# uart_tx_arb

--- config.mk ---
export PLATFORM = sky130hd
export DESIGN_NAME = uart_tx_arb
export DESIGN_NICKNAME = d
export VERILOG_FILES = /design/src/rtl/uart_tx_arb.sv
export SDC_FILE = /design/constraint.sdc
export NUM_CORES = 1
export LEC_CHECK = 0
export CORE_ASPECT_RATIO = 1.2
export CORE_MARGIN = 1.5
export CORE_UTILIZATION = 44
export DETAILED_ROUTE_END_ITERATION = 10
export PLACE_DENSITY = 0.83
export SETUP_SLACK_MARGIN = 0.2
export SYNTH_ARGS = -nofsm -noshare
export SYNTH_HDL_FRONTEND = slang
export SYNTH_SLANG_ARGS = --single-unit
--- constraint.sdc ---
create_clock -name CLK -period 2.2 [get_ports CLK]
set_input_delay 0.44 -clock CLK [delete_from_list [all_inputs] [get_ports CLK]]
set_output_delay 0.44 -clock CLK [all_outputs]
set_load 0.005 [all_outputs]
--- src/rtl/uart_tx_arb.sv ---
// uart_tx_arb: two-requester, packet-granular round-robin arbiter in front of a
// serial byte transmitter. Each accepted byte is registered onto tx_data and
// announced with a one-cycle tx_en strobe. The arbiter then follows the
// transmitter's busy handshake before it offers the next byte.
// Optional feature: define UART_TX_ARB_TIMEOUT_EN to revoke a grant after
// TIMEOUT_CYCLES consecutive SEND cycles in which the owner presents no byte.
module uart_tx_arb #(
  parameter int unsigned TIMEOUT_CYCLES = 1024
) (
  input  logic       CLK,
  input  logic       reset,
  input  logic       req0_valid,
  input  logic [7:0] req0_data,
  input  logic       req0_last,
  output logic       req0_ready,
  input  logic       req1_valid,
  input  logic [7:0] req1_data,
  input  logic       req1_last,
  output logic       req1_ready,
  output logic [7:0] tx_data,
  output logic       tx_en,
  input  logic       tx_busy,
  output logic [1:0] grant,
  output logic       timeout_flag
);

  localparam logic [1:0] ST_IDLE      = 2'd0;
  localparam logic [1:0] ST_SEND      = 2'd1;
  localparam logic [1:0] ST_WAIT_BUSY = 2'd2;
  localparam logic [1:0] ST_WAIT_IDLE = 2'd3;

  logic [1:0] state_q, state_d;
  logic [1:0] grant_q, grant_d;
  logic       last_grant_q, last_grant_d;  // 0: requester 0 owned last, 1: requester 1
  logic [7:0] tx_data_q, tx_data_d;
  logic       tx_en_q, tx_en_d;
  logic       release_q, release_d;        // byte in flight closes the packet
  logic       timeout_flag_q, timeout_flag_d;

  logic       owner_valid;
  logic [7:0] owner_data;
  logic       owner_last;
  logic       accept;
  logic       pick1;

`ifdef UART_TX_ARB_TIMEOUT_EN
  localparam logic [15:0] TimeoutLim = 16'(TIMEOUT_CYCLES);
  logic [15:0] cnt_q, cnt_d;
`endif

  // Mux the current owner's request lines and decide whether a byte is taken.
  always_comb begin
    owner_valid = grant_q[1] ? req1_valid : req0_valid;
    owner_data  = grant_q[1] ? req1_data  : req0_data;
    owner_last  = grant_q[1] ? req1_last  : req0_last;
    accept      = (state_q == ST_SEND) && owner_valid && !tx_busy;
    req0_ready  = accept && grant_q[0];
    req1_ready  = accept && grant_q[1];
  end

  // Next-state logic for the arbiter FSM and its registered outputs.
  always_comb begin
    state_d        = state_q;
    grant_d        = grant_q;
    last_grant_d   = last_grant_q;
    tx_data_d      = tx_data_q;
    tx_en_d        = 1'b0;
    release_d      = release_q;
    timeout_flag_d = 1'b0;
    pick1          = 1'b0;
`ifdef UART_TX_ARB_TIMEOUT_EN
    cnt_d          = '0;
`endif
    case (state_q)
      ST_IDLE: begin
        if (req0_valid || req1_valid) begin
          // On a tie, requester 1 wins only if requester 0 owned last.
          pick1     = req1_valid && (!req0_valid || !last_grant_q);
          grant_d   = pick1 ? 2'b10 : 2'b01;
          release_d = 1'b0;
          state_d   = ST_SEND;
        end
      end
      ST_SEND: begin
        if (accept) begin
          tx_data_d = owner_data;
          tx_en_d   = 1'b1;
          release_d = owner_last;
          state_d   = ST_WAIT_BUSY;
        end
`ifdef UART_TX_ARB_TIMEOUT_EN
        else if (!owner_valid) begin
          if (cnt_q + 16'd1 == TimeoutLim) begin
            grant_d        = 2'b00;
            last_grant_d   = grant_q[1];
            timeout_flag_d = 1'b1;
            state_d        = ST_IDLE;
          end else begin
            cnt_d = cnt_q + 16'd1;
          end
        end
`endif
      end
      ST_WAIT_BUSY: begin
        if (tx_busy) state_d = ST_WAIT_IDLE;
      end
      ST_WAIT_IDLE: begin
        if (!tx_busy) begin
          if (release_q) begin
            grant_d      = 2'b00;
            last_grant_d = grant_q[1];
            state_d      = ST_IDLE;
          end else begin
            state_d = ST_SEND;
          end
        end
      end
      default: state_d = ST_IDLE;
    endcase
  end

  // State registers; reset aborts any packet and drops a pending strobe.
  always_ff @(posedge CLK or posedge reset) begin
    if (reset) begin
      state_q        <= ST_IDLE;
      grant_q        <= 2'b00;
      last_grant_q   <= 1'b1;
      tx_data_q      <= 8'h00;
      tx_en_q        <= 1'b0;
      release_q      <= 1'b0;
      timeout_flag_q <= 1'b0;
    end else begin
      state_q        <= state_d;
      grant_q        <= grant_d;
      last_grant_q   <= last_grant_d;
      tx_data_q      <= tx_data_d;
      tx_en_q        <= tx_en_d;
      release_q      <= release_d;
      timeout_flag_q <= timeout_flag_d;
    end
  end

`ifdef UART_TX_ARB_TIMEOUT_EN
  // Idle-cycle counter for the granted requester.
  always_ff @(posedge CLK or posedge reset) begin
    if (reset) cnt_q <= '0;
    else       cnt_q <= cnt_d;
  end
  assign timeout_flag = timeout_flag_q;
`else
  assign timeout_flag = 1'b0;
`endif

  assign tx_data = tx_data_q;
  assign tx_en   = tx_en_q;
  assign grant   = grant_q;

endmodule

uart_tx_arb/cell_classes.png
(12 px per um)
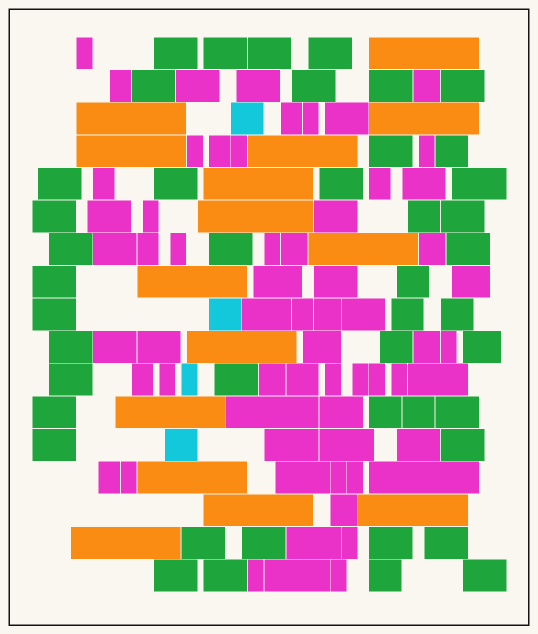
| class | color | cells | share of their area |
|---|---|---|---|
| other buffers and delay cells | green | 44 | 33% |
| flip-flops | orange | 15 | 29% |
| all other logic | magenta | 62 | 36% |
| clock drivers and dummy loads | cyan | 4 | 2.0% |

==> job_summary.md <==
## PnR job results

| Metric | Value |
|---|---|
| Non-filler instance count after layout | `144` |
| Post-route setup TNS | `0 ns` |
| Tmin final | `1.94 ns` |
| Critical path class | `input port to output port` |
| Comb area leader | `multiplexers` |
| Tool warnings | `31` |
| Count of buffer and inverter cells on the critical path | `2` |
| Synth async-reset ratio | `100%` |
| Max Transition Viols Final | `0` |
| Cell Type Count | `24` |
| Clock power share | `10.3%` |
| Busiest grt layer | `met2` |
| ClkCell Share | `2.00%` |
| Crit. Startpoint | `req0_valid` |
| Most frequent cell after synthesis | `dfrtp_1` |
| Crit-path max cell delay | `0.49 ns` |
| Outcome | `finished clean` |
| Reg2reg start | `state_q[0]$_DFFE_PP0P_` |
| Met3 Use GR | `2.47%` |
| Hold_buf cts | `0` |
| Sw frac | `35.7%` |
| Routing usage on met1 | `19.5%` |
| DRT Pass-1 Iters | `4` |
| RSZ-0062 raised after global routing | `false` |
| Max reg flops | `8` |
| Detail Route Antenna Nets | `0` |
| Via Count | `746` |
| Logic inverters | `4` |
| Logic share of the area | `34.4%` |
| Power in the clock group | `0.000156 W` |
uart_tx_arb/met3.png
(10 px per um)
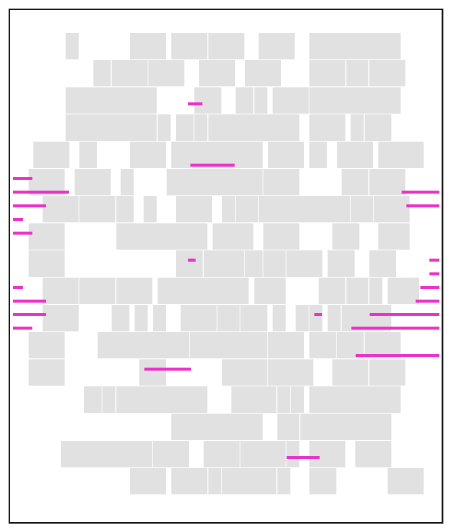
nets with wire on the layer: 21
longest straight run: 8.50 um


# dram_arb

dram_arb/final_clocks.png
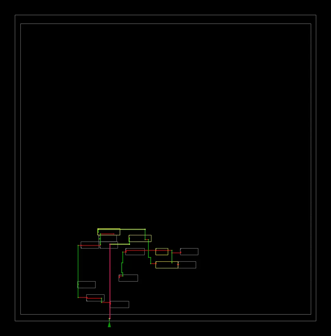
### src/rtl/dram_arb.sv
// -----------------------------------------------------------------------------
// dram_arb
// Two-requester arbiter for the single data-RAM port.
//   m0 : CPU data port (fixed high priority)
//   m1 : UART debug/loader path (live memory access while the CPU runs)
// m1 is guaranteed a slot after STARVE_MAX consecutive blocked cycles. The
// owner of each outstanding read is tracked for one cycle so the RAM read
// data can be flagged valid to the requester that issued it.
//
// Ports
//   clk_i, rst_n_i              clock, synchronous active-low reset
//   mX_req_i / mX_we_i          request, 1=write 0=read (X = 0,1)
//   mX_addr_i / mX_wr_data_i    byte address, write data
//   mX_byte_en_i                write byte lanes
//   mX_gnt_o                    request accepted this cycle (combinational)
//   mX_rd_data_o / mX_rd_vld_o  read data and its valid flag
//   ram_en_o / ram_we_o         RAM enable, byte write enables (0 on read)
//   ram_addr_o / ram_wr_data_o  RAM address, write data
//   ram_rd_data_i               RAM read data, one cycle after ram_en_o
// -----------------------------------------------------------------------------
module dram_arb #(
    parameter int XLEN       = 32,
    parameter int STARVE_MAX = 8
) (
    input  logic            clk_i,
    input  logic            rst_n_i,
    input  logic            m0_req_i,
    input  logic            m0_we_i,
    input  logic [XLEN-1:0] m0_addr_i,
    input  logic [XLEN-1:0] m0_wr_data_i,
    input  logic [3:0]      m0_byte_en_i,
    output logic            m0_gnt_o,
    output logic [XLEN-1:0] m0_rd_data_o,
    output logic            m0_rd_vld_o,
    input  logic            m1_req_i,
    input  logic            m1_we_i,
    input  logic [XLEN-1:0] m1_addr_i,
    input  logic [XLEN-1:0] m1_wr_data_i,
    input  logic [3:0]      m1_byte_en_i,
    output logic            m1_gnt_o,
    output logic [XLEN-1:0] m1_rd_data_o,
    output logic            m1_rd_vld_o,
    output logic            ram_en_o,
    output logic [3:0]      ram_we_o,
    output logic [XLEN-1:0] ram_addr_o,
    output logic [XLEN-1:0] ram_wr_data_o,
    input  logic [XLEN-1:0] ram_rd_data_i
);

    typedef enum logic [1:0] {
        OWN_NONE = 2'd0,
        OWN_M0   = 2'd1,
        OWN_M1   = 2'd2
    } owner_t;

    localparam logic [7:0] STARVE_LIM = 8'(STARVE_MAX);

    logic [7:0] starve_cnt;
    owner_t     rd_owner_p1;

    logic       gnt0;
    logic       gnt1;
    logic       sel_we;
    logic [3:0] sel_be;

    // ---- stage p0: combinational arbitration and RAM mux --------------------
    always_comb begin
        // m1 wins when the guard has expired or when m0 is idle; reset blocks all.
        gnt1   = rst_n_i && m1_req_i && ((starve_cnt == STARVE_LIM) || !m0_req_i);
        gnt0   = rst_n_i && m0_req_i && !gnt1;
        sel_we = gnt1 ? m1_we_i : m0_we_i;
        sel_be = gnt1 ? m1_byte_en_i : m0_byte_en_i;

        ram_en_o      = gnt0 || gnt1;
        ram_we_o      = (ram_en_o && sel_we) ? sel_be : 4'b0000;
        ram_addr_o    = gnt1 ? m1_addr_i : m0_addr_i;
        ram_wr_data_o = gnt1 ? m1_wr_data_i : m0_wr_data_i;
    end

    assign m0_gnt_o = gnt0;
    assign m1_gnt_o = gnt1;

    // ---- stage p0 -> p1: starvation counter and read-owner tracking ---------
    always_ff @(posedge clk_i) begin
        if (!rst_n_i) begin
            starve_cnt  <= 8'd0;
            rd_owner_p1 <= OWN_NONE;
        end else begin
            // Any cycle where m1 is served or stops asking ends the window.
            if (gnt1 || !m1_req_i) begin
                starve_cnt <= 8'd0;
            end else if (starve_cnt != STARVE_LIM) begin
                starve_cnt <= starve_cnt + 8'd1;
            end

            if (gnt0 && !m0_we_i) begin
                rd_owner_p1 <= OWN_M0;
            end else if (gnt1 && !m1_we_i) begin
                rd_owner_p1 <= OWN_M1;
            end else begin
                rd_owner_p1 <= OWN_NONE;
            end
        end
    end

    // ---- stage p1: read response -------------------------------------------
    // Gating with rst_n_i drops a response whose read was granted just before
    // reset asserted.
    assign m0_rd_vld_o  = rst_n_i && (rd_owner_p1 == OWN_M0);
    assign m1_rd_vld_o  = rst_n_i && (rd_owner_p1 == OWN_M1);
    assign m0_rd_data_o = ram_rd_data_i;
    assign m1_rd_data_o = ram_rd_data_i;

endmodule
### config.mk
export PLATFORM = sky130hd
export DESIGN_NAME = dram_arb
export DESIGN_NICKNAME = d
export VERILOG_FILES = /design/src/rtl/dram_arb.sv
export SDC_FILE = /design/constraint.sdc
export NUM_CORES = 1
export LEC_CHECK = 0
export ABC_AREA = 1
export CORE_AREA = 2 2 122 124
export DETAILED_ROUTE_END_ITERATION = 6
export DIE_AREA = 0 0 124 126
export SYNTH_ARGS = -nofsm -noshare
export SYNTH_HDL_FRONTEND = slang
export SYNTH_SLANG_ARGS = --single-unit
### constraint.sdc
create_clock -name clk_i -period 1.7 [get_ports clk_i]
set_input_delay 0.17 -clock clk_i [delete_from_list [all_inputs] [get_ports clk_i]]
set_output_delay 0.17 -clock clk_i [all_outputs]
set_load 0.05 [all_outputs]
==> job_summary.md <==
## PnR job results

| Metric | Value |
|---|---|
| Worst path most repeated cell | `nor2_4` |
| Logic area | `0.00138 mm2` |
| Biggest consumer | `combinational logic` |
| Post-DP Area | `0.00481 mm2` |
| Most frequent cell after synthesis | `nand2_1` |
| Met2 wire len | `5090 um` |
| FF-to-FF setup slack | `0.21 ns` |
| DRC errors left | `0` |
| Inst Count DP | `697` |
| Critical path's slowest cell | `dfxtp_2` |
| Top cell area share | `41.1%` |
| Final WL | `9950 um` |
| Initial antenna violation count | `0` |
| Core Area | `0.0143 mm2` |
| Clock power share | `18.9%` |
| # resized after CTS | `25` |
| H-tree levels | `1` |
| Crit path depth | `11` |
| Adder share | `1.31%` |
| Final Worst Setup Slack | `-0.267 ns` |
| Outcome | `finished, violations left` |
| Int Pwr | `0.00151 W` |
| FP Util | `13.3%` |
| YS chip area | `0.00191 mm2` |
| Failing checks | `setup timing` |
| Max Transition Viols Final | `0` |
| Logic inverters | `15` |
| Flops | `10` |
| Mux share | `0%` |
| Setup violators final | `70` |
About dram_arb/final_clocks.png:
power in the clock group: 0.000462 W
Sink Count: 10


# eth_egress_arbiter

eth_egress_arbiter/pins.png
(3 px per um) Pins as bars across the die edge, other pins in gray.
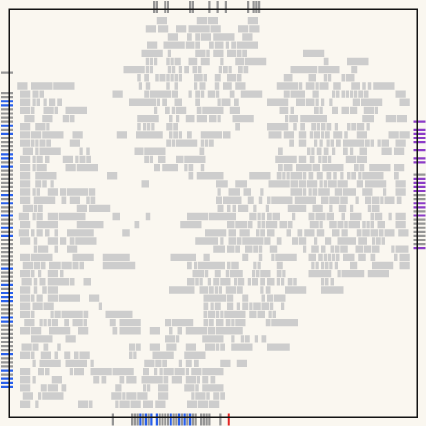
eth_egress_arbiter/zoom.png
Window x 77 to 127, y 77 to 127 um. Cells in gray, sequential cells in the stronger gray; small squares are vias.
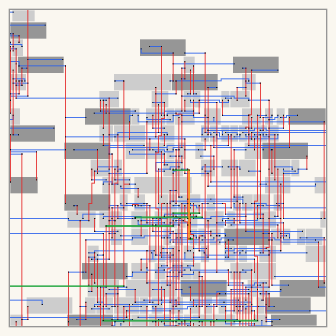
eth_egress_arbiter/cell_classes.png
(4 px per um)
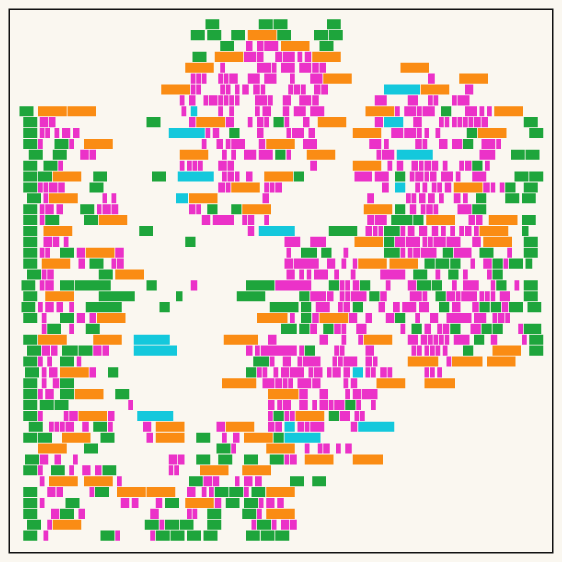
`config.mk`:
```
export PLATFORM = sky130hd
export DESIGN_NAME = eth_egress_arbiter
export DESIGN_NICKNAME = d
export VERILOG_FILES = /design/src/rtl/eth_sw_pkg.sv /design/src/rtl/eth_out_stage.sv /design/src/rtl/eth_egress_arbiter.sv
export SDC_FILE = /design/constraint.sdc
export NUM_CORES = 1
export LEC_CHECK = 0
export ABC_AREA = 1
export CAP_MARGIN = 20
export CORE_MARGIN = 2
export CORE_UTILIZATION = 25
export DETAILED_ROUTE_END_ITERATION = 8
export PLACE_DENSITY = 0.61
export SLEW_MARGIN = 15
export SYNTH_ARGS = -nofsm -noshare
export SYNTH_HDL_FRONTEND = slang
export SYNTH_SLANG_ARGS = --single-unit
```
`constraint.sdc`:
```
create_clock -name clk -period 2 [get_ports clk]
set_clock_uncertainty 0.05 [all_clocks]
set_input_delay 0.4 -clock clk [delete_from_list [all_inputs] [get_ports clk]]
set_output_delay 0.4 -clock clk [all_outputs]
set_load 0.01 [all_outputs]
```
`src/rtl/eth_sw_pkg.sv`:
```
`default_nettype none
// ============================================================================
// Module      : eth_sw_pkg
// Description : Shared types and constants for the ethernet_switch egress path.
// Revision    : 1.0 - initial release
// ============================================================================
package eth_sw_pkg;

    localparam int ETH_DATA_W    = 32;
    localparam int ETH_MAX_WORDS = 381;

    typedef enum logic [2:0] {
        IDLE,
        GRANT_A,
        GRANT_B,
        DROP_A,
        DROP_B
    } arb_state_e;

    typedef enum logic {
        PORT_A,
        PORT_B
    } port_e;

    typedef struct packed {
        logic [ETH_DATA_W-1:0] data;
        logic                  sop;
        logic                  eop;
        logic                  err;
    } eth_word_t;

endpackage
`default_nettype wire

```
`src/rtl/eth_out_stage.sv`:
```
`default_nettype none
// ============================================================================
// Module      : eth_out_stage
// Description : One-entry egress register with valid/ready. Accepting a new
//               word while the held word drains keeps one word per cycle.
// Revision    : 1.0 - initial release
// ============================================================================
module eth_out_stage
    import eth_sw_pkg::*;
(
    input  logic      clk,
    input  logic      reset,
    input  logic      i_valid,
    input  eth_word_t i_word,
    output logic      o_ready,
    output logic      o_valid,
    output eth_word_t o_word,
    input  logic      i_ready
);

    logic      r_valid;
    eth_word_t r_word;

    // The register can take a word when empty or when its word leaves this cycle.
    assign o_ready = !r_valid || i_ready;
    assign o_valid = r_valid;
    assign o_word  = r_word;

    // Load on an accepted word; otherwise empty out on an egress handshake.
    always_ff @(posedge clk) begin
        if (!reset) begin
            r_valid <= 1'b0;
            r_word  <= '0;
        end else if (i_valid && o_ready) begin
            r_valid <= 1'b1;
            r_word  <= i_word;
        end else if (i_ready) begin
            r_valid <= 1'b0;
        end
    end

endmodule
`default_nettype wire

```
`src/rtl/eth_egress_arbiter.sv`:
```
`default_nettype none
// ============================================================================
// Module      : eth_egress_arbiter
// Description : Frame-granular round-robin 2:1 arbiter for one switch egress
//               port, with maximum-length truncation, malformed-word drop and
//               saturating per-input frame counters.
// Revision    : 1.0 - initial release
// ============================================================================
module eth_egress_arbiter
    import eth_sw_pkg::*;
#(
    parameter int DATA_W    = ETH_DATA_W,
    parameter int MAX_WORDS = ETH_MAX_WORDS,
    parameter int CNT_W     = 16
) (
    input  logic              clk,
    input  logic              reset,
    input  logic              in_valid_a,
    input  logic              in_sop_a,
    input  logic              in_eop_a,
    input  logic [DATA_W-1:0] in_data_a,
    output logic              in_ready_a,
    input  logic              in_valid_b,
    input  logic              in_sop_b,
    input  logic              in_eop_b,
    input  logic [DATA_W-1:0] in_data_b,
    output logic              in_ready_b,
    output logic              out_valid,
    output logic              out_sop,
    output logic              out_eop,
    output logic              out_err,
    output logic [DATA_W-1:0] out_data,
    input  logic              out_ready,
    output logic              err_sop,
    output logic [CNT_W-1:0]  frames_a,
    output logic [CNT_W-1:0]  frames_b
);

    localparam int c_wcnt_w = $clog2(MAX_WORDS + 1);

    arb_state_e          r_state;
    arb_state_e          w_state_nxt;
    port_e               r_last_grant;
    port_e               w_last_nxt;
    logic [c_wcnt_w-1:0] r_wcnt;
    logic [c_wcnt_w-1:0] w_wcnt_nxt;
    logic [c_wcnt_w-1:0] w_wcnt_inc;
    logic [CNT_W-1:0]    r_frames_a;
    logic [CNT_W-1:0]    r_frames_b;
    logic                r_err_sop;

    logic                w_sop_a;
    logic                w_sop_b;
    logic                w_sel_b;
    logic                w_g_valid;
    logic                w_g_eop;
    logic [DATA_W-1:0]   w_g_data;
    logic                w_ready_a;
    logic                w_ready_b;
    logic                w_drop_err;
    logic                w_inc_a;
    logic                w_inc_b;
    logic                w_push;
    eth_word_t           w_word;
    logic                w_stage_ready;
    eth_word_t           w_out_word;

    assign w_sop_a    = in_valid_a && in_sop_a;
    assign w_sop_b    = in_valid_b && in_sop_b;
    assign w_sel_b    = (r_state == GRANT_B) || (r_state == DROP_B);
    assign w_g_valid  = w_sel_b ? in_valid_b : in_valid_a;
    assign w_g_eop    = w_sel_b ? in_eop_b   : in_eop_a;
    assign w_g_data   = w_sel_b ? in_data_b  : in_data_a;
    assign w_wcnt_inc = r_wcnt + 1'b1;

    // Next-state, ready, egress word and counter strobes for the arbiter.
    always_comb begin
        w_state_nxt = r_state;
        w_last_nxt  = r_last_grant;
        w_wcnt_nxt  = r_wcnt;
        w_ready_a   = 1'b0;
        w_ready_b   = 1'b0;
        w_drop_err  = 1'b0;
        w_inc_a     = 1'b0;
        w_inc_b     = 1'b0;
        w_push      = 1'b0;
        w_word      = '0;
        case (r_state)
            IDLE: begin
                // Words without SOP are swallowed here; SOP words wait for the grant.
                w_ready_a  = in_valid_a && !in_sop_a;
                w_ready_b  = in_valid_b && !in_sop_b;
                w_drop_err = w_ready_a || w_ready_b;
                if (w_sop_a && (!w_sop_b || r_last_grant == PORT_B)) begin
                    w_state_nxt = GRANT_A;
                end else if (w_sop_b) begin
                    w_state_nxt = GRANT_B;
                end
            end
            GRANT_A, GRANT_B: begin
                if (w_sel_b) w_ready_b = w_stage_ready;
                else         w_ready_a = w_stage_ready;
                if (w_g_valid && w_stage_ready) begin
                    w_push      = 1'b1;
                    w_word.data = w_g_data;
                    w_word.sop  = (r_wcnt == '0);
                    w_wcnt_nxt  = w_wcnt_inc;
                    if (w_g_eop || w_wcnt_inc == c_wcnt_w'(MAX_WORDS)) begin
                        // Frame closes here, either normally or cut at the length limit.
                        w_word.eop = 1'b1;
                        w_word.err = !w_g_eop;
                        w_wcnt_nxt = '0;
                        if (w_sel_b) w_inc_b = 1'b1;
                        else         w_inc_a = 1'b1;
                        if (w_g_eop) begin
                            w_state_nxt = IDLE;
                            w_last_nxt  = w_sel_b ? PORT_B : PORT_A;
                        end else begin
                            w_state_nxt = w_sel_b ? DROP_B : DROP_A;
                        end
                    end
                end
            end
            DROP_A, DROP_B: begin
                if (w_sel_b) w_ready_b = 1'b1;
                else         w_ready_a = 1'b1;
                if (w_g_valid && w_g_eop) begin
                    w_state_nxt = IDLE;
                    w_last_nxt  = w_sel_b ? PORT_B : PORT_A;
                end
            end
            default: begin
                w_state_nxt = IDLE;
            end
        endcase
    end

    // Arbiter state, word counter, error pulse and saturating frame counters.
    always_ff @(posedge clk) begin
        if (!reset) begin
            r_state      <= IDLE;
            r_last_grant <= PORT_B;
            r_wcnt       <= '0;
            r_frames_a   <= '0;
            r_frames_b   <= '0;
            r_err_sop    <= 1'b0;
        end else begin
            r_state      <= w_state_nxt;
            r_last_grant <= w_last_nxt;
            r_wcnt       <= w_wcnt_nxt;
            r_err_sop    <= w_drop_err;
            if (w_inc_a && r_frames_a != '1) r_frames_a <= r_frames_a + 1'b1;
            if (w_inc_b && r_frames_b != '1) r_frames_b <= r_frames_b + 1'b1;
        end
    end

    eth_out_stage u_out_stage (
        .clk     (clk),
        .reset   (reset),
        .i_valid (w_push),
        .i_word  (w_word),
        .o_ready (w_stage_ready),
        .o_valid (out_valid),
        .o_word  (w_out_word),
        .i_ready (out_ready)
    );

    // Ready is held low while reset is asserted so no word appears accepted.
    assign in_ready_a = reset && w_ready_a;
    assign in_ready_b = reset && w_ready_b;
    assign out_data   = w_out_word.data;
    assign out_sop    = w_out_word.sop;
    assign out_eop    = w_out_word.eop;
    assign out_err    = w_out_word.err;
    assign err_sop    = r_err_sop;
    assign frames_a   = r_frames_a;
    assign frames_b   = r_frames_b;

endmodule
`default_nettype wire

```
==> job_summary.md <==
## PnR job results

| Metric | Value |
|---|---|
| Critical path's slowest cell | `dfxtp_4` |
| Outcome | `finished, violations left` |
| Die height | `135 um` |
| Mux share | `0%` |
| CP endpoint kind | `flop` |
| Seq pwr | `0.00217 W` |
| HPWL Detailed | `9670 um` |
| Worst path most repeated cell | `nand2_1` |
| Setup violators final | `10` |
| Via/cell ratio | `4.60` |
| Final Worst Setup Slack | `-0.0477 ns` |
| Min-Delay Endpoint | `frames_b[2]$_SDFFE_PN0P_` |
| DRC errors left | `0` |
| CTS tree | `done` |
| #MultiIn Comb | `459` |
| Top sig layer | `met4` |
| Via Count | `4875` |
| Tmin final | `2.05 ns` |
| Max reg flops | `35` |
| Failing checks | `setup timing` |
Notes on eth_egress_arbiter/pins.png above:
| port | color | pins | direction | edge |
|---|---|---|---|---|
| out_err | red | 1 | output | south |
| in_data_a | blue | 32 | input | 24 west, 8 south |
| frames_b | purple | 16 | output | east |
all pins by edge: 74 west, 30 south, 27 east, 13 north

Notes on eth_egress_arbiter/zoom.png above:
| layer | color |
|---|---|
| met3 | green |
| met2 | red |
| met4 | orange |
| met1 | blue |
most frequent: nand2_1 (26), dfxtp_1 (19), inv_1 (13)
netlist names of flops here include: frames_b (15), frames_a (4)
sequential cells in the window: 19
cells with their middle in the window: 148

Notes on eth_egress_arbiter/cell_classes.png above:
| class | color | cells | share of their area |
|---|---|---|---|
| clock drivers and dummy loads | cyan | 16 | 4.5% |
| other buffers and delay cells | green | 212 | 30% |
| flip-flops | orange | 82 | 24% |
| all other logic | magenta | 523 | 41% |


# sync_capture_ctrl

sync_capture_ctrl/met3.png
(4 px per um)
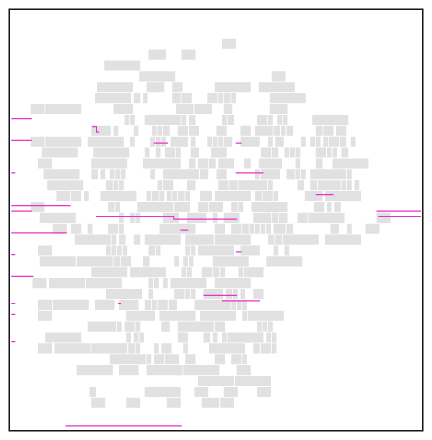
sync_capture_ctrl/hierarchy.png
(3 px per um)
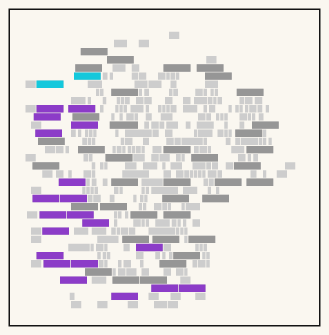
sync_capture_ctrl/pins.png
(4 px per um) Pins as bars across the die edge, other pins in gray.
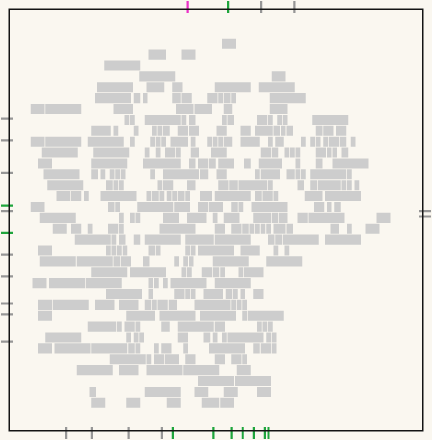
### src/rtl/sync_ctrl_pkg.sv
// Shared definitions for the toggle-handshake capture controller.
// Holds the FSM state encoding, the data/counter widths and the default
// stability/timeout parameter values used by sync_capture_ctrl.
package sync_ctrl_pkg;

  localparam int DATA_W             = 10;
  localparam int STAB_CNT_W         = 4;
  localparam int TMO_CNT_W          = 8;
  localparam int STABLE_CYCLES_DEF  = 4;
  localparam int TIMEOUT_CYCLES_DEF = 255;

  typedef enum logic [1:0] {
    ST_IDLE        = 2'd0,
    ST_WAIT_STABLE = 2'd1,
    ST_VALID       = 2'd2,
    ST_ACK         = 2'd3
  } state_t;

endpackage

### src/rtl/sync_stage.sv
// Two-flop synchronizer for a WIDTH-bit bus; no handshake of its own.
// Latency: 2 clk cycles. Backpressure: none, samples every cycle.
// Ports: clk, rst_n (async active-low), i_d (raw input), o_q (synchronized).
module sync_stage #(
  parameter int WIDTH = 1
) (
  input  logic             clk,
  input  logic             rst_n,
  input  logic [WIDTH-1:0] i_d,
  output logic [WIDTH-1:0] o_q
);

  logic [WIDTH-1:0] r_meta;
  logic [WIDTH-1:0] r_sync;

  always_ff @(posedge clk or negedge rst_n) begin
    if (!rst_n) begin
      r_meta <= '0;
      r_sync <= '0;
    end else begin
      r_meta <= i_d;
      r_sync <= r_meta;
    end
  end

  assign o_q = r_sync;

endmodule

### src/rtl/sync_capture_ctrl.sv
// Captures a word from an off-chip sender using a toggle req/ack handshake,
// accepting it only after the synchronized data has been stable for
// STABLE_CYCLES consecutive samples. Latency: STABLE_CYCLES+3 cycles from a
// req toggle to data_valid. Backpressure: data_valid/data_out hold until
// out_ready; ack is withheld until the word is taken or the wait times out.
// Ports: clk, rst_n (async active-low); async_data/async_req from the sender;
// ack toggle back to the sender; data_out/data_valid/out_ready downstream;
// err_timeout sticky abort flag with err_clr synchronous clear.
module sync_capture_ctrl
  import sync_ctrl_pkg::*;
#(
  parameter int STABLE_CYCLES  = STABLE_CYCLES_DEF,
  parameter int TIMEOUT_CYCLES = TIMEOUT_CYCLES_DEF
) (
  input  logic              clk,
  input  logic              rst_n,
  input  logic [DATA_W-1:0] async_data,
  input  logic              async_req,
  output logic              ack,
  output logic [DATA_W-1:0] data_out,
  output logic              data_valid,
  input  logic              out_ready,
  output logic              err_timeout,
  input  logic              err_clr
);

  localparam logic [STAB_CNT_W-1:0] STAB_LAST = STAB_CNT_W'(STABLE_CYCLES - 1);
  localparam logic [TMO_CNT_W-1:0]  TMO_LAST  = TMO_CNT_W'(TIMEOUT_CYCLES - 1);

  logic [DATA_W-1:0]     w_data_s;
  logic                  w_req_s;
  logic                  w_req_edge;
  logic                  w_match;
  logic                  w_capture;
  logic                  w_tmo_hit;

  state_t                r_state,      w_state_nxt;
  logic                  r_req_d;
  logic [DATA_W-1:0]     r_data_prev,  w_data_prev_nxt;
  logic [STAB_CNT_W-1:0] r_stab_cnt,   w_stab_cnt_nxt;
  logic [TMO_CNT_W-1:0]  r_tmo_cnt,    w_tmo_cnt_nxt;
  logic                  r_ack,        w_ack_nxt;
  logic [DATA_W-1:0]     r_data_out,   w_data_out_nxt;
  logic                  r_data_valid, w_data_valid_nxt;
  logic                  r_err,        w_err_nxt;

  sync_stage #(.WIDTH(DATA_W)) u_sync_data (
    .clk   (clk),
    .rst_n (rst_n),
    .i_d   (async_data),
    .o_q   (w_data_s)
  );

  sync_stage #(.WIDTH(1)) u_sync_req (
    .clk   (clk),
    .rst_n (rst_n),
    .i_d   (async_req),
    .o_q   (w_req_s)
  );

  // Any level change of the synchronized request marks a new word.
  assign w_req_edge = w_req_s ^ r_req_d;
  assign w_match    = (w_data_s == r_data_prev);
  assign w_capture  = (r_state == ST_WAIT_STABLE) && w_match && (r_stab_cnt == STAB_LAST);
  // Capture takes priority when stability and timeout land on the same cycle.
  assign w_tmo_hit  = (r_state == ST_WAIT_STABLE) && (r_tmo_cnt == TMO_LAST) && !w_capture;

  always_comb begin
    w_state_nxt      = r_state;
    w_data_prev_nxt  = r_data_prev;
    w_stab_cnt_nxt   = r_stab_cnt;
    w_tmo_cnt_nxt    = r_tmo_cnt;
    w_ack_nxt        = r_ack;
    w_data_out_nxt   = r_data_out;
    w_data_valid_nxt = r_data_valid;
    w_err_nxt        = r_err;

    case (r_state)
      ST_IDLE: begin
        if (w_req_edge) begin
          w_state_nxt     = ST_WAIT_STABLE;
          w_stab_cnt_nxt  = '0;
          w_tmo_cnt_nxt   = '0;
          w_data_prev_nxt = w_data_s;
        end
      end
      ST_WAIT_STABLE: begin
        w_data_prev_nxt = w_data_s;
        w_tmo_cnt_nxt   = r_tmo_cnt + 1'b1;
        w_stab_cnt_nxt  = w_match ? (r_stab_cnt + 1'b1) : '0;
        if (w_capture) begin
          w_data_out_nxt   = w_data_s;
          w_data_valid_nxt = 1'b1;
          w_state_nxt      = ST_VALID;
        end else if (w_tmo_hit) begin
          w_state_nxt = ST_ACK;
        end
      end
      ST_VALID: begin
        if (out_ready) begin
          w_data_valid_nxt = 1'b0;
          w_state_nxt      = ST_ACK;
        end
      end
      ST_ACK: begin
        // Echo the request level the word was launched with.
        w_ack_nxt   = r_req_d;
        w_state_nxt = ST_IDLE;
      end
      default: w_state_nxt = ST_IDLE;
    endcase

    // Set dominates clear so a coincident clear cannot hide an abort.
    if (w_tmo_hit) begin
      w_err_nxt = 1'b1;
    end else if (err_clr) begin
      w_err_nxt = 1'b0;
    end
  end

  always_ff @(posedge clk or negedge rst_n) begin
    if (!rst_n) begin
      r_state      <= ST_IDLE;
      r_req_d      <= 1'b0;
      r_data_prev  <= '0;
      r_stab_cnt   <= '0;
      r_tmo_cnt    <= '0;
      r_ack        <= 1'b0;
      r_data_out   <= '0;
      r_data_valid <= 1'b0;
      r_err        <= 1'b0;
    end else begin
      r_state      <= w_state_nxt;
      r_req_d      <= w_req_s;
      r_data_prev  <= w_data_prev_nxt;
      r_stab_cnt   <= w_stab_cnt_nxt;
      r_tmo_cnt    <= w_tmo_cnt_nxt;
      r_ack        <= w_ack_nxt;
      r_data_out   <= w_data_out_nxt;
      r_data_valid <= w_data_valid_nxt;
      r_err        <= w_err_nxt;
    end
  end

  assign ack         = r_ack;
  assign data_out    = r_data_out;
  assign data_valid  = r_data_valid;
  assign err_timeout = r_err;

endmodule

### config.mk
export PLATFORM = sky130hd
export DESIGN_NAME = sync_capture_ctrl
export DESIGN_NICKNAME = d
export VERILOG_FILES = /design/src/rtl/sync_ctrl_pkg.sv /design/src/rtl/sync_stage.sv /design/src/rtl/sync_capture_ctrl.sv
export SDC_FILE = /design/constraint.sdc
export NUM_CORES = 1
export LEC_CHECK = 0
export ABC_AREA = 1
export ABC_CLOCK_PERIOD_IN_PS = 1500
export CAP_MARGIN = 10
export CORE_AREA = 5 5 98 100
export DETAILED_ROUTE_END_ITERATION = 7
export DIE_AREA = 0 0 103 105
export HOLD_SLACK_MARGIN = 0.12
export PLACE_DENSITY = 0.54
export RECOVER_POWER = 25
export SKIP_CTS_REPAIR_TIMING = 1
export SLEW_MARGIN = 20
export SYNTH_ARGS = -nofsm -noshare
export SYNTH_HDL_FRONTEND = slang
export SYNTH_SLANG_ARGS = --single-unit
export TNS_END_PERCENT = 10
### constraint.sdc
create_clock -name clk -period 1.5 [get_ports clk]
set_input_delay 0.15 -clock clk [delete_from_list [all_inputs] [get_ports clk]]
set_output_delay 0.15 -clock clk [all_outputs]
set_load 0.02 [all_outputs]
==> job_summary.md <==
## PnR job results

| Metric | Value |
|---|---|
| CP endpoint kind | `flop` |
| Crit path depth | `11` |
| Seq pwr | `0.00208 W` |
| Final Worst Setup Slack | `-0.130 ns` |
| WL/cell | `11.1 um` |
| Syn Area/Cell | `9.41 um2` |
| CP cell instances | `inv_2 > ha_4 > inv_4 > nor2_1 > nand3_1 > nor2_2 > nand3_2 > clkinv_4 > buf_4 > buf_4 > o22ai_1` |
| Element type at the critical path start | `flop` |
| Routed length on met3 | `175 um` |
| Worst Path Required | `1.72 ns` |
| Failing checks | `setup timing` |
| Met2 usage in global routing | `14.6%` |
| Design area | `0.00352 mm2` |
| HPWL Detailed | `3490 um` |
| Flops | `60` |
| Number of global-route vias before repair | `1866` |
| Setup violators final | `22` |
| Final WL | `5010 um` |
| Outcome | `finished, violations left` |
| Routability cong. | `0.767` |
| Initial antenna violation count | `0` |
| YS chip area | `0.00252 mm2` |
| Max_cap viols | `0` |
| Busiest grt layer | `met2` |
| Logic area | `871 um2` |
| Post-route setup TNS | `-1.62 ns` |
| Dominant logic cell type in the layout | `nand2_1` |
| Most frequent cell after synthesis | `nand2_1` |
| Top delay family on crit path | `simple AND/OR/NAND/NOR gates` |
About sync_capture_ctrl/met3.png:
share of all routed wire: 3.5%
wire length on this layer: 175 um
nets with wire on the layer: 18
longest straight run: 28.8 um

About sync_capture_ctrl/hierarchy.png:
| scope | color | placed flops |
|---|---|---|
| u_sync_req | cyan | 2 |
| u_sync_data | purple | 20 |
not colored: 38

About sync_capture_ctrl/pins.png:
| port | color | pins | direction | edge |
|---|---|---|---|---|
| data_out | green | 10 | output | 7 south, 2 west, 1 north |
| ack | magenta | 1 | output | north |


# ps2_key_event

ps2_key_event/cell_classes.png
(8 px per um)
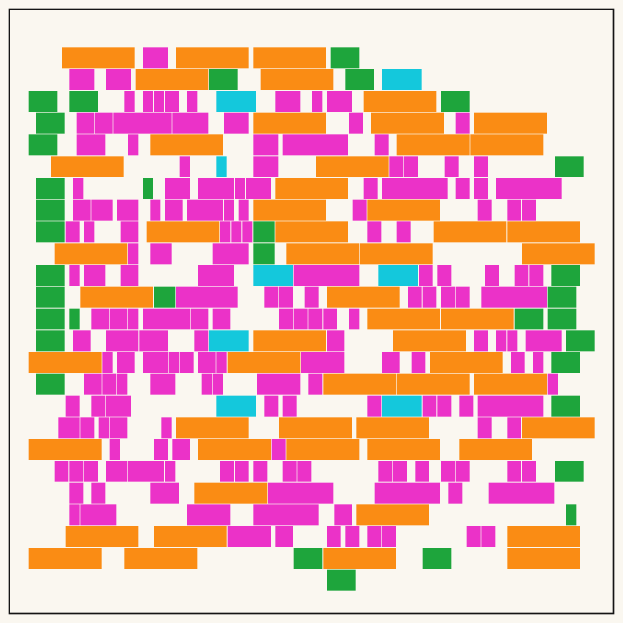
ps2_key_event/final_clocks.png
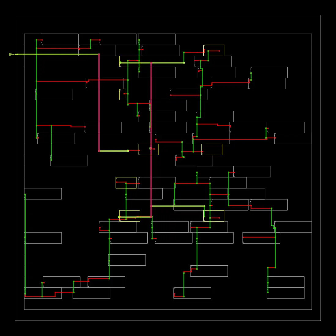
**config.mk**
```make
export PLATFORM = sky130hd
export DESIGN_NAME = ps2_key_event
export DESIGN_NICKNAME = d
export VERILOG_FILES = /design/src/rtl/ps2_pkg.sv /design/src/rtl/ps2_evt_fifo.sv /design/src/rtl/ps2_key_event.sv
export SDC_FILE = /design/constraint.sdc
export NUM_CORES = 1
export LEC_CHECK = 0
export CORE_MARGIN = 2
export CORE_UTILIZATION = 54
export DETAILED_ROUTE_END_ITERATION = 10
export PLACE_DENSITY = 0.76
export RECOVER_POWER = 50
export SYNTH_ARGS = -nofsm -noshare
export SYNTH_HDL_FRONTEND = slang
export SYNTH_SLANG_ARGS = --single-unit
```
**constraint.sdc**
```tcl
create_clock -name computerClk -period 3.8 [get_ports computerClk]
set_clock_uncertainty 0.1 [all_clocks]
set_input_delay 0.57 -clock computerClk [delete_from_list [all_inputs] [get_ports computerClk]]
set_output_delay 0.57 -clock computerClk [all_outputs]
set_load 0.01 [all_outputs]
```
**src/rtl/ps2_pkg.sv**
```systemverilog
// Shared PS/2 set-2 constants, key-event record and assembler state type.
package ps2_pkg;

  localparam logic [7:0]  PS2_EXT       = 8'hE0;
  localparam logic [7:0]  PS2_BRK       = 8'hF0;
  localparam logic [7:0]  PS2_PAUSE     = 8'hE1;
  localparam int unsigned PS2_PAUSE_LEN = 8;

  // One assembled key event as stored in the event FIFO.
  typedef struct packed {
    logic [7:0] code;
    logic       ext;
    logic       brk;
  } ps2_evt_t;

  typedef enum logic [2:0] {
    ST_IDLE,
    ST_EXT,
    ST_BRK,
    ST_EXT_BRK,
    ST_PAUSE
  } ps2_state_t;

endpackage

```
**src/rtl/ps2_evt_fifo.sv**
```systemverilog
// Generic synchronous FIFO with occupancy count; a push into a full FIFO is
// accepted only when a pop happens in the same cycle.
module ps2_evt_fifo #(
  parameter int unsigned DEPTH = 4,
  parameter int unsigned WIDTH = 10
) (
  input  logic                     computerClk,
  input  logic                     rst_n,
  input  logic                     push_i,
  input  logic [WIDTH-1:0]         push_data_i,
  input  logic                     pop_i,
  output logic [WIDTH-1:0]         head_o,
  output logic                     full_o,
  output logic                     empty_o,
  output logic [$clog2(DEPTH):0]   level_o
);

  localparam int unsigned AW = $clog2(DEPTH);
  localparam logic [AW:0] FULL_LVL = (AW+1)'(DEPTH);

  logic [WIDTH-1:0] mem_q [DEPTH];
  logic [AW-1:0]    wr_ptr_q;
  logic [AW-1:0]    rd_ptr_q;
  logic [AW:0]      level_q;
  logic             do_push;
  logic             do_pop;

  assign full_o  = (level_q == FULL_LVL);
  assign empty_o = (level_q == '0);
  assign level_o = level_q;
  assign head_o  = mem_q[rd_ptr_q];

  // Qualify requests against occupancy.
  always_comb begin
    do_pop  = pop_i && !empty_o;
    do_push = push_i && (!full_o || do_pop);
  end

  // Storage, pointers and occupancy; storage resets so the head reads 0.
  always_ff @(posedge computerClk or negedge rst_n) begin
    if (!rst_n) begin
      for (int unsigned i = 0; i < DEPTH; i++) mem_q[i] <= '0;
      wr_ptr_q <= '0;
      rd_ptr_q <= '0;
      level_q  <= '0;
    end else begin
      if (do_push) begin
        mem_q[wr_ptr_q] <= push_data_i;
        wr_ptr_q        <= wr_ptr_q + 1'b1;
      end
      if (do_pop) rd_ptr_q <= rd_ptr_q + 1'b1;
      case ({do_push, do_pop})
        2'b10:   level_q <= level_q + 1'b1;
        2'b01:   level_q <= level_q - 1'b1;
        default: level_q <= level_q;
      endcase
    end
  end

endmodule

```
**src/rtl/ps2_key_event.sv**
```systemverilog
// Assembles set-2 scan-code prefix sequences into key events, queues them in
// an event FIFO and keeps sticky overflow / frame-error flags.
import ps2_pkg::*;

module ps2_key_event #(
  parameter int unsigned DEPTH = 4
) (
  input  logic                   computerClk,
  input  logic                   rst_n,
  input  logic                   in_valid,
  input  logic [7:0]             in_data,
  input  logic                   in_err,
  output logic                   out_valid,
  input  logic                   out_ready,
  output logic [7:0]             out_code,
  output logic                   out_ext,
  output logic                   out_break,
  output logic [$clog2(DEPTH):0] level,
  output logic                   overflow,
  output logic                   frame_err,
  input  logic                   clr_flags
);

  ps2_state_t state_q, state_d;
  logic [2:0] skip_q, skip_d;
  logic       overflow_q, frame_err_q;
  logic       emit;
  ps2_evt_t   evt;
  ps2_evt_t   head;
  logic       fifo_full;
  logic       fifo_empty;
  logic       pop;

  assign out_valid = !fifo_empty;
  assign pop       = out_valid && out_ready;
  assign out_code  = head.code;
  assign out_ext   = head.ext;
  assign out_break = head.brk;
  assign overflow  = overflow_q;
  assign frame_err = frame_err_q;

  // Prefix decode: next state, skip count and the event pushed this cycle.
  always_comb begin
    state_d = state_q;
    skip_d  = skip_q;
    emit    = 1'b0;
    evt     = '{code: in_data, ext: 1'b0, brk: 1'b0};
    if (in_valid) begin
      if (in_err) begin
        state_d = ST_IDLE;
        skip_d  = '0;
      end else begin
        case (state_q)
          ST_IDLE: begin
            if (in_data == PS2_EXT)        state_d = ST_EXT;
            else if (in_data == PS2_BRK)   state_d = ST_BRK;
            else if (in_data == PS2_PAUSE) begin
              state_d = ST_PAUSE;
              skip_d  = 3'(PS2_PAUSE_LEN - 1);
            end else emit = 1'b1;
          end
          ST_EXT: begin
            if (in_data == PS2_BRK)      state_d = ST_EXT_BRK;
            else if (in_data != PS2_EXT) begin
              emit    = 1'b1;
              evt.ext = 1'b1;
              state_d = ST_IDLE;
            end
          end
          ST_BRK: begin
            emit    = 1'b1;
            evt.brk = 1'b1;
            state_d = ST_IDLE;
          end
          ST_EXT_BRK: begin
            emit    = 1'b1;
            evt.ext = 1'b1;
            evt.brk = 1'b1;
            state_d = ST_IDLE;
          end
          ST_PAUSE: begin
            // The byte seen at count 1 is the last of the sequence.
            if (skip_q <= 3'd1) begin
              emit     = 1'b1;
              evt.code = PS2_PAUSE;
              skip_d   = '0;
              state_d  = ST_IDLE;
            end else begin
              skip_d = skip_q - 1'b1;
            end
          end
          default: begin
            state_d = ST_IDLE;
            skip_d  = '0;
          end
        endcase
      end
    end
  end

  // Assembler state and sticky flags; a set wins over clr_flags.
  always_ff @(posedge computerClk or negedge rst_n) begin
    if (!rst_n) begin
      state_q     <= ST_IDLE;
      skip_q      <= '0;
      overflow_q  <= 1'b0;
      frame_err_q <= 1'b0;
    end else begin
      state_q <= state_d;
      skip_q  <= skip_d;
      if (emit && fifo_full && !pop) overflow_q <= 1'b1;
      else if (clr_flags)            overflow_q <= 1'b0;
      if (in_valid && in_err)        frame_err_q <= 1'b1;
      else if (clr_flags)            frame_err_q <= 1'b0;
    end
  end

  ps2_evt_fifo #(
    .DEPTH (DEPTH),
    .WIDTH ($bits(ps2_evt_t))
  ) u_fifo (
    .computerClk (computerClk),
    .rst_n       (rst_n),
    .push_i      (emit),
    .push_data_i (evt),
    .pop_i       (out_ready),
    .head_o      (head),
    .full_o      (fifo_full),
    .empty_o     (fifo_empty),
    .level_o     (level)
  );

endmodule

```
==> job_summary.md <==
## PnR job results

| Metric | Value |
|---|---|
| Outcome | `finished, violations left` |
| Failing checks | `capacitance limit, slew limit` |
| Commonest cells post-synth | `o21ai_0 (65), dfrtp_1 (55), nand2_1 (14)` |
| Worst-path clk slew | `0.09 ns` |
| Adder share | `3.91%` |
| Max_cap viols | `1` |
| Cell Type Count | `43` |
| Min-Delay Endpoint | `u_fifo.mem_q[10]$_DFFE_PN0P_` |
| Sequential power share | `43.4%` |
| CP endpoint kind | `flop` |
| Achievable clock frequency | `329 MHz` |
| YS chip area | `0.00275 mm2` |
| Storage cell area | `0.00138 mm2` |
| Yosys Instances | `248` |
| Logic inverters | `12` |
| Ports | `30` |
| Post-CTS Setup Inserts | `0` |
| Area-dominant cell class after layout | `registers` |
| Tmin final | `3.04 ns` |
| Int Pwr | `0.00148 W` |
| Critical path's slowest cell | `dlygate4sd3_1` |
| FP Util | `57.1%` |
| Routability cong. | `0.855` |
| Power in the clock group | `0.000349 W` |
| Post-Synthesis Cells | `248` |
| Max Transition Viols Final | `31` |
| Post-synth seq share | `50.1%` |
| Fin nets | `299` |
| Worst Setup EP | `u_fifo.level_o[2]$_DFFE_PN0P_` |
| Largest net degree at the start of global routing | `39` |
## Picture notes: ps2_key_event/cell_classes.png
| class | color | cells | share of their area |
|---|---|---|---|
| other buffers and delay cells | green | 34 | 10% |
| clock drivers and dummy loads | cyan | 8 | 3.2% |
| all other logic | magenta | 181 | 42% |
| flip-flops | orange | 55 | 45% |

## Picture notes: ps2_key_event/final_clocks.png
Latency at later pin: 0.31 ns
Sink Count: 55
Flops: 55
clock buffer count from CTS: 5


# alu_mdu_flat

alu_mdu_flat/met3.png
(1.5 px per um)
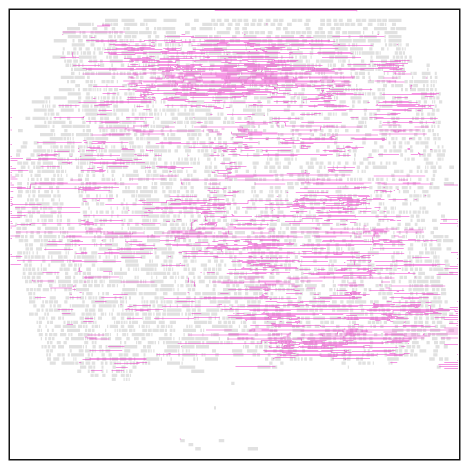
alu_mdu_flat/zoom.png
Window x 199 to 249, y 199 to 249 um. Cells in gray, sequential cells in the stronger gray; small squares are vias.
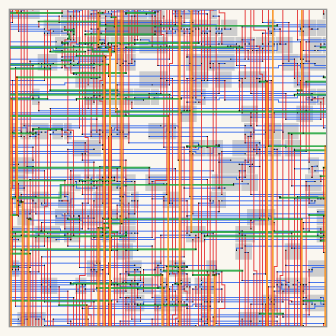
==> config.mk <==
export PLATFORM = sky130hd
export DESIGN_NAME = alu_mdu_flat
export DESIGN_NICKNAME = d
export VERILOG_FILES = /design/src/rtl/alu_mdu_if.sv /design/src/rtl/alu_mdu.sv /design/src/flat_wrapper.sv
export SDC_FILE = /design/constraint.sdc
export NUM_CORES = 1
export LEC_CHECK = 0
export ABC_AREA = 0
export CORE_MARGIN = 3
export CORE_UTILIZATION = 30
export DETAILED_ROUTE_END_ITERATION = 8
export HOLD_SLACK_MARGIN = 0.05
export SLEW_MARGIN = 20
export SYNTH_ARGS = -nofsm -noshare
export SYNTH_HDL_FRONTEND = slang
export SYNTH_SLANG_ARGS = --single-unit
==> constraint.sdc <==
create_clock -name clk -period 4.5 [get_ports clk]
set_input_delay 1.35 -clock clk [delete_from_list [all_inputs] [get_ports clk]]
set_output_delay 1.35 -clock clk [all_outputs]
set_load 0.02 [all_outputs]
==> src/rtl/alu_mdu_if.sv <==
// Request/response bundle between the datapath control and alu_mdu.
// The master drives the request; the slave returns the registered results and HI/LO.
interface alu_mdu_if #(
  parameter int WIDTH = 32
) ();
  logic             start;
  logic [4:0]       op;
  logic [WIDTH-1:0] src_a;
  logic [WIDTH-1:0] src_b;
  logic             busy;
  logic             done;
  logic [WIDTH-1:0] result;
  logic             zero;
  logic             overflow;
  logic [WIDTH-1:0] hi;
  logic [WIDTH-1:0] lo;

  modport master (
    output start, op, src_a, src_b,
    input  busy, done, result, zero, overflow, hi, lo
  );

  modport slave (
    input  start, op, src_a, src_b,
    output busy, done, result, zero, overflow, hi, lo
  );
endinterface

==> src/rtl/alu_mdu.sv <==
// Registered ALU with an iterative multiply/divide unit and architectural HI/LO.
// state | meaning:  IDLE single-cycle ops / accept MDU | CALC one mul/div step per cycle | FIX sign fix, write HI/LO
module alu_mdu #(
  parameter int WIDTH = 32
) (
  input logic       clk,
  input logic       rst_n,
  alu_mdu_if.slave  bus
);
  localparam int SH_W = $clog2(WIDTH);

  localparam logic [4:0] OP_ADD = 5'd0,  OP_SUB  = 5'd1,  OP_AND  = 5'd2,  OP_OR   = 5'd3;
  localparam logic [4:0] OP_XOR = 5'd4,  OP_NOR  = 5'd5,  OP_SLT  = 5'd6,  OP_SLTU = 5'd7;
  localparam logic [4:0] OP_SLL = 5'd8,  OP_SRL  = 5'd9,  OP_SRA  = 5'd10, OP_LU   = 5'd11;
  localparam logic [4:0] OP_MFHI = 5'd16, OP_MFLO = 5'd17, OP_MTHI = 5'd18, OP_MTLO = 5'd19;

  typedef enum logic [1:0] {ST_IDLE, ST_CALC, ST_FIX} state_t;

  state_t            state_q, state_d;
  logic [SH_W-1:0]   cnt_q, cnt_d;
  logic [WIDTH-1:0]  acc_q, acc_d, mq_q, mq_d, opb_q, opb_d;
  logic              is_div_q, is_div_d, neg_q, neg_d, sa_q, sa_d, bz_q, bz_d;
  logic [WIDTH-1:0]  result_q, result_d, hi_q, hi_d, lo_q, lo_d;
  logic              zero_q, zero_d, ovf_q, ovf_d, done_q, done_d;

  logic [WIDTH-1:0]   sum_w, diff_w, alu_res, mag_a, mag_b, quo_fix, rem_fix, fix_lo;
  logic [SH_W-1:0]    shamt;
  logic               alu_ovf, signed_op;
  logic [WIDTH:0]     mul_sum, div_shift, div_diff;
  logic [2*WIDTH-1:0] prod_mag, prod_fix;

  always_comb begin
    sum_w   = bus.src_a + bus.src_b;
    diff_w  = bus.src_a - bus.src_b;
    shamt   = bus.src_a[SH_W-1:0];
    alu_res = '0;
    alu_ovf = 1'b0;
    case (bus.op)
      OP_ADD: begin
        alu_res = sum_w;
        alu_ovf = (bus.src_a[WIDTH-1] == bus.src_b[WIDTH-1]) && (sum_w[WIDTH-1] != bus.src_a[WIDTH-1]);
      end
      OP_SUB: begin
        alu_res = diff_w;
        alu_ovf = (bus.src_a[WIDTH-1] != bus.src_b[WIDTH-1]) && (diff_w[WIDTH-1] != bus.src_a[WIDTH-1]);
      end
      OP_AND:  alu_res = bus.src_a & bus.src_b;
      OP_OR:   alu_res = bus.src_a | bus.src_b;
      OP_XOR:  alu_res = bus.src_a ^ bus.src_b;
      OP_NOR:  alu_res = ~(bus.src_a | bus.src_b);
      OP_SLT:  alu_res = {{(WIDTH-1){1'b0}}, ($signed(bus.src_a) < $signed(bus.src_b))};
      OP_SLTU: alu_res = {{(WIDTH-1){1'b0}}, (bus.src_a < bus.src_b)};
      OP_SLL:  alu_res = bus.src_b << shamt;
      OP_SRL:  alu_res = bus.src_b >> shamt;
      OP_SRA:  alu_res = $signed(bus.src_b) >>> shamt;
      OP_LU:   alu_res = {bus.src_b[WIDTH/2-1:0], {(WIDTH/2){1'b0}}};
      OP_MFHI: alu_res = hi_q;
      OP_MFLO: alu_res = lo_q;
      OP_MTHI, OP_MTLO: alu_res = bus.src_a;
      default: alu_res = '0;
    endcase
  end

  // Signed MDU ops run on magnitudes; signs are restored in FIX.
  always_comb begin
    signed_op = ~bus.op[0];
    mag_a     = (signed_op && bus.src_a[WIDTH-1]) ? -bus.src_a : bus.src_a;
    mag_b     = (signed_op && bus.src_b[WIDTH-1]) ? -bus.src_b : bus.src_b;
    mul_sum   = {1'b0, acc_q} + {1'b0, (mq_q[0] ? opb_q : {WIDTH{1'b0}})};
    div_shift = {acc_q, mq_q[WIDTH-1]};
    div_diff  = div_shift - {1'b0, opb_q};
    prod_mag  = {acc_q, mq_q};
    prod_fix  = neg_q ? -prod_mag : prod_mag;
    quo_fix   = bz_q ? {WIDTH{1'b1}} : (neg_q ? -mq_q : mq_q);
    rem_fix   = sa_q ? -acc_q : acc_q;
    fix_lo    = is_div_q ? quo_fix : prod_fix[WIDTH-1:0];
  end

  always_comb begin
    state_d  = state_q;
    cnt_d    = cnt_q;
    acc_d    = acc_q;
    mq_d     = mq_q;
    opb_d    = opb_q;
    is_div_d = is_div_q;
    neg_d    = neg_q;
    sa_d     = sa_q;
    bz_d     = bz_q;
    result_d = result_q;
    zero_d   = zero_q;
    ovf_d    = ovf_q;
    hi_d     = hi_q;
    lo_d     = lo_q;
    done_d   = 1'b0;
    case (state_q)
      ST_IDLE: begin
        if (bus.start) begin
          if (bus.op[4:2] == 3'b011) begin
            is_div_d = bus.op[1];
            sa_d     = signed_op & bus.src_a[WIDTH-1];
            neg_d    = signed_op & (bus.src_a[WIDTH-1] ^ bus.src_b[WIDTH-1]);
            bz_d     = (bus.src_b == '0);
            acc_d    = '0;
            mq_d     = mag_a;
            opb_d    = mag_b;
            cnt_d    = SH_W'(WIDTH-1);
            state_d  = ST_CALC;
          end else begin
            result_d = alu_res;
            zero_d   = (alu_res == '0);
            ovf_d    = alu_ovf;
            done_d   = 1'b1;
            if (bus.op == OP_MTHI) hi_d = bus.src_a;
            if (bus.op == OP_MTLO) lo_d = bus.src_a;
          end
        end
      end
      ST_CALC: begin
        if (is_div_q) begin
          if (!div_diff[WIDTH]) begin
            acc_d = div_diff[WIDTH-1:0];
            mq_d  = {mq_q[WIDTH-2:0], 1'b1};
          end else begin
            acc_d = div_shift[WIDTH-1:0];
            mq_d  = {mq_q[WIDTH-2:0], 1'b0};
          end
        end else begin
          acc_d = mul_sum[WIDTH:1];
          mq_d  = {mul_sum[0], mq_q[WIDTH-1:1]};
        end
        if (cnt_q == '0) state_d = ST_FIX;
        else             cnt_d   = cnt_q - 1'b1;
      end
      ST_FIX: begin
        hi_d     = is_div_q ? rem_fix : prod_fix[2*WIDTH-1:WIDTH];
        lo_d     = fix_lo;
        result_d = fix_lo;
        zero_d   = (fix_lo == '0);
        ovf_d    = 1'b0;
        done_d   = 1'b1;
        state_d  = ST_IDLE;
      end
      default: state_d = ST_IDLE;
    endcase
  end

  always_ff @(posedge clk or negedge rst_n) begin
    if (!rst_n) begin
      state_q  <= ST_IDLE;
      cnt_q    <= '0;
      acc_q    <= '0;
      mq_q     <= '0;
      opb_q    <= '0;
      is_div_q <= 1'b0;
      neg_q    <= 1'b0;
      sa_q     <= 1'b0;
      bz_q     <= 1'b0;
      result_q <= '0;
      zero_q   <= 1'b1;
      ovf_q    <= 1'b0;
      done_q   <= 1'b0;
      hi_q     <= '0;
      lo_q     <= '0;
    end else begin
      state_q  <= state_d;
      cnt_q    <= cnt_d;
      acc_q    <= acc_d;
      mq_q     <= mq_d;
      opb_q    <= opb_d;
      is_div_q <= is_div_d;
      neg_q    <= neg_d;
      sa_q     <= sa_d;
      bz_q     <= bz_d;
      result_q <= result_d;
      zero_q   <= zero_d;
      ovf_q    <= ovf_d;
      done_q   <= done_d;
      hi_q     <= hi_d;
      lo_q     <= lo_d;
    end
  end

  assign bus.busy     = (state_q != ST_IDLE);
  assign bus.done     = done_q;
  assign bus.result   = result_q;
  assign bus.zero     = zero_q;
  assign bus.overflow = ovf_q;
  assign bus.hi       = hi_q;
  assign bus.lo       = lo_q;
endmodule

==> src/flat_wrapper.sv <==
// flat-port wrapper written by rule: the top's interface ports become plain ports
module alu_mdu_flat 
#(
  parameter int WIDTH = 32
)
  (clk, rst_n, bus_start, bus_op, bus_src_a, bus_src_b, bus_busy, bus_done, bus_result, bus_zero, bus_overflow, bus_hi, bus_lo);
  alu_mdu_if #(.WIDTH(WIDTH)) bus_i ();
  input logic clk;
  input logic rst_n;
  input wire logic [$bits(bus_i.start)-1:0] bus_start;
  input wire logic [$bits(bus_i.op)-1:0] bus_op;
  input wire logic [$bits(bus_i.src_a)-1:0] bus_src_a;
  input wire logic [$bits(bus_i.src_b)-1:0] bus_src_b;
  output wire logic [$bits(bus_i.busy)-1:0] bus_busy;
  output wire logic [$bits(bus_i.done)-1:0] bus_done;
  output wire logic [$bits(bus_i.result)-1:0] bus_result;
  output wire logic [$bits(bus_i.zero)-1:0] bus_zero;
  output wire logic [$bits(bus_i.overflow)-1:0] bus_overflow;
  output wire logic [$bits(bus_i.hi)-1:0] bus_hi;
  output wire logic [$bits(bus_i.lo)-1:0] bus_lo;
  assign bus_i.start = bus_start;
  assign bus_i.op = bus_op;
  assign bus_i.src_a = bus_src_a;
  assign bus_i.src_b = bus_src_b;
  assign bus_busy = bus_i.busy;
  assign bus_done = bus_i.done;
  assign bus_result = bus_i.result;
  assign bus_zero = bus_i.zero;
  assign bus_overflow = bus_i.overflow;
  assign bus_hi = bus_i.hi;
  assign bus_lo = bus_i.lo;
  alu_mdu #(.WIDTH(WIDTH)) u_core (.clk(clk), .rst_n(rst_n), .bus(bus_i));
endmodule
==> job_summary.md <==
## PnR job results

| Metric | Value |
|---|---|
| Outcome | `finished, violations left` |
| Met2 usage in global routing | `47.6%` |
| Biggest consumer | `combinational logic` |
| Hold_buf cts | `0` |
| P&R area growth vs syn | `42.4%` |
| Final Worst Setup Slack | `-0.165 ns` |
| Post-CTS Setup Inserts | `49` |
| Fin nets | `4450` |
| Most frequent cell after synthesis | `nand2_1` |
| Worst Setup EP | `u_core.bus.zero$_DFFE_PN1P_` |
| Root buf cell | `clkbuf_16` |
| Adder share | `9.18%` |
| Setup violators final | `2` |
| Final WL | `154000 um` |
| Routed length on met3 | `17800 um` |
| RR Endpoint | `u_core.bus.zero$_DFFE_PN1P_` |
| CP max FO | `3` |
| WL/cell | `28.8 um` |
| Detail Route Antenna Nets | `0` |
| Achievable clock frequency | `214 MHz` |
| Routability cong. | `1.08` |
| #MultiIn Comb | `2748` |
| Failing checks | `setup timing` |
| Post-Synthesis Cells | `3371` |
| Crit-path max cell delay | `0.38 ns` |
| Mux share | `9.67%` |
| Top cells excl fill/tap | `buf_4 (825), nand2_1 (350), o21ai_0 (269)` |
About alu_mdu_flat/met3.png:
share of all routed wire: 12%
main direction: horizontal
wire length on this layer: 17800 um
longest straight run: 156 um
nets with wire on the layer: 750

About alu_mdu_flat/zoom.png:
| layer | color |
|---|---|
| met3 | green |
| met1 | blue |
| met4 | orange |
| met2 | red |
netlist names of flops here include: u_core.bus.lo (1)
sequential cells in the window: 1
most frequent: buf_4 (38), nand2_1 (13), ha_1 (13)
cells with their middle in the window: 142


# logic_unit_pipe_flat

logic_unit_pipe_flat/met3.png
(6 px per um)
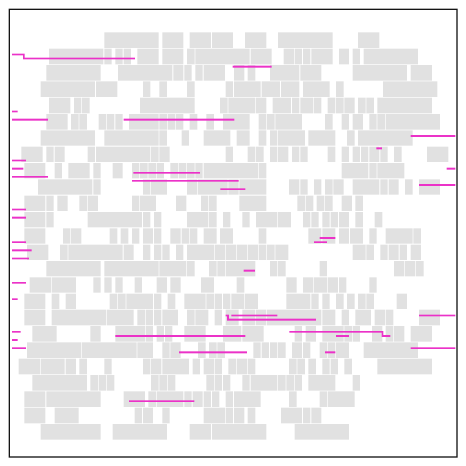
logic_unit_pipe_flat/pins.png
(4 px per um) Pins as bars across the die edge, other pins in gray.
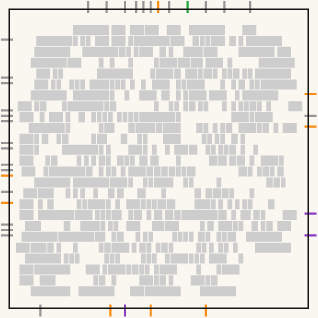
**config.mk**
```make
export PLATFORM = sky130hd
export DESIGN_NAME = logic_unit_pipe_flat
export DESIGN_NICKNAME = d
export VERILOG_FILES = /design/src/rtl/logic_unit_pipe_pkg.sv /design/src/rtl/logic_unit_pipe_if.sv /design/src/rtl/logic_unit_pipe_core.sv /design/src/rtl/logic_unit_pipe.sv /design/src/flat_wrapper.sv
export SDC_FILE = /design/constraint.sdc
export NUM_CORES = 1
export LEC_CHECK = 0
export ABC_AREA = 1
export CAP_MARGIN = 20
export CORE_UTILIZATION = 48
export DETAILED_ROUTE_END_ITERATION = 10
export GPL_TIMING_DRIVEN = 0
export HOLD_SLACK_MARGIN = 0.1
export PLACE_DENSITY = 0.72
export SLEW_MARGIN = 20
export SYNTH_ARGS = -nofsm -noshare
export SYNTH_HDL_FRONTEND = slang
export SYNTH_SLANG_ARGS = --single-unit
```
**constraint.sdc**
```tcl
create_clock -name clk -period 2.7 [get_ports clk]
set_input_delay 0.54 -clock clk [delete_from_list [all_inputs] [get_ports clk]]
set_output_delay 0.54 -clock clk [all_outputs]
set_load 0.01 [all_outputs]
```
**src/rtl/logic_unit_pipe_pkg.sv**
```systemverilog
// Shared types and the bitwise operation table for the pipelined logic unit.
// logic_op works on a wide vector; callers truncate to their own WIDTH.
package logic_pkg;

  localparam int DEF_WIDTH = 8;
  localparam int OPCODE_W  = 3;
  localparam int MAX_W     = 64;

  typedef enum logic [OPCODE_W-1:0] {
    OP_OR   = 3'b000,
    OP_AND  = 3'b001,
    OP_NAND = 3'b010,
    OP_NOR  = 3'b011,
    OP_XOR  = 3'b100,
    OP_XNOR = 3'b101,
    OP_NOT  = 3'b110,
    OP_PASS = 3'b111
  } op_e;

  // Purely per-bit, so zero-extended upper bits never affect the truncated result.
  function automatic logic [MAX_W-1:0] logic_op(input op_e op,
                                                input logic [MAX_W-1:0] a,
                                                input logic [MAX_W-1:0] b);
    logic [MAX_W-1:0] r;
    r = a;
    unique case (op)
      OP_OR:   r = a | b;
      OP_AND:  r = a & b;
      OP_NAND: r = ~(a & b);
      OP_NOR:  r = ~(a | b);
      OP_XOR:  r = a ^ b;
      OP_XNOR: r = ~(a ^ b);
      OP_NOT:  r = ~a;
      OP_PASS: r = a;
      default: r = a;
    endcase
    return r;
  endfunction

endpackage

```
**src/rtl/logic_unit_pipe_if.sv**
```systemverilog
// Operand/result handshake bundle of the pipelined logic unit.
interface logic_unit_pipe_if
  import logic_pkg::*;
#(
  parameter int WIDTH = DEF_WIDTH,
  parameter int OP_W  = OPCODE_W
);
  logic             in_valid;
  logic             in_ready;
  logic [WIDTH-1:0] in1;
  logic [WIDTH-1:0] in2;
  logic [OP_W-1:0]  opcode;
  logic             acc_sel;
  logic             acc_clr;
  logic             out_valid;
  logic             out_ready;
  logic [WIDTH-1:0] out_logic;
  logic             flag_zero;
  logic             flag_ones;
  logic             flag_par;

  modport master (
    output in_valid, in1, in2, opcode, acc_sel, acc_clr, out_ready,
    input  in_ready, out_valid, out_logic, flag_zero, flag_ones, flag_par
  );

  modport slave (
    input  in_valid, in1, in2, opcode, acc_sel, acc_clr, out_ready,
    output in_ready, out_valid, out_logic, flag_zero, flag_ones, flag_par
  );
endinterface

```
**src/rtl/logic_unit_pipe_core.sv**
```systemverilog
// Combinational bitwise operation plus zero/all-ones/parity status.
module logic_core
  import logic_pkg::*;
#(
  parameter int WIDTH = DEF_WIDTH
) (
  input  op_e              op,
  input  logic [WIDTH-1:0] a,
  input  logic [WIDTH-1:0] b,
  output logic [WIDTH-1:0] result,
  output logic             zero,
  output logic             ones,
  output logic             par
);

  assign result = WIDTH'(logic_op(op, MAX_W'(a), MAX_W'(b)));
  assign zero   = (result == '0);
  assign ones   = &result;
  assign par    = ^result;

endmodule

```
**src/rtl/logic_unit_pipe.sv**
```systemverilog
// Two-stage pipelined logic unit with valid/ready handshake and a chaining accumulator.
// S1 captures the beat; S2 holds the registered result, flags and updates acc.
module logic_unit_pipe
  import logic_pkg::*;
#(
  parameter int WIDTH = DEF_WIDTH,
  parameter int OP_W  = OPCODE_W
) (
  input  logic              clk,
  input  logic              rst_n,
  logic_unit_pipe_if.slave  bus
);

  logic             s1_valid;
  logic [WIDTH-1:0] s1_in1;
  logic [WIDTH-1:0] s1_in2;
  logic [OP_W-1:0]  s1_op;
  logic             s1_acc_sel;
  logic             s1_acc_clr;

  logic             s2_valid;
  logic [WIDTH-1:0] s2_result;
  logic             s2_zero;
  logic             s2_ones;
  logic             s2_par;

  logic [WIDTH-1:0] acc;

  logic             s2_ready;
  logic             s2_load;
  logic             in_fire;

  logic [WIDTH-1:0] core_a;
  logic [WIDTH-1:0] core_result;
  logic             core_zero;
  logic             core_ones;
  logic             core_par;

  assign s2_ready     = !s2_valid || bus.out_ready;
  assign s2_load      = s1_valid && s2_ready;
  assign bus.in_ready = !s1_valid || s2_ready;
  assign in_fire      = bus.in_valid && bus.in_ready;

  // Clear wins over select so a chain can be restarted without a dummy beat.
  assign core_a = s1_acc_clr ? '0 : (s1_acc_sel ? acc : s1_in1);

  logic_core #(.WIDTH(WIDTH)) u_core (
    .op     (op_e'(s1_op)),
    .a      (core_a),
    .b      (s1_in2),
    .result (core_result),
    .zero   (core_zero),
    .ones   (core_ones),
    .par    (core_par)
  );

  always_ff @(posedge clk or negedge rst_n) begin
    if (!rst_n) begin
      s1_valid   <= 1'b0;
      s1_in1     <= '0;
      s1_in2     <= '0;
      s1_op      <= '0;
      s1_acc_sel <= 1'b0;
      s1_acc_clr <= 1'b0;
    end else if (in_fire) begin
      s1_valid   <= 1'b1;
      s1_in1     <= bus.in1;
      s1_in2     <= bus.in2;
      s1_op      <= bus.opcode;
      s1_acc_sel <= bus.acc_sel;
      s1_acc_clr <= bus.acc_clr;
    end else if (s2_load) begin
      s1_valid   <= 1'b0;
    end
  end

  // acc is written on the S2 load edge so the next beat in S1 already sees it.
  always_ff @(posedge clk or negedge rst_n) begin
    if (!rst_n) begin
      s2_valid  <= 1'b0;
      s2_result <= '0;
      s2_zero   <= 1'b0;
      s2_ones   <= 1'b0;
      s2_par    <= 1'b0;
      acc       <= '0;
    end else if (s2_load) begin
      s2_valid  <= 1'b1;
      s2_result <= core_result;
      s2_zero   <= core_zero;
      s2_ones   <= core_ones;
      s2_par    <= core_par;
      acc       <= core_result;
    end else if (bus.out_ready) begin
      s2_valid  <= 1'b0;
    end
  end

  assign bus.out_valid = s2_valid;
  assign bus.out_logic = s2_result;
  assign bus.flag_zero = s2_zero;
  assign bus.flag_ones = s2_ones;
  assign bus.flag_par  = s2_par;

endmodule

```
**src/flat_wrapper.sv**
```systemverilog
// flat-port wrapper written by rule: the top's interface ports become plain ports
module logic_unit_pipe_flat import logic_pkg::*;
#(
  parameter int WIDTH = DEF_WIDTH,
  parameter int OP_W  = OPCODE_W
)
  (clk, rst_n, bus_in_valid, bus_in1, bus_in2, bus_opcode, bus_acc_sel, bus_acc_clr, bus_out_ready, bus_in_ready, bus_out_valid, bus_out_logic, bus_flag_zero, bus_flag_ones, bus_flag_par);
  logic_unit_pipe_if #(.WIDTH(WIDTH), .OP_W(OP_W)) bus_i ();
  input  logic clk;
  input  logic rst_n;
  input wire logic [$bits(bus_i.in_valid)-1:0] bus_in_valid;
  input wire logic [$bits(bus_i.in1)-1:0] bus_in1;
  input wire logic [$bits(bus_i.in2)-1:0] bus_in2;
  input wire logic [$bits(bus_i.opcode)-1:0] bus_opcode;
  input wire logic [$bits(bus_i.acc_sel)-1:0] bus_acc_sel;
  input wire logic [$bits(bus_i.acc_clr)-1:0] bus_acc_clr;
  input wire logic [$bits(bus_i.out_ready)-1:0] bus_out_ready;
  output wire logic [$bits(bus_i.in_ready)-1:0] bus_in_ready;
  output wire logic [$bits(bus_i.out_valid)-1:0] bus_out_valid;
  output wire logic [$bits(bus_i.out_logic)-1:0] bus_out_logic;
  output wire logic [$bits(bus_i.flag_zero)-1:0] bus_flag_zero;
  output wire logic [$bits(bus_i.flag_ones)-1:0] bus_flag_ones;
  output wire logic [$bits(bus_i.flag_par)-1:0] bus_flag_par;
  assign bus_i.in_valid = bus_in_valid;
  assign bus_i.in1 = bus_in1;
  assign bus_i.in2 = bus_in2;
  assign bus_i.opcode = bus_opcode;
  assign bus_i.acc_sel = bus_acc_sel;
  assign bus_i.acc_clr = bus_acc_clr;
  assign bus_i.out_ready = bus_out_ready;
  assign bus_in_ready = bus_i.in_ready;
  assign bus_out_valid = bus_i.out_valid;
  assign bus_out_logic = bus_i.out_logic;
  assign bus_flag_zero = bus_i.flag_zero;
  assign bus_flag_ones = bus_i.flag_ones;
  assign bus_flag_par = bus_i.flag_par;
  logic_unit_pipe #(.WIDTH(WIDTH), .OP_W(OP_W)) u_core (.clk(clk), .rst_n(rst_n), .bus(bus_i));
endmodule
```
==> job_summary.md <==
## PnR job results

| Metric | Value |
|---|---|
| # diodes | `0` |
| Via/cell ratio | `4.88` |
| Sw frac | `42.0%` |
| Routing usage on met1 | `34.3%` |
| Achievable clock frequency | `398 MHz` |
| Synth async-reset ratio | `100%` |
| Total Power | `0.00229 W` |
| Rel. slew slack | `60.4%` |
| Outcome | `finished clean` |
| Fin Clk Skew | `0.00346 ns` |
| CP endpoint kind | `flop` |
| Logic area | `0.00139 mm2` |
| CP max FO | `10` |
| Met3 Use GR | `4.74%` |
| Count of buffer and inverter cells on the critical path | `4` |
| Post-DP Area | `0.00299 mm2` |
| Yosys Instances | `364` |
| Hold Fails Final Rpt | `0` |
| Grt ovf | `0` |
## Picture notes: logic_unit_pipe_flat/met3.png
nets with wire on the layer: 32
share of all routed wire: 3.8%
main direction: horizontal
longest straight run: 21.4 um
wire length on this layer: 231 um

## Picture notes: logic_unit_pipe_flat/pins.png
| port | color | pins | direction | edge |
|---|---|---|---|---|
| bus_opcode | purple | 3 | input | 2 east, 1 south |
| bus_flag_ones | green | 1 | output | north |
| bus_in2 | orange | 8 | input | 3 south, 2 east, 2 west, 1 north |


# core_mo_flat

core_mo_flat/met3.png
(4 px per um)
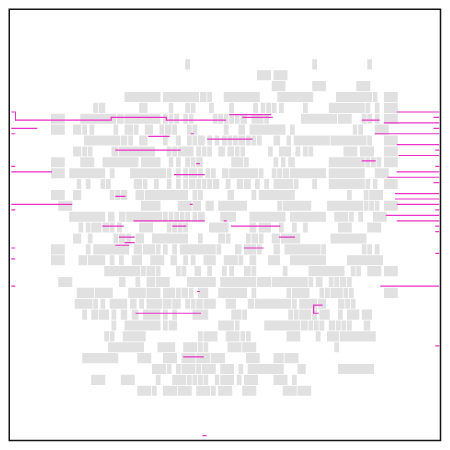
core_mo_flat/pins.png
(3 px per um) Pins as bars across the die edge, other pins in gray.
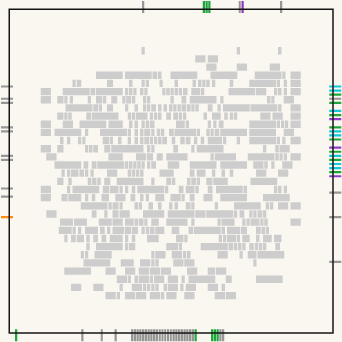
### config.mk
export PLATFORM = sky130hd
export DESIGN_NAME = core_mo_flat
export DESIGN_NICKNAME = d
export VERILOG_FILES = /design/src/rtl/ni_defs_pkg.sv /design/src/rtl/link.sv /design/src/rtl/core_ot_table.sv /design/src/rtl/core_mo.sv /design/src/flat_wrapper.sv
export SDC_FILE = /design/constraint.sdc
export NUM_CORES = 1
export LEC_CHECK = 0
export ABC_AREA = 1
export CORE_MARGIN = 10
export CORE_UTILIZATION = 40
export DETAILED_ROUTE_END_ITERATION = 16
export GPL_TIMING_DRIVEN = 1
export HOLD_SLACK_MARGIN = 0.02
export PLACE_DENSITY = 0.68
export SLEW_MARGIN = 0
export SYNTH_ARGS = -nofsm -noshare
export SYNTH_HDL_FRONTEND = slang
export SYNTH_SLANG_ARGS = --single-unit
### constraint.sdc
create_clock -name clk -period 3.6 [get_ports clk]
set_clock_uncertainty 0.15 [all_clocks]
set_input_delay 0.36 -clock clk [delete_from_list [all_inputs] [get_ports clk]]
set_output_delay 0.36 -clock clk [all_outputs]
set_load 0.005 [all_outputs]
### src/rtl/ni_defs_pkg.sv
`default_nettype none
// +--------------------------------------------------------------------+
// | ni_defs : shared network-interface types, widths and helpers       |
// | Revision: 1.0                                                      |
// +--------------------------------------------------------------------+
package ni_defs;

   localparam int CORE_ADDR_W = 2;
   localparam int MEM_ADDR_W  = 4;
   localparam int DATA_W      = 8;

   typedef enum logic [0:0] {
      TX_WR = 1'b0,
      TX_RD = 1'b1
   } tx_kind_t;

   typedef struct packed {
      tx_kind_t                kind;
      logic [CORE_ADDR_W-1:0]  core_addr;
      logic [MEM_ADDR_W-1:0]   mem_addr;
      logic [DATA_W-1:0]       data;
      logic                    acq_rel;
   } tx_t;

   typedef struct packed {
      logic [MEM_ADDR_W-1:0]   mem_addr;
      logic                    acq;
   } ot_entry_t;

   // Width of a counter that must hold 0..max_out inclusive.
   function automatic int cnt_w(input int max_out);
      return $clog2(max_out + 1);
   endfunction

endpackage
`default_nettype wire

### src/rtl/link.sv
`default_nettype none
// +--------------------------------------------------------------------+
// | link : valid/ready transaction channel between NI endpoints        |
// | Revision: 1.0                                                      |
// +--------------------------------------------------------------------+
interface link;
   import ni_defs::*;

   logic src_rdy;
   logic tgt_rdy;
   tx_t  tx;

   modport egress  (output src_rdy, output tx, input tgt_rdy);
   modport ingress (input src_rdy, input tx, output tgt_rdy);

endinterface
`default_nettype wire

### src/rtl/core_ot_table.sv
`default_nettype none
// +--------------------------------------------------------------------+
// | core_ot_table : ordered, compacting outstanding-read table         |
// | Revision: 1.0                                                      |
// +--------------------------------------------------------------------+
module core_ot_table
   import ni_defs::*;
#(
   parameter int DEPTH = 4,
   parameter int CNT_W = cnt_w(DEPTH)
) (
   input  logic                  clk,
   input  logic                  rst_n,
   input  logic                  alloc,
   input  ot_entry_t             alloc_entry,
   input  logic [MEM_ADDR_W-1:0] lookup_addr,
   input  logic                  retire,
   output logic                  hit,
   output ot_entry_t             hit_entry,
   output logic [CNT_W-1:0]      count,
   output logic                  head_removed,
   output logic                  any_acq
);

   ot_entry_t        r_ent [DEPTH];
   logic [CNT_W-1:0] r_cnt;

   ot_entry_t        w_next [DEPTH];
   logic [CNT_W-1:0] w_idx;
   logic [CNT_W-1:0] w_cnt_mid;
   logic [CNT_W-1:0] w_cnt_next;
   logic             w_do_ret;

   // Descending scan so the lowest (oldest) matching slot wins.
   always_comb begin
      hit       = 1'b0;
      hit_entry = '0;
      w_idx     = '0;
      any_acq   = 1'b0;
      for (int i = DEPTH - 1; i >= 0; i--) begin
         if (CNT_W'(i) < r_cnt && r_ent[i].mem_addr == lookup_addr) begin
            hit       = 1'b1;
            hit_entry = r_ent[i];
            w_idx     = CNT_W'(i);
         end
      end
      for (int i = 0; i < DEPTH; i++) begin
         if (CNT_W'(i) < r_cnt && r_ent[i].acq) begin
            any_acq = 1'b1;
         end
      end
   end

   always_comb begin
      w_do_ret   = retire & hit;
      w_next     = r_ent;
      w_cnt_mid  = r_cnt;
      if (w_do_ret) begin
         for (int i = 0; i < DEPTH - 1; i++) begin
            if (CNT_W'(i) >= w_idx) begin
               w_next[i] = r_ent[i + 1];
            end
         end
         w_cnt_mid = r_cnt - CNT_W'(1);
      end
      w_cnt_next = w_cnt_mid;
      // Append after compaction so a same-cycle retire frees the slot first.
      if (alloc) begin
         for (int i = 0; i < DEPTH; i++) begin
            if (CNT_W'(i) == w_cnt_mid) begin
               w_next[i] = alloc_entry;
            end
         end
         w_cnt_next = w_cnt_mid + CNT_W'(1);
      end
   end

   assign head_removed = w_do_ret && (w_idx == '0);
   assign count        = r_cnt;

   always_ff @(posedge clk or negedge rst_n) begin
      if (!rst_n) begin
         r_cnt <= '0;
         for (int i = 0; i < DEPTH; i++) begin
            r_ent[i] <= '0;
         end
      end else begin
         r_cnt <= w_cnt_next;
         r_ent <= w_next;
      end
   end

endmodule
`default_nettype wire

### src/rtl/core_mo.sv
`default_nettype none
// +--------------------------------------------------------------------+
// | core_mo : multi-outstanding core model with acquire/release rules  |
// | Revision: 1.0                                                      |
// +--------------------------------------------------------------------+
module core_mo
   import ni_defs::*;
#(
   parameter logic [CORE_ADDR_W-1:0] CORE_ADDR       = '0,
   parameter int                     MAX_OUTSTANDING = 4,
   parameter int                     ACQ_REL_EN      = 1,
   parameter int                     TIMEOUT         = 64,
   localparam int                    CNT_W           = cnt_w(MAX_OUTSTANDING)
) (
   input  logic                  clk,
   input  logic                  rst_n,
   input  logic                  req_valid,
   output logic                  req_ready,
   input  tx_kind_t              req_kind,
   input  logic [MEM_ADDR_W-1:0] req_mem_addr,
   input  logic [DATA_W-1:0]     req_data,
   input  logic                  req_acq_rel,
   link.egress                   wpath,
   link.ingress                  rpath,
   output logic                  rsp_valid,
   output logic [MEM_ADDR_W-1:0] rsp_mem_addr,
   output logic [DATA_W-1:0]     rsp_data,
   output logic                  rsp_acq,
   output logic [CNT_W-1:0]      outstanding,
   output logic                  err_unexpected,
   output logic                  timeout
);

   localparam int               AGE_W     = $clog2(TIMEOUT + 1);
   localparam logic [AGE_W-1:0] c_timeout = AGE_W'(TIMEOUT);
   localparam logic [CNT_W-1:0] c_max     = CNT_W'(MAX_OUTSTANDING);
   localparam logic             c_acq_en  = (ACQ_REL_EN != 0);

   logic                  r_rsp_valid;
   logic [MEM_ADDR_W-1:0] r_rsp_mem_addr;
   logic [DATA_W-1:0]     r_rsp_data;
   logic                  r_rsp_acq;
   logic                  r_err;
   logic                  r_timeout;
   logic [AGE_W-1:0]      r_age;

   logic                  w_can_issue;
   logic                  w_alloc;
   logic                  w_rx;
   logic                  w_match_ok;
   logic                  w_hit;
   logic                  w_retire;
   logic                  w_bad;
   logic                  w_head_removed;
   logic                  w_any_acq;
   logic [CNT_W-1:0]      w_cnt;
   logic [AGE_W-1:0]      w_age_next;
   ot_entry_t             w_hit_entry;
   ot_entry_t             w_alloc_entry;
   logic                  w_unused_acq_rel;

   // Gating looks only at registered table state; rpath never reaches wpath.
   assign w_can_issue = rst_n
                      & ~((req_kind == TX_RD) && (w_cnt == c_max))
                      & ~(c_acq_en && w_any_acq)
                      & ~(c_acq_en && (req_kind == TX_WR) && req_acq_rel && (w_cnt != '0));

   assign wpath.src_rdy = req_valid & w_can_issue;
   assign req_ready     = wpath.tgt_rdy & w_can_issue;
   assign wpath.tx      = '{kind:      req_kind,
                            core_addr: CORE_ADDR,
                            mem_addr:  req_mem_addr,
                            data:      (req_kind == TX_WR) ? req_data : '0,
                            acq_rel:   c_acq_en & req_acq_rel};

   assign w_alloc       = req_valid & req_ready & (req_kind == TX_RD);
   assign w_alloc_entry = '{mem_addr: req_mem_addr, acq: c_acq_en & req_acq_rel};

   assign rpath.tgt_rdy    = 1'b1;
   assign w_rx             = rpath.src_rdy & rpath.tgt_rdy;
   assign w_match_ok       = (rpath.tx.kind == TX_RD) && (rpath.tx.core_addr == CORE_ADDR);
   assign w_retire         = w_rx & w_match_ok & w_hit;
   assign w_bad            = w_rx & ~w_retire;
   assign w_unused_acq_rel = rpath.tx.acq_rel;

   core_ot_table #(
      .DEPTH (MAX_OUTSTANDING),
      .CNT_W (CNT_W)
   ) u_table (
      .clk          (clk),
      .rst_n        (rst_n),
      .alloc        (w_alloc),
      .alloc_entry  (w_alloc_entry),
      .lookup_addr  (rpath.tx.mem_addr),
      .retire       (w_rx & w_match_ok),
      .hit          (w_hit),
      .hit_entry    (w_hit_entry),
      .count        (w_cnt),
      .head_removed (w_head_removed),
      .any_acq      (w_any_acq)
   );

   always_comb begin
      w_age_next = r_age;
      if (w_cnt == '0 || w_head_removed) begin
         w_age_next = '0;
      end else if (r_age != c_timeout) begin
         w_age_next = r_age + AGE_W'(1);
      end
   end

   always_ff @(posedge clk or negedge rst_n) begin
      if (!rst_n) begin
         r_rsp_valid    <= 1'b0;
         r_rsp_mem_addr <= '0;
         r_rsp_data     <= '0;
         r_rsp_acq      <= 1'b0;
         r_err          <= 1'b0;
         r_timeout      <= 1'b0;
         r_age          <= '0;
      end else begin
         r_rsp_valid <= w_retire;
         if (w_retire) begin
            r_rsp_mem_addr <= w_hit_entry.mem_addr;
            r_rsp_data     <= rpath.tx.data;
            r_rsp_acq      <= w_hit_entry.acq;
         end
         r_err     <= r_err | w_bad;
         r_age     <= w_age_next;
         r_timeout <= r_timeout | (w_age_next == c_timeout);
      end
   end

   assign rsp_valid      = r_rsp_valid;
   assign rsp_mem_addr   = r_rsp_mem_addr;
   assign rsp_data       = r_rsp_data;
   assign rsp_acq        = r_rsp_acq;
   assign outstanding    = w_cnt;
   assign err_unexpected = r_err;
   assign timeout        = r_timeout;

   a_cnt_bound : assert property (@(posedge clk) disable iff (!rst_n)
      outstanding <= c_max);
   a_acq_block : assert property (@(posedge clk) disable iff (!rst_n)
      (c_acq_en && w_any_acq) |-> !(wpath.src_rdy && wpath.tgt_rdy));
   a_rx_result : assert property (@(posedge clk) disable iff (!rst_n)
      rpath.src_rdy |=> (rsp_valid || err_unexpected));

endmodule
`default_nettype wire

### src/flat_wrapper.sv
// flat-port wrapper written by rule: the top's interface ports become plain ports
module core_mo_flat import ni_defs::*;
#(
   parameter logic [CORE_ADDR_W-1:0] CORE_ADDR       = '0,
   parameter int                     MAX_OUTSTANDING = 4,
   parameter int                     ACQ_REL_EN      = 1,
   parameter int                     TIMEOUT         = 64,
   localparam int                    CNT_W           = cnt_w(MAX_OUTSTANDING)
)
  (clk, rst_n, req_valid, req_ready, req_kind, req_mem_addr, req_data, req_acq_rel, rsp_valid, rsp_mem_addr, rsp_data, rsp_acq, outstanding, err_unexpected, timeout, wpath_src_rdy, wpath_tx, wpath_tgt_rdy, rpath_src_rdy, rpath_tx, rpath_tgt_rdy);
  link wpath_i ();
  link rpath_i ();
  input  logic clk;
  input  logic rst_n;
  input  logic req_valid;
  output logic req_ready;
  input  tx_kind_t req_kind;
  input  logic [MEM_ADDR_W-1:0] req_mem_addr;
  input  logic [DATA_W-1:0] req_data;
  input  logic req_acq_rel;
  output logic rsp_valid;
  output logic [MEM_ADDR_W-1:0] rsp_mem_addr;
  output logic [DATA_W-1:0] rsp_data;
  output logic rsp_acq;
  output logic [CNT_W-1:0] outstanding;
  output logic err_unexpected;
  output logic timeout;
  output wire logic [$bits(wpath_i.src_rdy)-1:0] wpath_src_rdy;
  output wire logic [$bits(wpath_i.tx)-1:0] wpath_tx;
  input wire logic [$bits(wpath_i.tgt_rdy)-1:0] wpath_tgt_rdy;
  input wire logic [$bits(rpath_i.src_rdy)-1:0] rpath_src_rdy;
  input wire logic [$bits(rpath_i.tx)-1:0] rpath_tx;
  output wire logic [$bits(rpath_i.tgt_rdy)-1:0] rpath_tgt_rdy;
  assign wpath_src_rdy = wpath_i.src_rdy;
  assign wpath_tx = wpath_i.tx;
  assign wpath_i.tgt_rdy = wpath_tgt_rdy;
  assign rpath_i.src_rdy = rpath_src_rdy;
  assign rpath_i.tx = rpath_tx;
  assign rpath_tgt_rdy = rpath_i.tgt_rdy;
  core_mo #(.CORE_ADDR(CORE_ADDR), .MAX_OUTSTANDING(MAX_OUTSTANDING), .ACQ_REL_EN(ACQ_REL_EN), .TIMEOUT(TIMEOUT)) u_core (.clk(clk), .rst_n(rst_n), .req_valid(req_valid), .req_ready(req_ready), .req_kind(req_kind), .req_mem_addr(req_mem_addr), .req_data(req_data), .req_acq_rel(req_acq_rel), .wpath(wpath_i), .rpath(rpath_i), .rsp_valid(rsp_valid), .rsp_mem_addr(rsp_mem_addr), .rsp_data(rsp_data), .rsp_acq(rsp_acq), .outstanding(outstanding), .err_unexpected(err_unexpected), .timeout(timeout));
endmodule
==> job_summary.md <==
## PnR job results

| Metric | Value |
|---|---|
| Final Cycle Share | `83.1%` |
| Die area | `0.0115 mm2` |
| Core Area | `0.00733 mm2` |
| Routing usage on met1 | `18.3%` |
| P&R area growth vs syn | `27.5%` |
| Top cells excl fill/tap | `nand2_1 (151), clkdlybuf4s50_1 (67), dfrtp_1 (46)` |
| Outcome | `finished clean` |
| VDD IR max | `0.282 mV` |
| RSZ-0062 raised after global routing | `false` |
| Port Buf Inserts | `68` |
| Power in the clock group | `0.000393 W` |
| Non-clock buffer share | `18.3%` |
| Non-filler instance count after layout | `581` |
| Syn Std Cell Area | `0.00306 mm2` |
| Met3 Use GR | `2.87%` |
| Inst Count DP | `573` |
| Sink Count | `46` |
| Crit. Startpoint | `rpath_tx[9]` |
| Hold Path Class | `input port to asynchronous set/reset pin` |
| Flops after synth | `46` |
| Design area | `0.00390 mm2` |
| Worst-margin pin slew | `0.623 ns` |
| Achievable clock frequency | `334 MHz` |
About core_mo_flat/met3.png:
nets with wire on the layer: 50
main direction: horizontal
share of all routed wire: 5.1%

About core_mo_flat/pins.png:
| port | color | pins | direction | edge |
|---|---|---|---|---|
| rsp_mem_addr | purple | 4 | output | 3 east, 1 north |
| rsp_data | cyan | 8 | output | east |
| req_acq_rel | orange | 1 | input | west |
| rpath_tx | green | 16 | input | 8 east, 5 south, 3 north |


# prbs_randomizer_par

prbs_randomizer_par/cell_classes.png
(8 px per um)
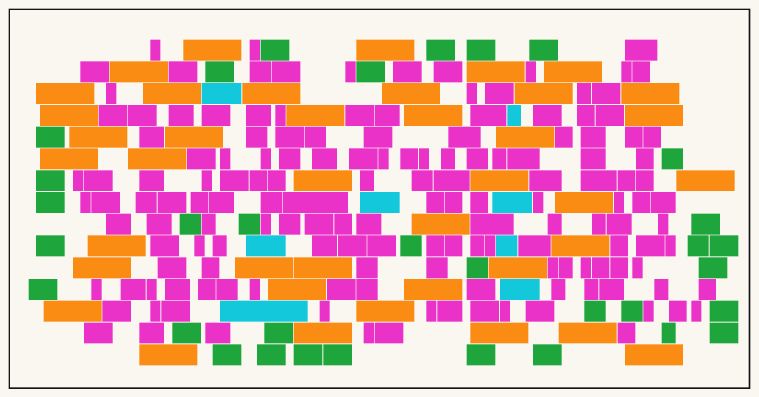
[config.mk]
export PLATFORM = sky130hd
export DESIGN_NAME = prbs_randomizer_par
export DESIGN_NICKNAME = d
export VERILOG_FILES = /design/src/rtl/prbs_randomizer_par.sv
export SDC_FILE = /design/constraint.sdc
export NUM_CORES = 1
export LEC_CHECK = 0
export ABC_CLOCK_PERIOD_IN_PS = 3100
export CAP_MARGIN = 20
export CORE_ASPECT_RATIO = 0.5
export CORE_UTILIZATION = 50
export CTS_CLUSTER_SIZE = 40
export DETAILED_ROUTE_END_ITERATION = 10
export PLACE_DENSITY = 0.73
export SYNTH_ARGS = -nofsm -noshare
export SYNTH_HDL_FRONTEND = slang
export SYNTH_SLANG_ARGS = --single-unit
[constraint.sdc]
create_clock -name clk -period 3.1 [get_ports clk]
set_input_delay 0.62 -clock clk [delete_from_list [all_inputs] [get_ports clk]]
set_output_delay 0.62 -clock clk [all_outputs]
set_load 0.03 [all_outputs]
[src/rtl/prbs_randomizer_par.sv]
// Parallel PRBS randomizer (1 + x^14 + x^15), W bits per word, MSB first, with a
// one-word registered output stage and a per-block reload from the working seed.
module prbs_randomizer_par #(
  parameter int W          = 1,
  parameter int BLOCK_BITS = 96
) (
  input  logic         clk,
  input  logic         reset,
  input  logic [1:15]  seed,
  input  logic         load,
  input  logic         en,
  input  logic [W-1:0] in_data,
  input  logic         in_valid,
  output logic         in_ready,
  output logic [W-1:0] out_data,
  output logic         out_valid,
  input  logic         out_ready,
  output logic         out_last
);

  localparam int WORDS = BLOCK_BITS / W;
  localparam int CW    = (WORDS > 1) ? $clog2(WORDS) : 1;
  localparam logic [CW-1:0] LAST_CNT = CW'(WORDS - 1);

  if (!((W == 1) || (W == 2) || (W == 4) || (W == 8)) || ((BLOCK_BITS % W) != 0)
      || (BLOCK_BITS < W)) begin : g_bad_param
    $error("prbs_randomizer_par: W must be 1/2/4/8 and divide BLOCK_BITS");
  end

  // W serial LFSR steps unrolled; in_data[W-1] is the earliest bit in time.
  function automatic void scramble(input  logic [1:15]  s_i,
                                   input  logic [W-1:0] d_i,
                                   output logic [1:15]  s_o,
                                   output logic [W-1:0] d_o);
    logic [1:15] st;
    logic        k;
    st  = s_i;
    d_o = d_i;
    for (int i = W - 1; i >= 0; i--) begin
      k      = st[14] ^ st[15];
      d_o[i] = d_i[i] ^ k;
      st     = {k, st[1:14]};
    end
    s_o = st;
  endfunction

  logic [1:15]   seed_q, seed_d;
  logic [1:15]   lfsr_q, lfsr_d;
  logic [CW-1:0] cnt_q, cnt_d;
  logic [W-1:0]  out_data_q, out_data_d;
  logic          out_valid_q, out_valid_d;
  logic          out_last_q, out_last_d;

  logic          fire;
  logic [1:15]   start_lfsr;
  logic [1:15]   blk_seed;
  logic [CW-1:0] start_cnt;
  logic [1:15]   step_lfsr;
  logic [W-1:0]  step_data;

  assign in_ready  = !out_valid_q || out_ready;
  assign out_data  = out_data_q;
  assign out_valid = out_valid_q;
  assign out_last  = out_last_q;

  always_comb begin
    seed_d      = seed_q;
    lfsr_d      = lfsr_q;
    cnt_d       = cnt_q;
    out_data_d  = out_data_q;
    out_valid_d = out_valid_q;
    out_last_d  = out_last_q;
    fire        = in_valid && in_ready;
    // A load takes effect before a coincident fire, so that word is count 0 of the new seed.
    start_lfsr  = load ? seed : lfsr_q;
    blk_seed    = load ? seed : seed_q;
    start_cnt   = load ? {CW{1'b0}} : cnt_q;
    scramble(start_lfsr, in_data, step_lfsr, step_data);
    seed_d = blk_seed;
    if (fire) begin
      out_valid_d = 1'b1;
      out_last_d  = (start_cnt == LAST_CNT);
      out_data_d  = en ? step_data : in_data;
      if (start_cnt == LAST_CNT) begin
        cnt_d  = {CW{1'b0}};
        lfsr_d = blk_seed;
      end else begin
        cnt_d  = start_cnt + CW'(1);
        lfsr_d = en ? step_lfsr : start_lfsr;
      end
    end else begin
      cnt_d  = start_cnt;
      lfsr_d = start_lfsr;
      if (out_ready) begin
        out_valid_d = 1'b0;
        out_last_d  = 1'b0;
      end else begin
        out_valid_d = out_valid_q;
        out_last_d  = out_last_q;
      end
    end
  end

  always_ff @(posedge clk) begin
    if (reset) begin
      seed_q      <= 15'd0;
      lfsr_q      <= 15'd0;
      cnt_q       <= {CW{1'b0}};
      out_data_q  <= {W{1'b0}};
      out_valid_q <= 1'b0;
      out_last_q  <= 1'b0;
    end else begin
      seed_q      <= seed_d;
      lfsr_q      <= lfsr_d;
      cnt_q       <= cnt_d;
      out_data_q  <= out_data_d;
      out_valid_q <= out_valid_d;
      out_last_q  <= out_last_d;
    end
  end

endmodule
==> job_summary.md <==
## PnR job results

| Metric | Value |
|---|---|
| Outcome | `finished clean` |
| Die width | `92.4 um` |
| VDD IR max | `0.263 mV` |
| Yosys Instances | `212` |
| Via Count | `1656` |
| Worst-path clk slew | `0.08 ns` |
| Worst Setup EP | `in_ready` |
| Worst path most repeated cell | `clkdlybuf4s50_1` |
| DRT Pass-1 Iters | `4` |
| Min-Delay Endpoint | `seed_q[4]$_SDFF_PP0_` |
| Die area | `0.00436 mm2` |
| Net Sw Power | `0.000299 W` |
| Top cells excl fill/tap | `dfxtp_1 (40), mux2i_1 (33), nor2_1 (24), clkdlybuf4s50_1 (24), buf_4 (8)` |
| Cell Type Count | `44` |
| Logic pwr share | `16.2%` |
| Crit path depth | `4` |
| Arrival time at the worst endpoint | `2.01 ns` |
| FF-to-FF setup slack | `1.05 ns` |
| Hold Path Stages | `2` |
| Storage cell area | `801 um2` |
| Top cell area share | `39.2%` |
| Logic inverters | `4` |
| Syn Area/Cell | `9.63 um2` |
| Rel. slew slack | `58.6%` |
| Routing usage on met1 | `31.2%` |
| Routability cong. | `0.829` |
| # diodes | `0` |
| Logic share of the area | `46.2%` |
About prbs_randomizer_par/cell_classes.png:
| class | color | cells | share of their area |
|---|---|---|---|
| flip-flops | orange | 40 | 34% |
| other buffers and delay cells | green | 33 | 13% |
| clock drivers and dummy loads | cyan | 8 | 4.7% |
| all other logic | magenta | 154 | 48% |


# neo_f1_io

neo_f1_io/cell_classes.png
(8 px per um)
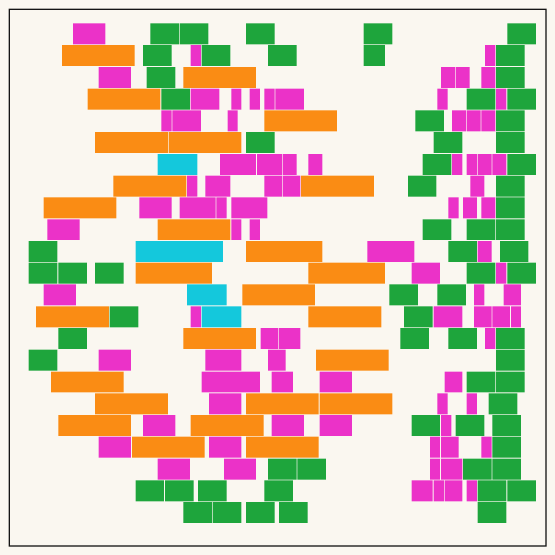
neo_f1_io/met3.png
(8 px per um)
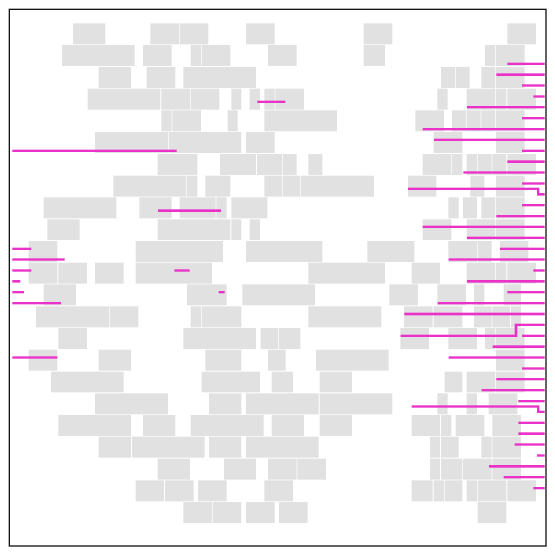
==> config.mk <==
export PLATFORM = sky130hd
export DESIGN_NAME = neo_f1_io
export DESIGN_NICKNAME = d
export VERILOG_FILES = /design/src/rtl/neo_f1_pkg.sv /design/src/rtl/neo_f1_rtc_ser.sv /design/src/rtl/neo_f1_io.sv
export SDC_FILE = /design/constraint.sdc
export NUM_CORES = 1
export LEC_CHECK = 0
export CAP_MARGIN = 20
export CORE_UTILIZATION = 30
export DETAILED_ROUTE_END_ITERATION = 10
export HOLD_SLACK_MARGIN = 0.08
export PLACE_DENSITY = 0.74
export SKIP_CTS_REPAIR_TIMING = 1
export SLEW_MARGIN = 20
export SYNTH_ARGS = -nofsm -noshare
export SYNTH_HDL_FRONTEND = slang
export SYNTH_HIERARCHICAL = 1
export SYNTH_SLANG_ARGS = --single-unit
==> constraint.sdc <==
create_clock -name CLK -period 2.6 [get_ports CLK]
set_clock_uncertainty 0.1 [all_clocks]
set_input_delay 0.26 -clock CLK [delete_from_list [all_inputs] [get_ports CLK]]
set_output_delay 0.26 -clock CLK [all_outputs]
set_load 0.005 [all_outputs]
==> src/rtl/neo_f1_pkg.sv <==
// Shared definitions for the NEO F1 I/O block: register addresses and the
// RTC serial engine state type.
package neo_f1_pkg;

  // Register select values, as seen on M68K_ADDR[7:4]
  localparam logic [3:0] ADDR_SLOT       = 4'h2;
  localparam logic [3:0] ADDR_LED_STB    = 4'h3;
  localparam logic [3:0] ADDR_LED_DATA   = 4'h4;
  localparam logic [3:0] ADDR_RTC_DIRECT = 4'h5;
  localparam logic [3:0] ADDR_RTC_CMD    = 4'h6;

  // Number of command bits shifted out to the RTC per command
  localparam int RTC_CMD_BITS = 4;

  // RTC command engine states
  typedef enum logic [1:0] {
    RTC_IDLE,
    RTC_SETUP,
    RTC_HIGH,
    RTC_STROBE
  } rtc_state_t;

endpackage

==> src/rtl/neo_f1_rtc_ser.sv <==
// RTC command serialiser: shifts a 4-bit command out LSB first, each bit as
// a SETUP phase (data valid, clock low) followed by a HIGH phase (clock
// high), then closes with a STROBE phase. Every phase lasts RTC_DIV cycles.
module neo_f1_rtc_ser #(
  parameter int RTC_DIV = 8
) (
  input  logic       i_clk,
  input  logic       i_nReset,
  input  logic       i_start,
  input  logic [3:0] i_data,
  output logic       o_busy,
  output logic       o_rtcDin,
  output logic       o_rtcClk,
  output logic       o_rtcStrobe
);
  import neo_f1_pkg::*;

  localparam int DW = (RTC_DIV > 1) ? $clog2(RTC_DIV) : 1;

  rtc_state_t r_state;
  rtc_state_t w_next;
  logic [DW-1:0] r_div;
  logic [1:0]    r_bit;
  logic [3:0]    r_data;
  logic          w_phaseDone;

  assign w_phaseDone = (r_div == DW'(RTC_DIV - 1));

  // State register
  always_ff @(posedge i_clk or negedge i_nReset) begin
    if (!i_nReset) r_state <= RTC_IDLE;
    else           r_state <= w_next;
  end

  // Phase timer, bit index and captured command; timer restarts on every state change
  always_ff @(posedge i_clk or negedge i_nReset) begin
    if (!i_nReset) begin
      r_div  <= '0;
      r_bit  <= '0;
      r_data <= '0;
    end else begin
      if (r_state == RTC_IDLE) begin
        r_div <= '0;
        if (i_start) begin
          r_data <= i_data;
          r_bit  <= '0;
        end
      end else if (w_next != r_state) begin
        r_div <= '0;
      end else begin
        r_div <= r_div + 1'b1;
      end
      if (r_state == RTC_HIGH && w_phaseDone) r_bit <= r_bit + 1'b1;
    end
  end

  // Next-state: each phase ends when its timer reaches RTC_DIV-1
  always_comb begin
    w_next = r_state;
    case (r_state)
      RTC_IDLE:   if (i_start) w_next = RTC_SETUP;
      RTC_SETUP:  if (w_phaseDone) w_next = RTC_HIGH;
      RTC_HIGH:   if (w_phaseDone) w_next = (r_bit == 2'(RTC_CMD_BITS - 1)) ? RTC_STROBE : RTC_SETUP;
      RTC_STROBE: if (w_phaseDone) w_next = RTC_IDLE;
      default:    w_next = RTC_IDLE;
    endcase
  end

  // Outputs: data bit held through both halves of its clock period
  always_comb begin
    o_busy      = (r_state != RTC_IDLE);
    o_rtcDin    = 1'b0;
    o_rtcClk    = 1'b0;
    o_rtcStrobe = 1'b0;
    case (r_state)
      RTC_SETUP:  o_rtcDin = r_data[r_bit];
      RTC_HIGH: begin
        o_rtcDin = r_data[r_bit];
        o_rtcClk = 1'b1;
      end
      RTC_STROBE: o_rtcStrobe = 1'b1;
      default: ;
    endcase
  end

endmodule

==> src/rtl/neo_f1_io.sv <==
// NEO F1 I/O block: 68k-written slot select, LED latch strobes and data,
// RTC serial control, plus the DIP/status read multiplexer.
// Build option: define RTC_AUTO_EN to include the RTC command engine
// (register 0x6); without it the RTC lines are only driven directly.
module neo_f1_io #(
  parameter int NUM_SLOTS = 6,
  parameter int LED_CH    = 3,
  parameter int LED_PULSE = 4,
  parameter int RTC_DIV   = 8
) (
  input  logic                 CLK,
  input  logic                 nRESET,
  input  logic                 nBITW0,
  input  logic                 nDIPRD0,
  input  logic                 nDIPRD1,
  input  logic [7:4]           M68K_ADDR,
  input  logic [7:0]           M68K_DIN,
  output logic [7:0]           M68K_DOUT,
  output logic                 M68K_DOE,
  input  logic [7:0]           DIPSW,
  input  logic                 SYSTEMB,
  input  logic                 TEST,
  input  logic                 SERVICE,
  input  logic                 TYPE_A,
  input  logic                 TYPE_B,
  input  logic [3:0]           COINS,
  output logic [NUM_SLOTS-1:0] nSLOT,
  output logic [2:0]           SLOT_SEL,
  output logic [LED_CH-1:0]    LED_LATCH,
  output logic [7:0]           LED_DATA,
  input  logic                 RTC_DOUT,
  input  logic                 RTC_TP,
  output logic                 RTC_DIN,
  output logic                 RTC_CLK,
  output logic                 RTC_STROBE
);
  import neo_f1_pkg::*;

  localparam int PCW = $clog2(LED_PULSE + 1);

  logic           r_bitwMeta;
  logic           r_bitwSync;
  logic           r_bitwPrev;
  logic [2:0]     r_syncValid;
  logic           w_commit;
  logic [2:0]     r_slot;
  logic [LED_CH-1:0] r_ledLatch;
  logic [PCW-1:0] r_pulseCnt;
  logic [7:0]     r_ledData;
  logic [2:0]     r_rtcDirect;
  logic           w_rtcBusy;
  logic           w_cmdStart;
  logic           w_serDin;
  logic           w_serClk;
  logic           w_serStrobe;

  // Two-flop synchroniser for the write strobe plus edge history. The valid
  // pipe keeps a strobe that was already low during reset from looking like
  // a fresh falling edge once reset lifts.
  always_ff @(posedge CLK or negedge nRESET) begin
    if (!nRESET) begin
      r_bitwMeta  <= 1'b1;
      r_bitwSync  <= 1'b1;
      r_bitwPrev  <= 1'b1;
      r_syncValid <= '0;
    end else begin
      r_bitwMeta  <= nBITW0;
      r_bitwSync  <= r_bitwMeta;
      r_bitwPrev  <= r_bitwSync;
      r_syncValid <= {r_syncValid[1:0], 1'b1};
    end
  end

  assign w_commit = r_syncValid[2] & r_bitwPrev & ~r_bitwSync;

  // Slot register and LED data register
  always_ff @(posedge CLK or negedge nRESET) begin
    if (!nRESET) begin
      r_slot    <= '0;
      r_ledData <= '0;
    end else if (w_commit) begin
      if (M68K_ADDR == ADDR_SLOT)     r_slot    <= M68K_DIN[2:0];
      if (M68K_ADDR == ADDR_LED_DATA) r_ledData <= M68K_DIN;
    end
  end

  // LED strobe pulse: a new strobe always reloads the mask and the width
  always_ff @(posedge CLK or negedge nRESET) begin
    if (!nRESET) begin
      r_ledLatch <= '0;
      r_pulseCnt <= '0;
    end else if (w_commit && M68K_ADDR == ADDR_LED_STB) begin
      r_ledLatch <= M68K_DIN[3 +: LED_CH];
      r_pulseCnt <= PCW'(LED_PULSE);
    end else if (r_pulseCnt != '0) begin
      r_pulseCnt <= r_pulseCnt - 1'b1;
      if (r_pulseCnt == PCW'(1)) r_ledLatch <= '0;
    end
  end

`ifdef RTC_AUTO_EN
  assign w_cmdStart = w_commit && (M68K_ADDR == ADDR_RTC_CMD) && !w_rtcBusy;

  neo_f1_rtc_ser #(
    .RTC_DIV(RTC_DIV)
  ) u_rtcSer (
    .i_clk       (CLK),
    .i_nReset    (nRESET),
    .i_start     (w_cmdStart),
    .i_data      (M68K_DIN[3:0]),
    .o_busy      (w_rtcBusy),
    .o_rtcDin    (w_serDin),
    .o_rtcClk    (w_serClk),
    .o_rtcStrobe (w_serStrobe)
  );
`else
  assign w_cmdStart  = 1'b0;
  assign w_rtcBusy   = 1'b0;
  assign w_serDin    = 1'b0;
  assign w_serClk    = 1'b0;
  assign w_serStrobe = 1'b0;
`endif

  // Direct RTC pin register {STROBE,CLK,DIN}; cleared when a command starts
  // so the lines fall back to 0 after the engine finishes
  always_ff @(posedge CLK or negedge nRESET) begin
    if (!nRESET) begin
      r_rtcDirect <= '0;
    end else if (w_cmdStart) begin
      r_rtcDirect <= '0;
    end else if (w_commit && M68K_ADDR == ADDR_RTC_DIRECT && !w_rtcBusy) begin
      r_rtcDirect <= M68K_DIN[2:0];
    end
  end

  assign RTC_DIN    = w_rtcBusy ? w_serDin    : r_rtcDirect[0];
  assign RTC_CLK    = w_rtcBusy ? w_serClk    : r_rtcDirect[1];
  assign RTC_STROBE = w_rtcBusy ? w_serStrobe : r_rtcDirect[2];

  assign LED_LATCH = r_ledLatch;
  assign LED_DATA  = r_ledData;
  assign SLOT_SEL  = SYSTEMB ? r_slot : 3'd0;

  // One-hot-low slot select; out-of-range slot values select nothing
  always_comb begin
    nSLOT = '1;
    for (int i = 0; i < NUM_SLOTS; i++) begin
      if (SYSTEMB && r_slot == 3'(i)) nSLOT[i] = 1'b0;
    end
  end

  assign M68K_DOE = !nDIPRD0 || !nDIPRD1;

  // Read multiplexer; the second read port wins when both are enabled
  always_comb begin
    M68K_DOUT = 8'h00;
    if (!nDIPRD1) begin
      M68K_DOUT = {RTC_DOUT, RTC_TP, TYPE_B, COINS[3:2], SERVICE, COINS[1:0]};
    end else if (!nDIPRD0) begin
      M68K_DOUT = M68K_ADDR[7] ? {TEST, TYPE_A, 5'b00000, w_rtcBusy} : DIPSW;
    end
  end

endmodule

==> job_summary.md <==
## PnR job results

| Metric | Value |
|---|---|
| Outcome | `finished clean` |
| Clkbuf count | `3` |
| Pwr Density | `593 mW/mm2` |
| Tmin final | `2.19 ns` |
| ClkCell Share | `3.46%` |
| Min-delay src | `r_syncValid[1]$_DFF_PN0_` |
| CP endpoint kind | `output port` |
| Logic inverters | `14` |
| Arrival time at the worst endpoint | `1.83 ns` |
| DRT Pass-1 Iters | `4` |
| Root buf cell | `clkbuf_8` |
| Final WL | `2720 um` |
| Clock power share | `26.6%` |
| Commonest cells post-synth | `dfrtp_1 (23), inv_1 (14), mux2_2 (14)` |
| WL/cell | `11.7 um` |
| Worst Setup EP | `M68K_DOUT[4]` |
| Mux share | `16.4%` |
| Tool warnings | `28` |
| Min-Delay Endpoint | `r_syncValid[2]$_DFF_PN0_` |
| Xor/xnor share | `0.693%` |
| Inst Count DP | `229` |
| Sink Count | `26` |
Notes on neo_f1_io/cell_classes.png above:
| class | color | cells | share of their area |
|---|---|---|---|
| clock drivers and dummy loads | cyan | 4 | 3.6% |
| flip-flops | orange | 26 | 33% |
| all other logic | magenta | 85 | 30% |
| other buffers and delay cells | green | 68 | 34% |

Notes on neo_f1_io/met3.png above:
longest straight run: 20.2 um
share of all routed wire: 13%
wire length on this layer: 340 um
nets with wire on the layer: 50


# ecmac_pe_param

ecmac_pe_param/pins.png
(3 px per um) Pins as bars across the die edge, other pins in gray.
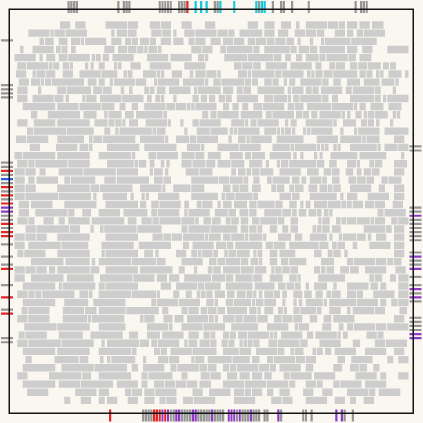
ecmac_pe_param/final_clocks.png
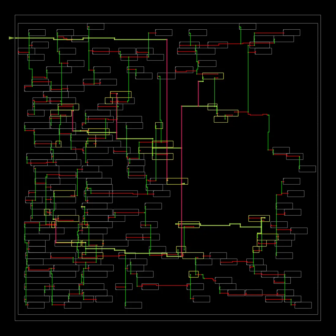
**src/rtl/ecmac_pe_param.sv**
```systemverilog
// Error-compensating MAC processing element for a systolic array.
// It holds a stationary weight, buffers colliding error products in a small FIFO and counts local timing errors.
module ecmac_pe_param #(
  parameter int DATA_W = 8,
  parameter int ACC_W  = 24,
  parameter int SIGNED = 0,
  parameter int DEPTH  = 4,
  parameter int CNT_W  = 16
) (
  input  logic                  clk,
  input  logic                  rst,
  input  logic                  weight_load,
  input  logic [DATA_W-1:0]     weight_in,
  input  logic [DATA_W-1:0]     act_in,
  input  logic                  act_valid_in,
  input  logic [ACC_W-1:0]      psum_in,
  input  logic [ACC_W-1:0]      psum_shadow_in,
  input  logic                  psum_err_in,
  input  logic [2*DATA_W-1:0]   err_prod_in,
  input  logic                  err_valid_in,
  output logic [DATA_W-1:0]     act_out,
  output logic                  act_valid_out,
  output logic [ACC_W-1:0]      psum_out,
  output logic [2*DATA_W-1:0]   err_prod_out,
  output logic                  err_valid_out,
  output logic [CNT_W-1:0]      err_count,
  output logic                  fifo_overflow
);
  localparam int PW = 2 * DATA_W;
  localparam int AW = (DEPTH > 1) ? $clog2(DEPTH) : 1;

  logic [DATA_W-1:0] weight_q, act_q;
  logic              v_q, perr_q, evalid_q;
  logic [ACC_W-1:0]  psum_q, shadow_q;
  logic [PW-1:0]     eprod_q;

  logic [PW-1:0]     fifo_mem [DEPTH];
  logic [AW-1:0]     wr_ptr_q, rd_ptr_q;
  logic [AW:0]       fill_q, fill_d;
  logic [CNT_W-1:0]  err_count_q;
  logic              ovf_q;

  logic [PW-1:0]     prod;
  logic [ACC_W-1:0]  prod_ext, sum;
  logic              le, ie, fifo_empty, fifo_full, push, pop;

  // Operands are widened to the product width first so the multiply keeps every bit.
  generate
    if (SIGNED != 0) begin : g_signed
      logic signed [PW-1:0] w_s, a_s;
      assign w_s      = PW'($signed(weight_q));
      assign a_s      = PW'($signed(act_q));
      assign prod     = w_s * a_s;
      assign prod_ext = ACC_W'($signed(prod));
    end else begin : g_unsigned
      assign prod     = PW'(weight_q) * PW'(act_q);
      assign prod_ext = ACC_W'(prod);
    end
  endgenerate

  assign sum        = psum_q + prod_ext;
  assign le         = v_q & perr_q;
  assign ie         = evalid_q;
  assign fifo_empty = (fill_q == '0);
  assign fifo_full  = (fill_q == (AW+1)'(DEPTH));
  // A push needs le, a pop needs !le, so they can never coincide.
  assign push       = le & ie;
  assign pop        = ~le & ~ie & ~fifo_empty;

  always_comb begin
    fill_d = fill_q;
    if (push && !fifo_full) fill_d = fill_q + 1'b1;
    else if (pop)           fill_d = fill_q - 1'b1;
  end

  always_comb begin
    act_out       = act_q;
    act_valid_out = v_q;
    err_count     = err_count_q;
    fifo_overflow = ovf_q;
    if (le)       psum_out = shadow_q;
    else if (v_q) psum_out = sum;
    else          psum_out = psum_q;
    err_prod_out  = '0;
    err_valid_out = 1'b0;
    if (le) begin
      err_prod_out  = prod;
      err_valid_out = 1'b1;
    end else if (ie) begin
      err_prod_out  = eprod_q;
      err_valid_out = 1'b1;
    end else if (!fifo_empty) begin
      err_prod_out  = fifo_mem[rd_ptr_q];
      err_valid_out = 1'b1;
    end
  end

  always_ff @(posedge clk) begin
    if (!rst && push && !fifo_full) fifo_mem[wr_ptr_q] <= eprod_q;
  end

  always_ff @(posedge clk) begin
    if (rst) begin
      weight_q    <= '0;
      act_q       <= '0;
      v_q         <= 1'b0;
      psum_q      <= '0;
      shadow_q    <= '0;
      perr_q      <= 1'b0;
      eprod_q     <= '0;
      evalid_q    <= 1'b0;
      wr_ptr_q    <= '0;
      rd_ptr_q    <= '0;
      fill_q      <= '0;
      err_count_q <= '0;
      ovf_q       <= 1'b0;
    end else begin
      if (weight_load) weight_q <= weight_in;
      act_q    <= act_in;
      v_q      <= act_valid_in;
      psum_q   <= psum_in;
      shadow_q <= psum_shadow_in;
      perr_q   <= psum_err_in;
      eprod_q  <= err_prod_in;
      evalid_q <= err_valid_in;
      fill_q   <= fill_d;
      if (push && !fifo_full) wr_ptr_q <= wr_ptr_q + 1'b1;
      if (push && fifo_full)  ovf_q    <= 1'b1;
      if (pop)                rd_ptr_q <= rd_ptr_q + 1'b1;
      if (le && err_count_q != {CNT_W{1'b1}}) err_count_q <= err_count_q + 1'b1;
    end
  end
endmodule
```
**config.mk**
```make
export PLATFORM = sky130hd
export DESIGN_NAME = ecmac_pe_param
export DESIGN_NICKNAME = d
export VERILOG_FILES = /design/src/rtl/ecmac_pe_param.sv
export SDC_FILE = /design/constraint.sdc
export NUM_CORES = 1
export LEC_CHECK = 0
export CAP_MARGIN = 20
export CORE_UTILIZATION = 55
export CTS_CLUSTER_SIZE = 40
export DETAILED_ROUTE_END_ITERATION = 8
export HOLD_SLACK_MARGIN = 0.06
export PLACE_DENSITY_LB_ADDON = 0.08
export SLEW_MARGIN = 20
export SYNTH_ARGS = -nofsm -noshare
export SYNTH_HDL_FRONTEND = slang
export SYNTH_SLANG_ARGS = --single-unit
```
**constraint.sdc**
```tcl
create_clock -name clk -period 7.3 [get_ports clk]
set_input_delay 1.46 -clock clk [delete_from_list [all_inputs] [get_ports clk]]
set_output_delay 1.46 -clock clk [all_outputs]
set_load 0.05 [all_outputs]
```
==> job_summary.md <==
## PnR job results

| Metric | Value |
|---|---|
| Min-delay src | `fifo_overflow$_SDFFE_PP0P_` |
| Area-dominant cell class after layout | `combinational gates` |
| Ys flop type | `dfxtp_1` |
| Setup violators final | `6` |
| Via Count | `7573` |
| CP endpoint kind | `output port` |
| Tap Cells | `220` |
| H-tree levels | `4` |
| Logic pwr share | `30.9%` |
| RSZ-0062 raised after global routing | `true` |
| Number of global-route vias before repair | `7666` |
| Failing checks | `setup timing` |
| Outcome | `finished, violations left` |
| Final Worst Setup Slack | `-0.0838 ns` |
| Port Buf Inserts | `152` |
| Bufs w/o clock | `219` |
| Commonest cells post-synth | `dfxtp_1 (109), nor2_1 (86), nor2b_1 (77)` |
## Picture notes: ecmac_pe_param/pins.png
| port | color | pins | direction | edge |
|---|---|---|---|---|
| weight_in | cyan | 8 | input | north |
| err_prod_out | red | 16 | output | 10 west, 5 south, 1 north |
| err_valid_out | blue | 1 | output | west |
| psum_shadow_in | purple | 24 | input | 15 south, 7 east, 2 west |

## Picture notes: ecmac_pe_param/final_clocks.png
Sink Count: 173
clkbuf count: 18
power in the clock group: 0.000884 W



## Gallery

The clock network.
shot_01.png
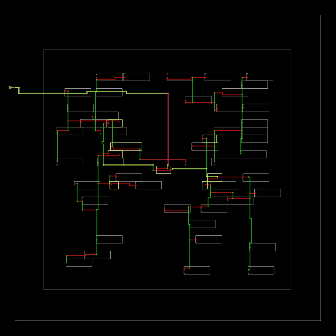
shot_02.png
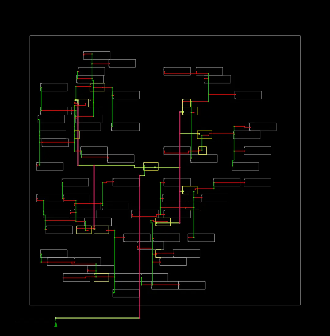
shot_03.png
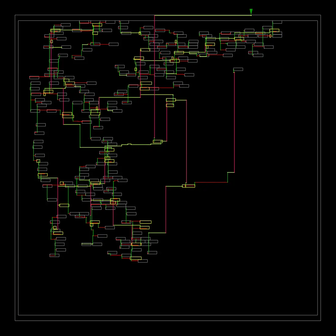
shot_04.png
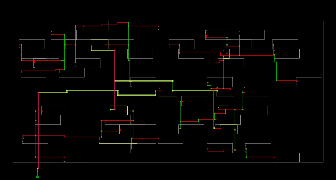
shot_05.png
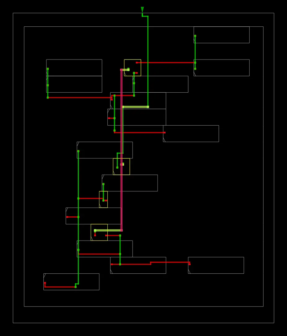
shot_06.png
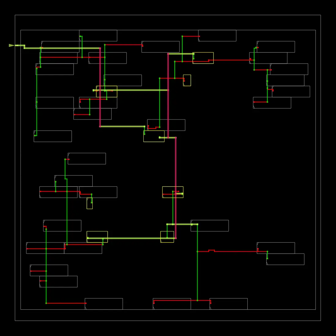
prbs_randomizer_par: shot_04.png
sync_capture_ctrl: shot_02.png
core_mo_flat: shot_01.png
alu_mdu_flat: shot_03.png
logic_unit_pipe_flat: shot_06.png
uart_tx_arb: shot_05.png
Of these, most clock buffers: shot_03.png


==> layout pictures side by side <==
Layout detail.
panel A
Window x 52 to 102, y 54 to 104 um. Cells in gray, sequential cells in the stronger gray; small squares are vias.
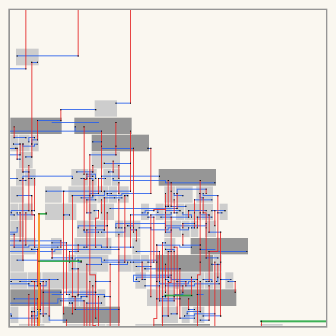
panel B
Window x 76 to 126, y 76 to 126 um. Cells in gray, sequential cells in the stronger gray; small squares are vias.
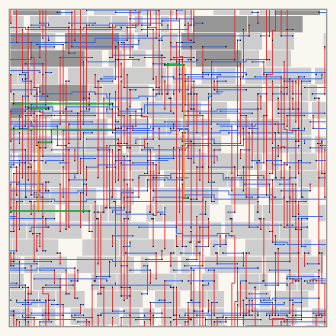
panel C
Window x 56 to 106, y 56 to 106 um. Cells in gray, sequential cells in the stronger gray; small squares are vias.
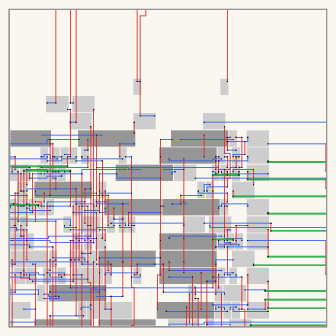
panel D
Window x 25 to 75, y 25 to 75 um. Cells in gray, sequential cells in the stronger gray; small squares are vias.
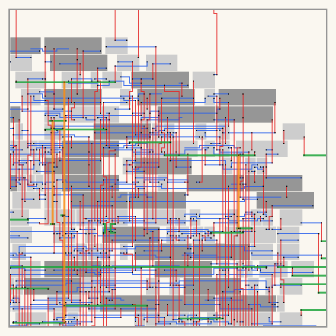
panel E
Window x 68 to 118, y 70 to 120 um. Cells in gray, sequential cells in the stronger gray; small squares are vias.
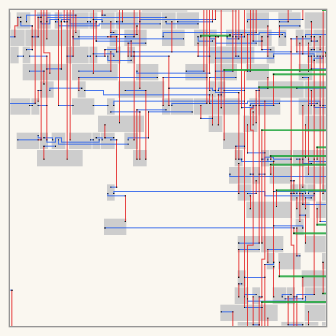
dram_arb: panel E
ps2_key_event: panel D
sync_capture_ctrl: panel A
core_mo_flat: panel C
ecmac_pe_param: panel B

Power is estimated from default activity; no workload was simulated.
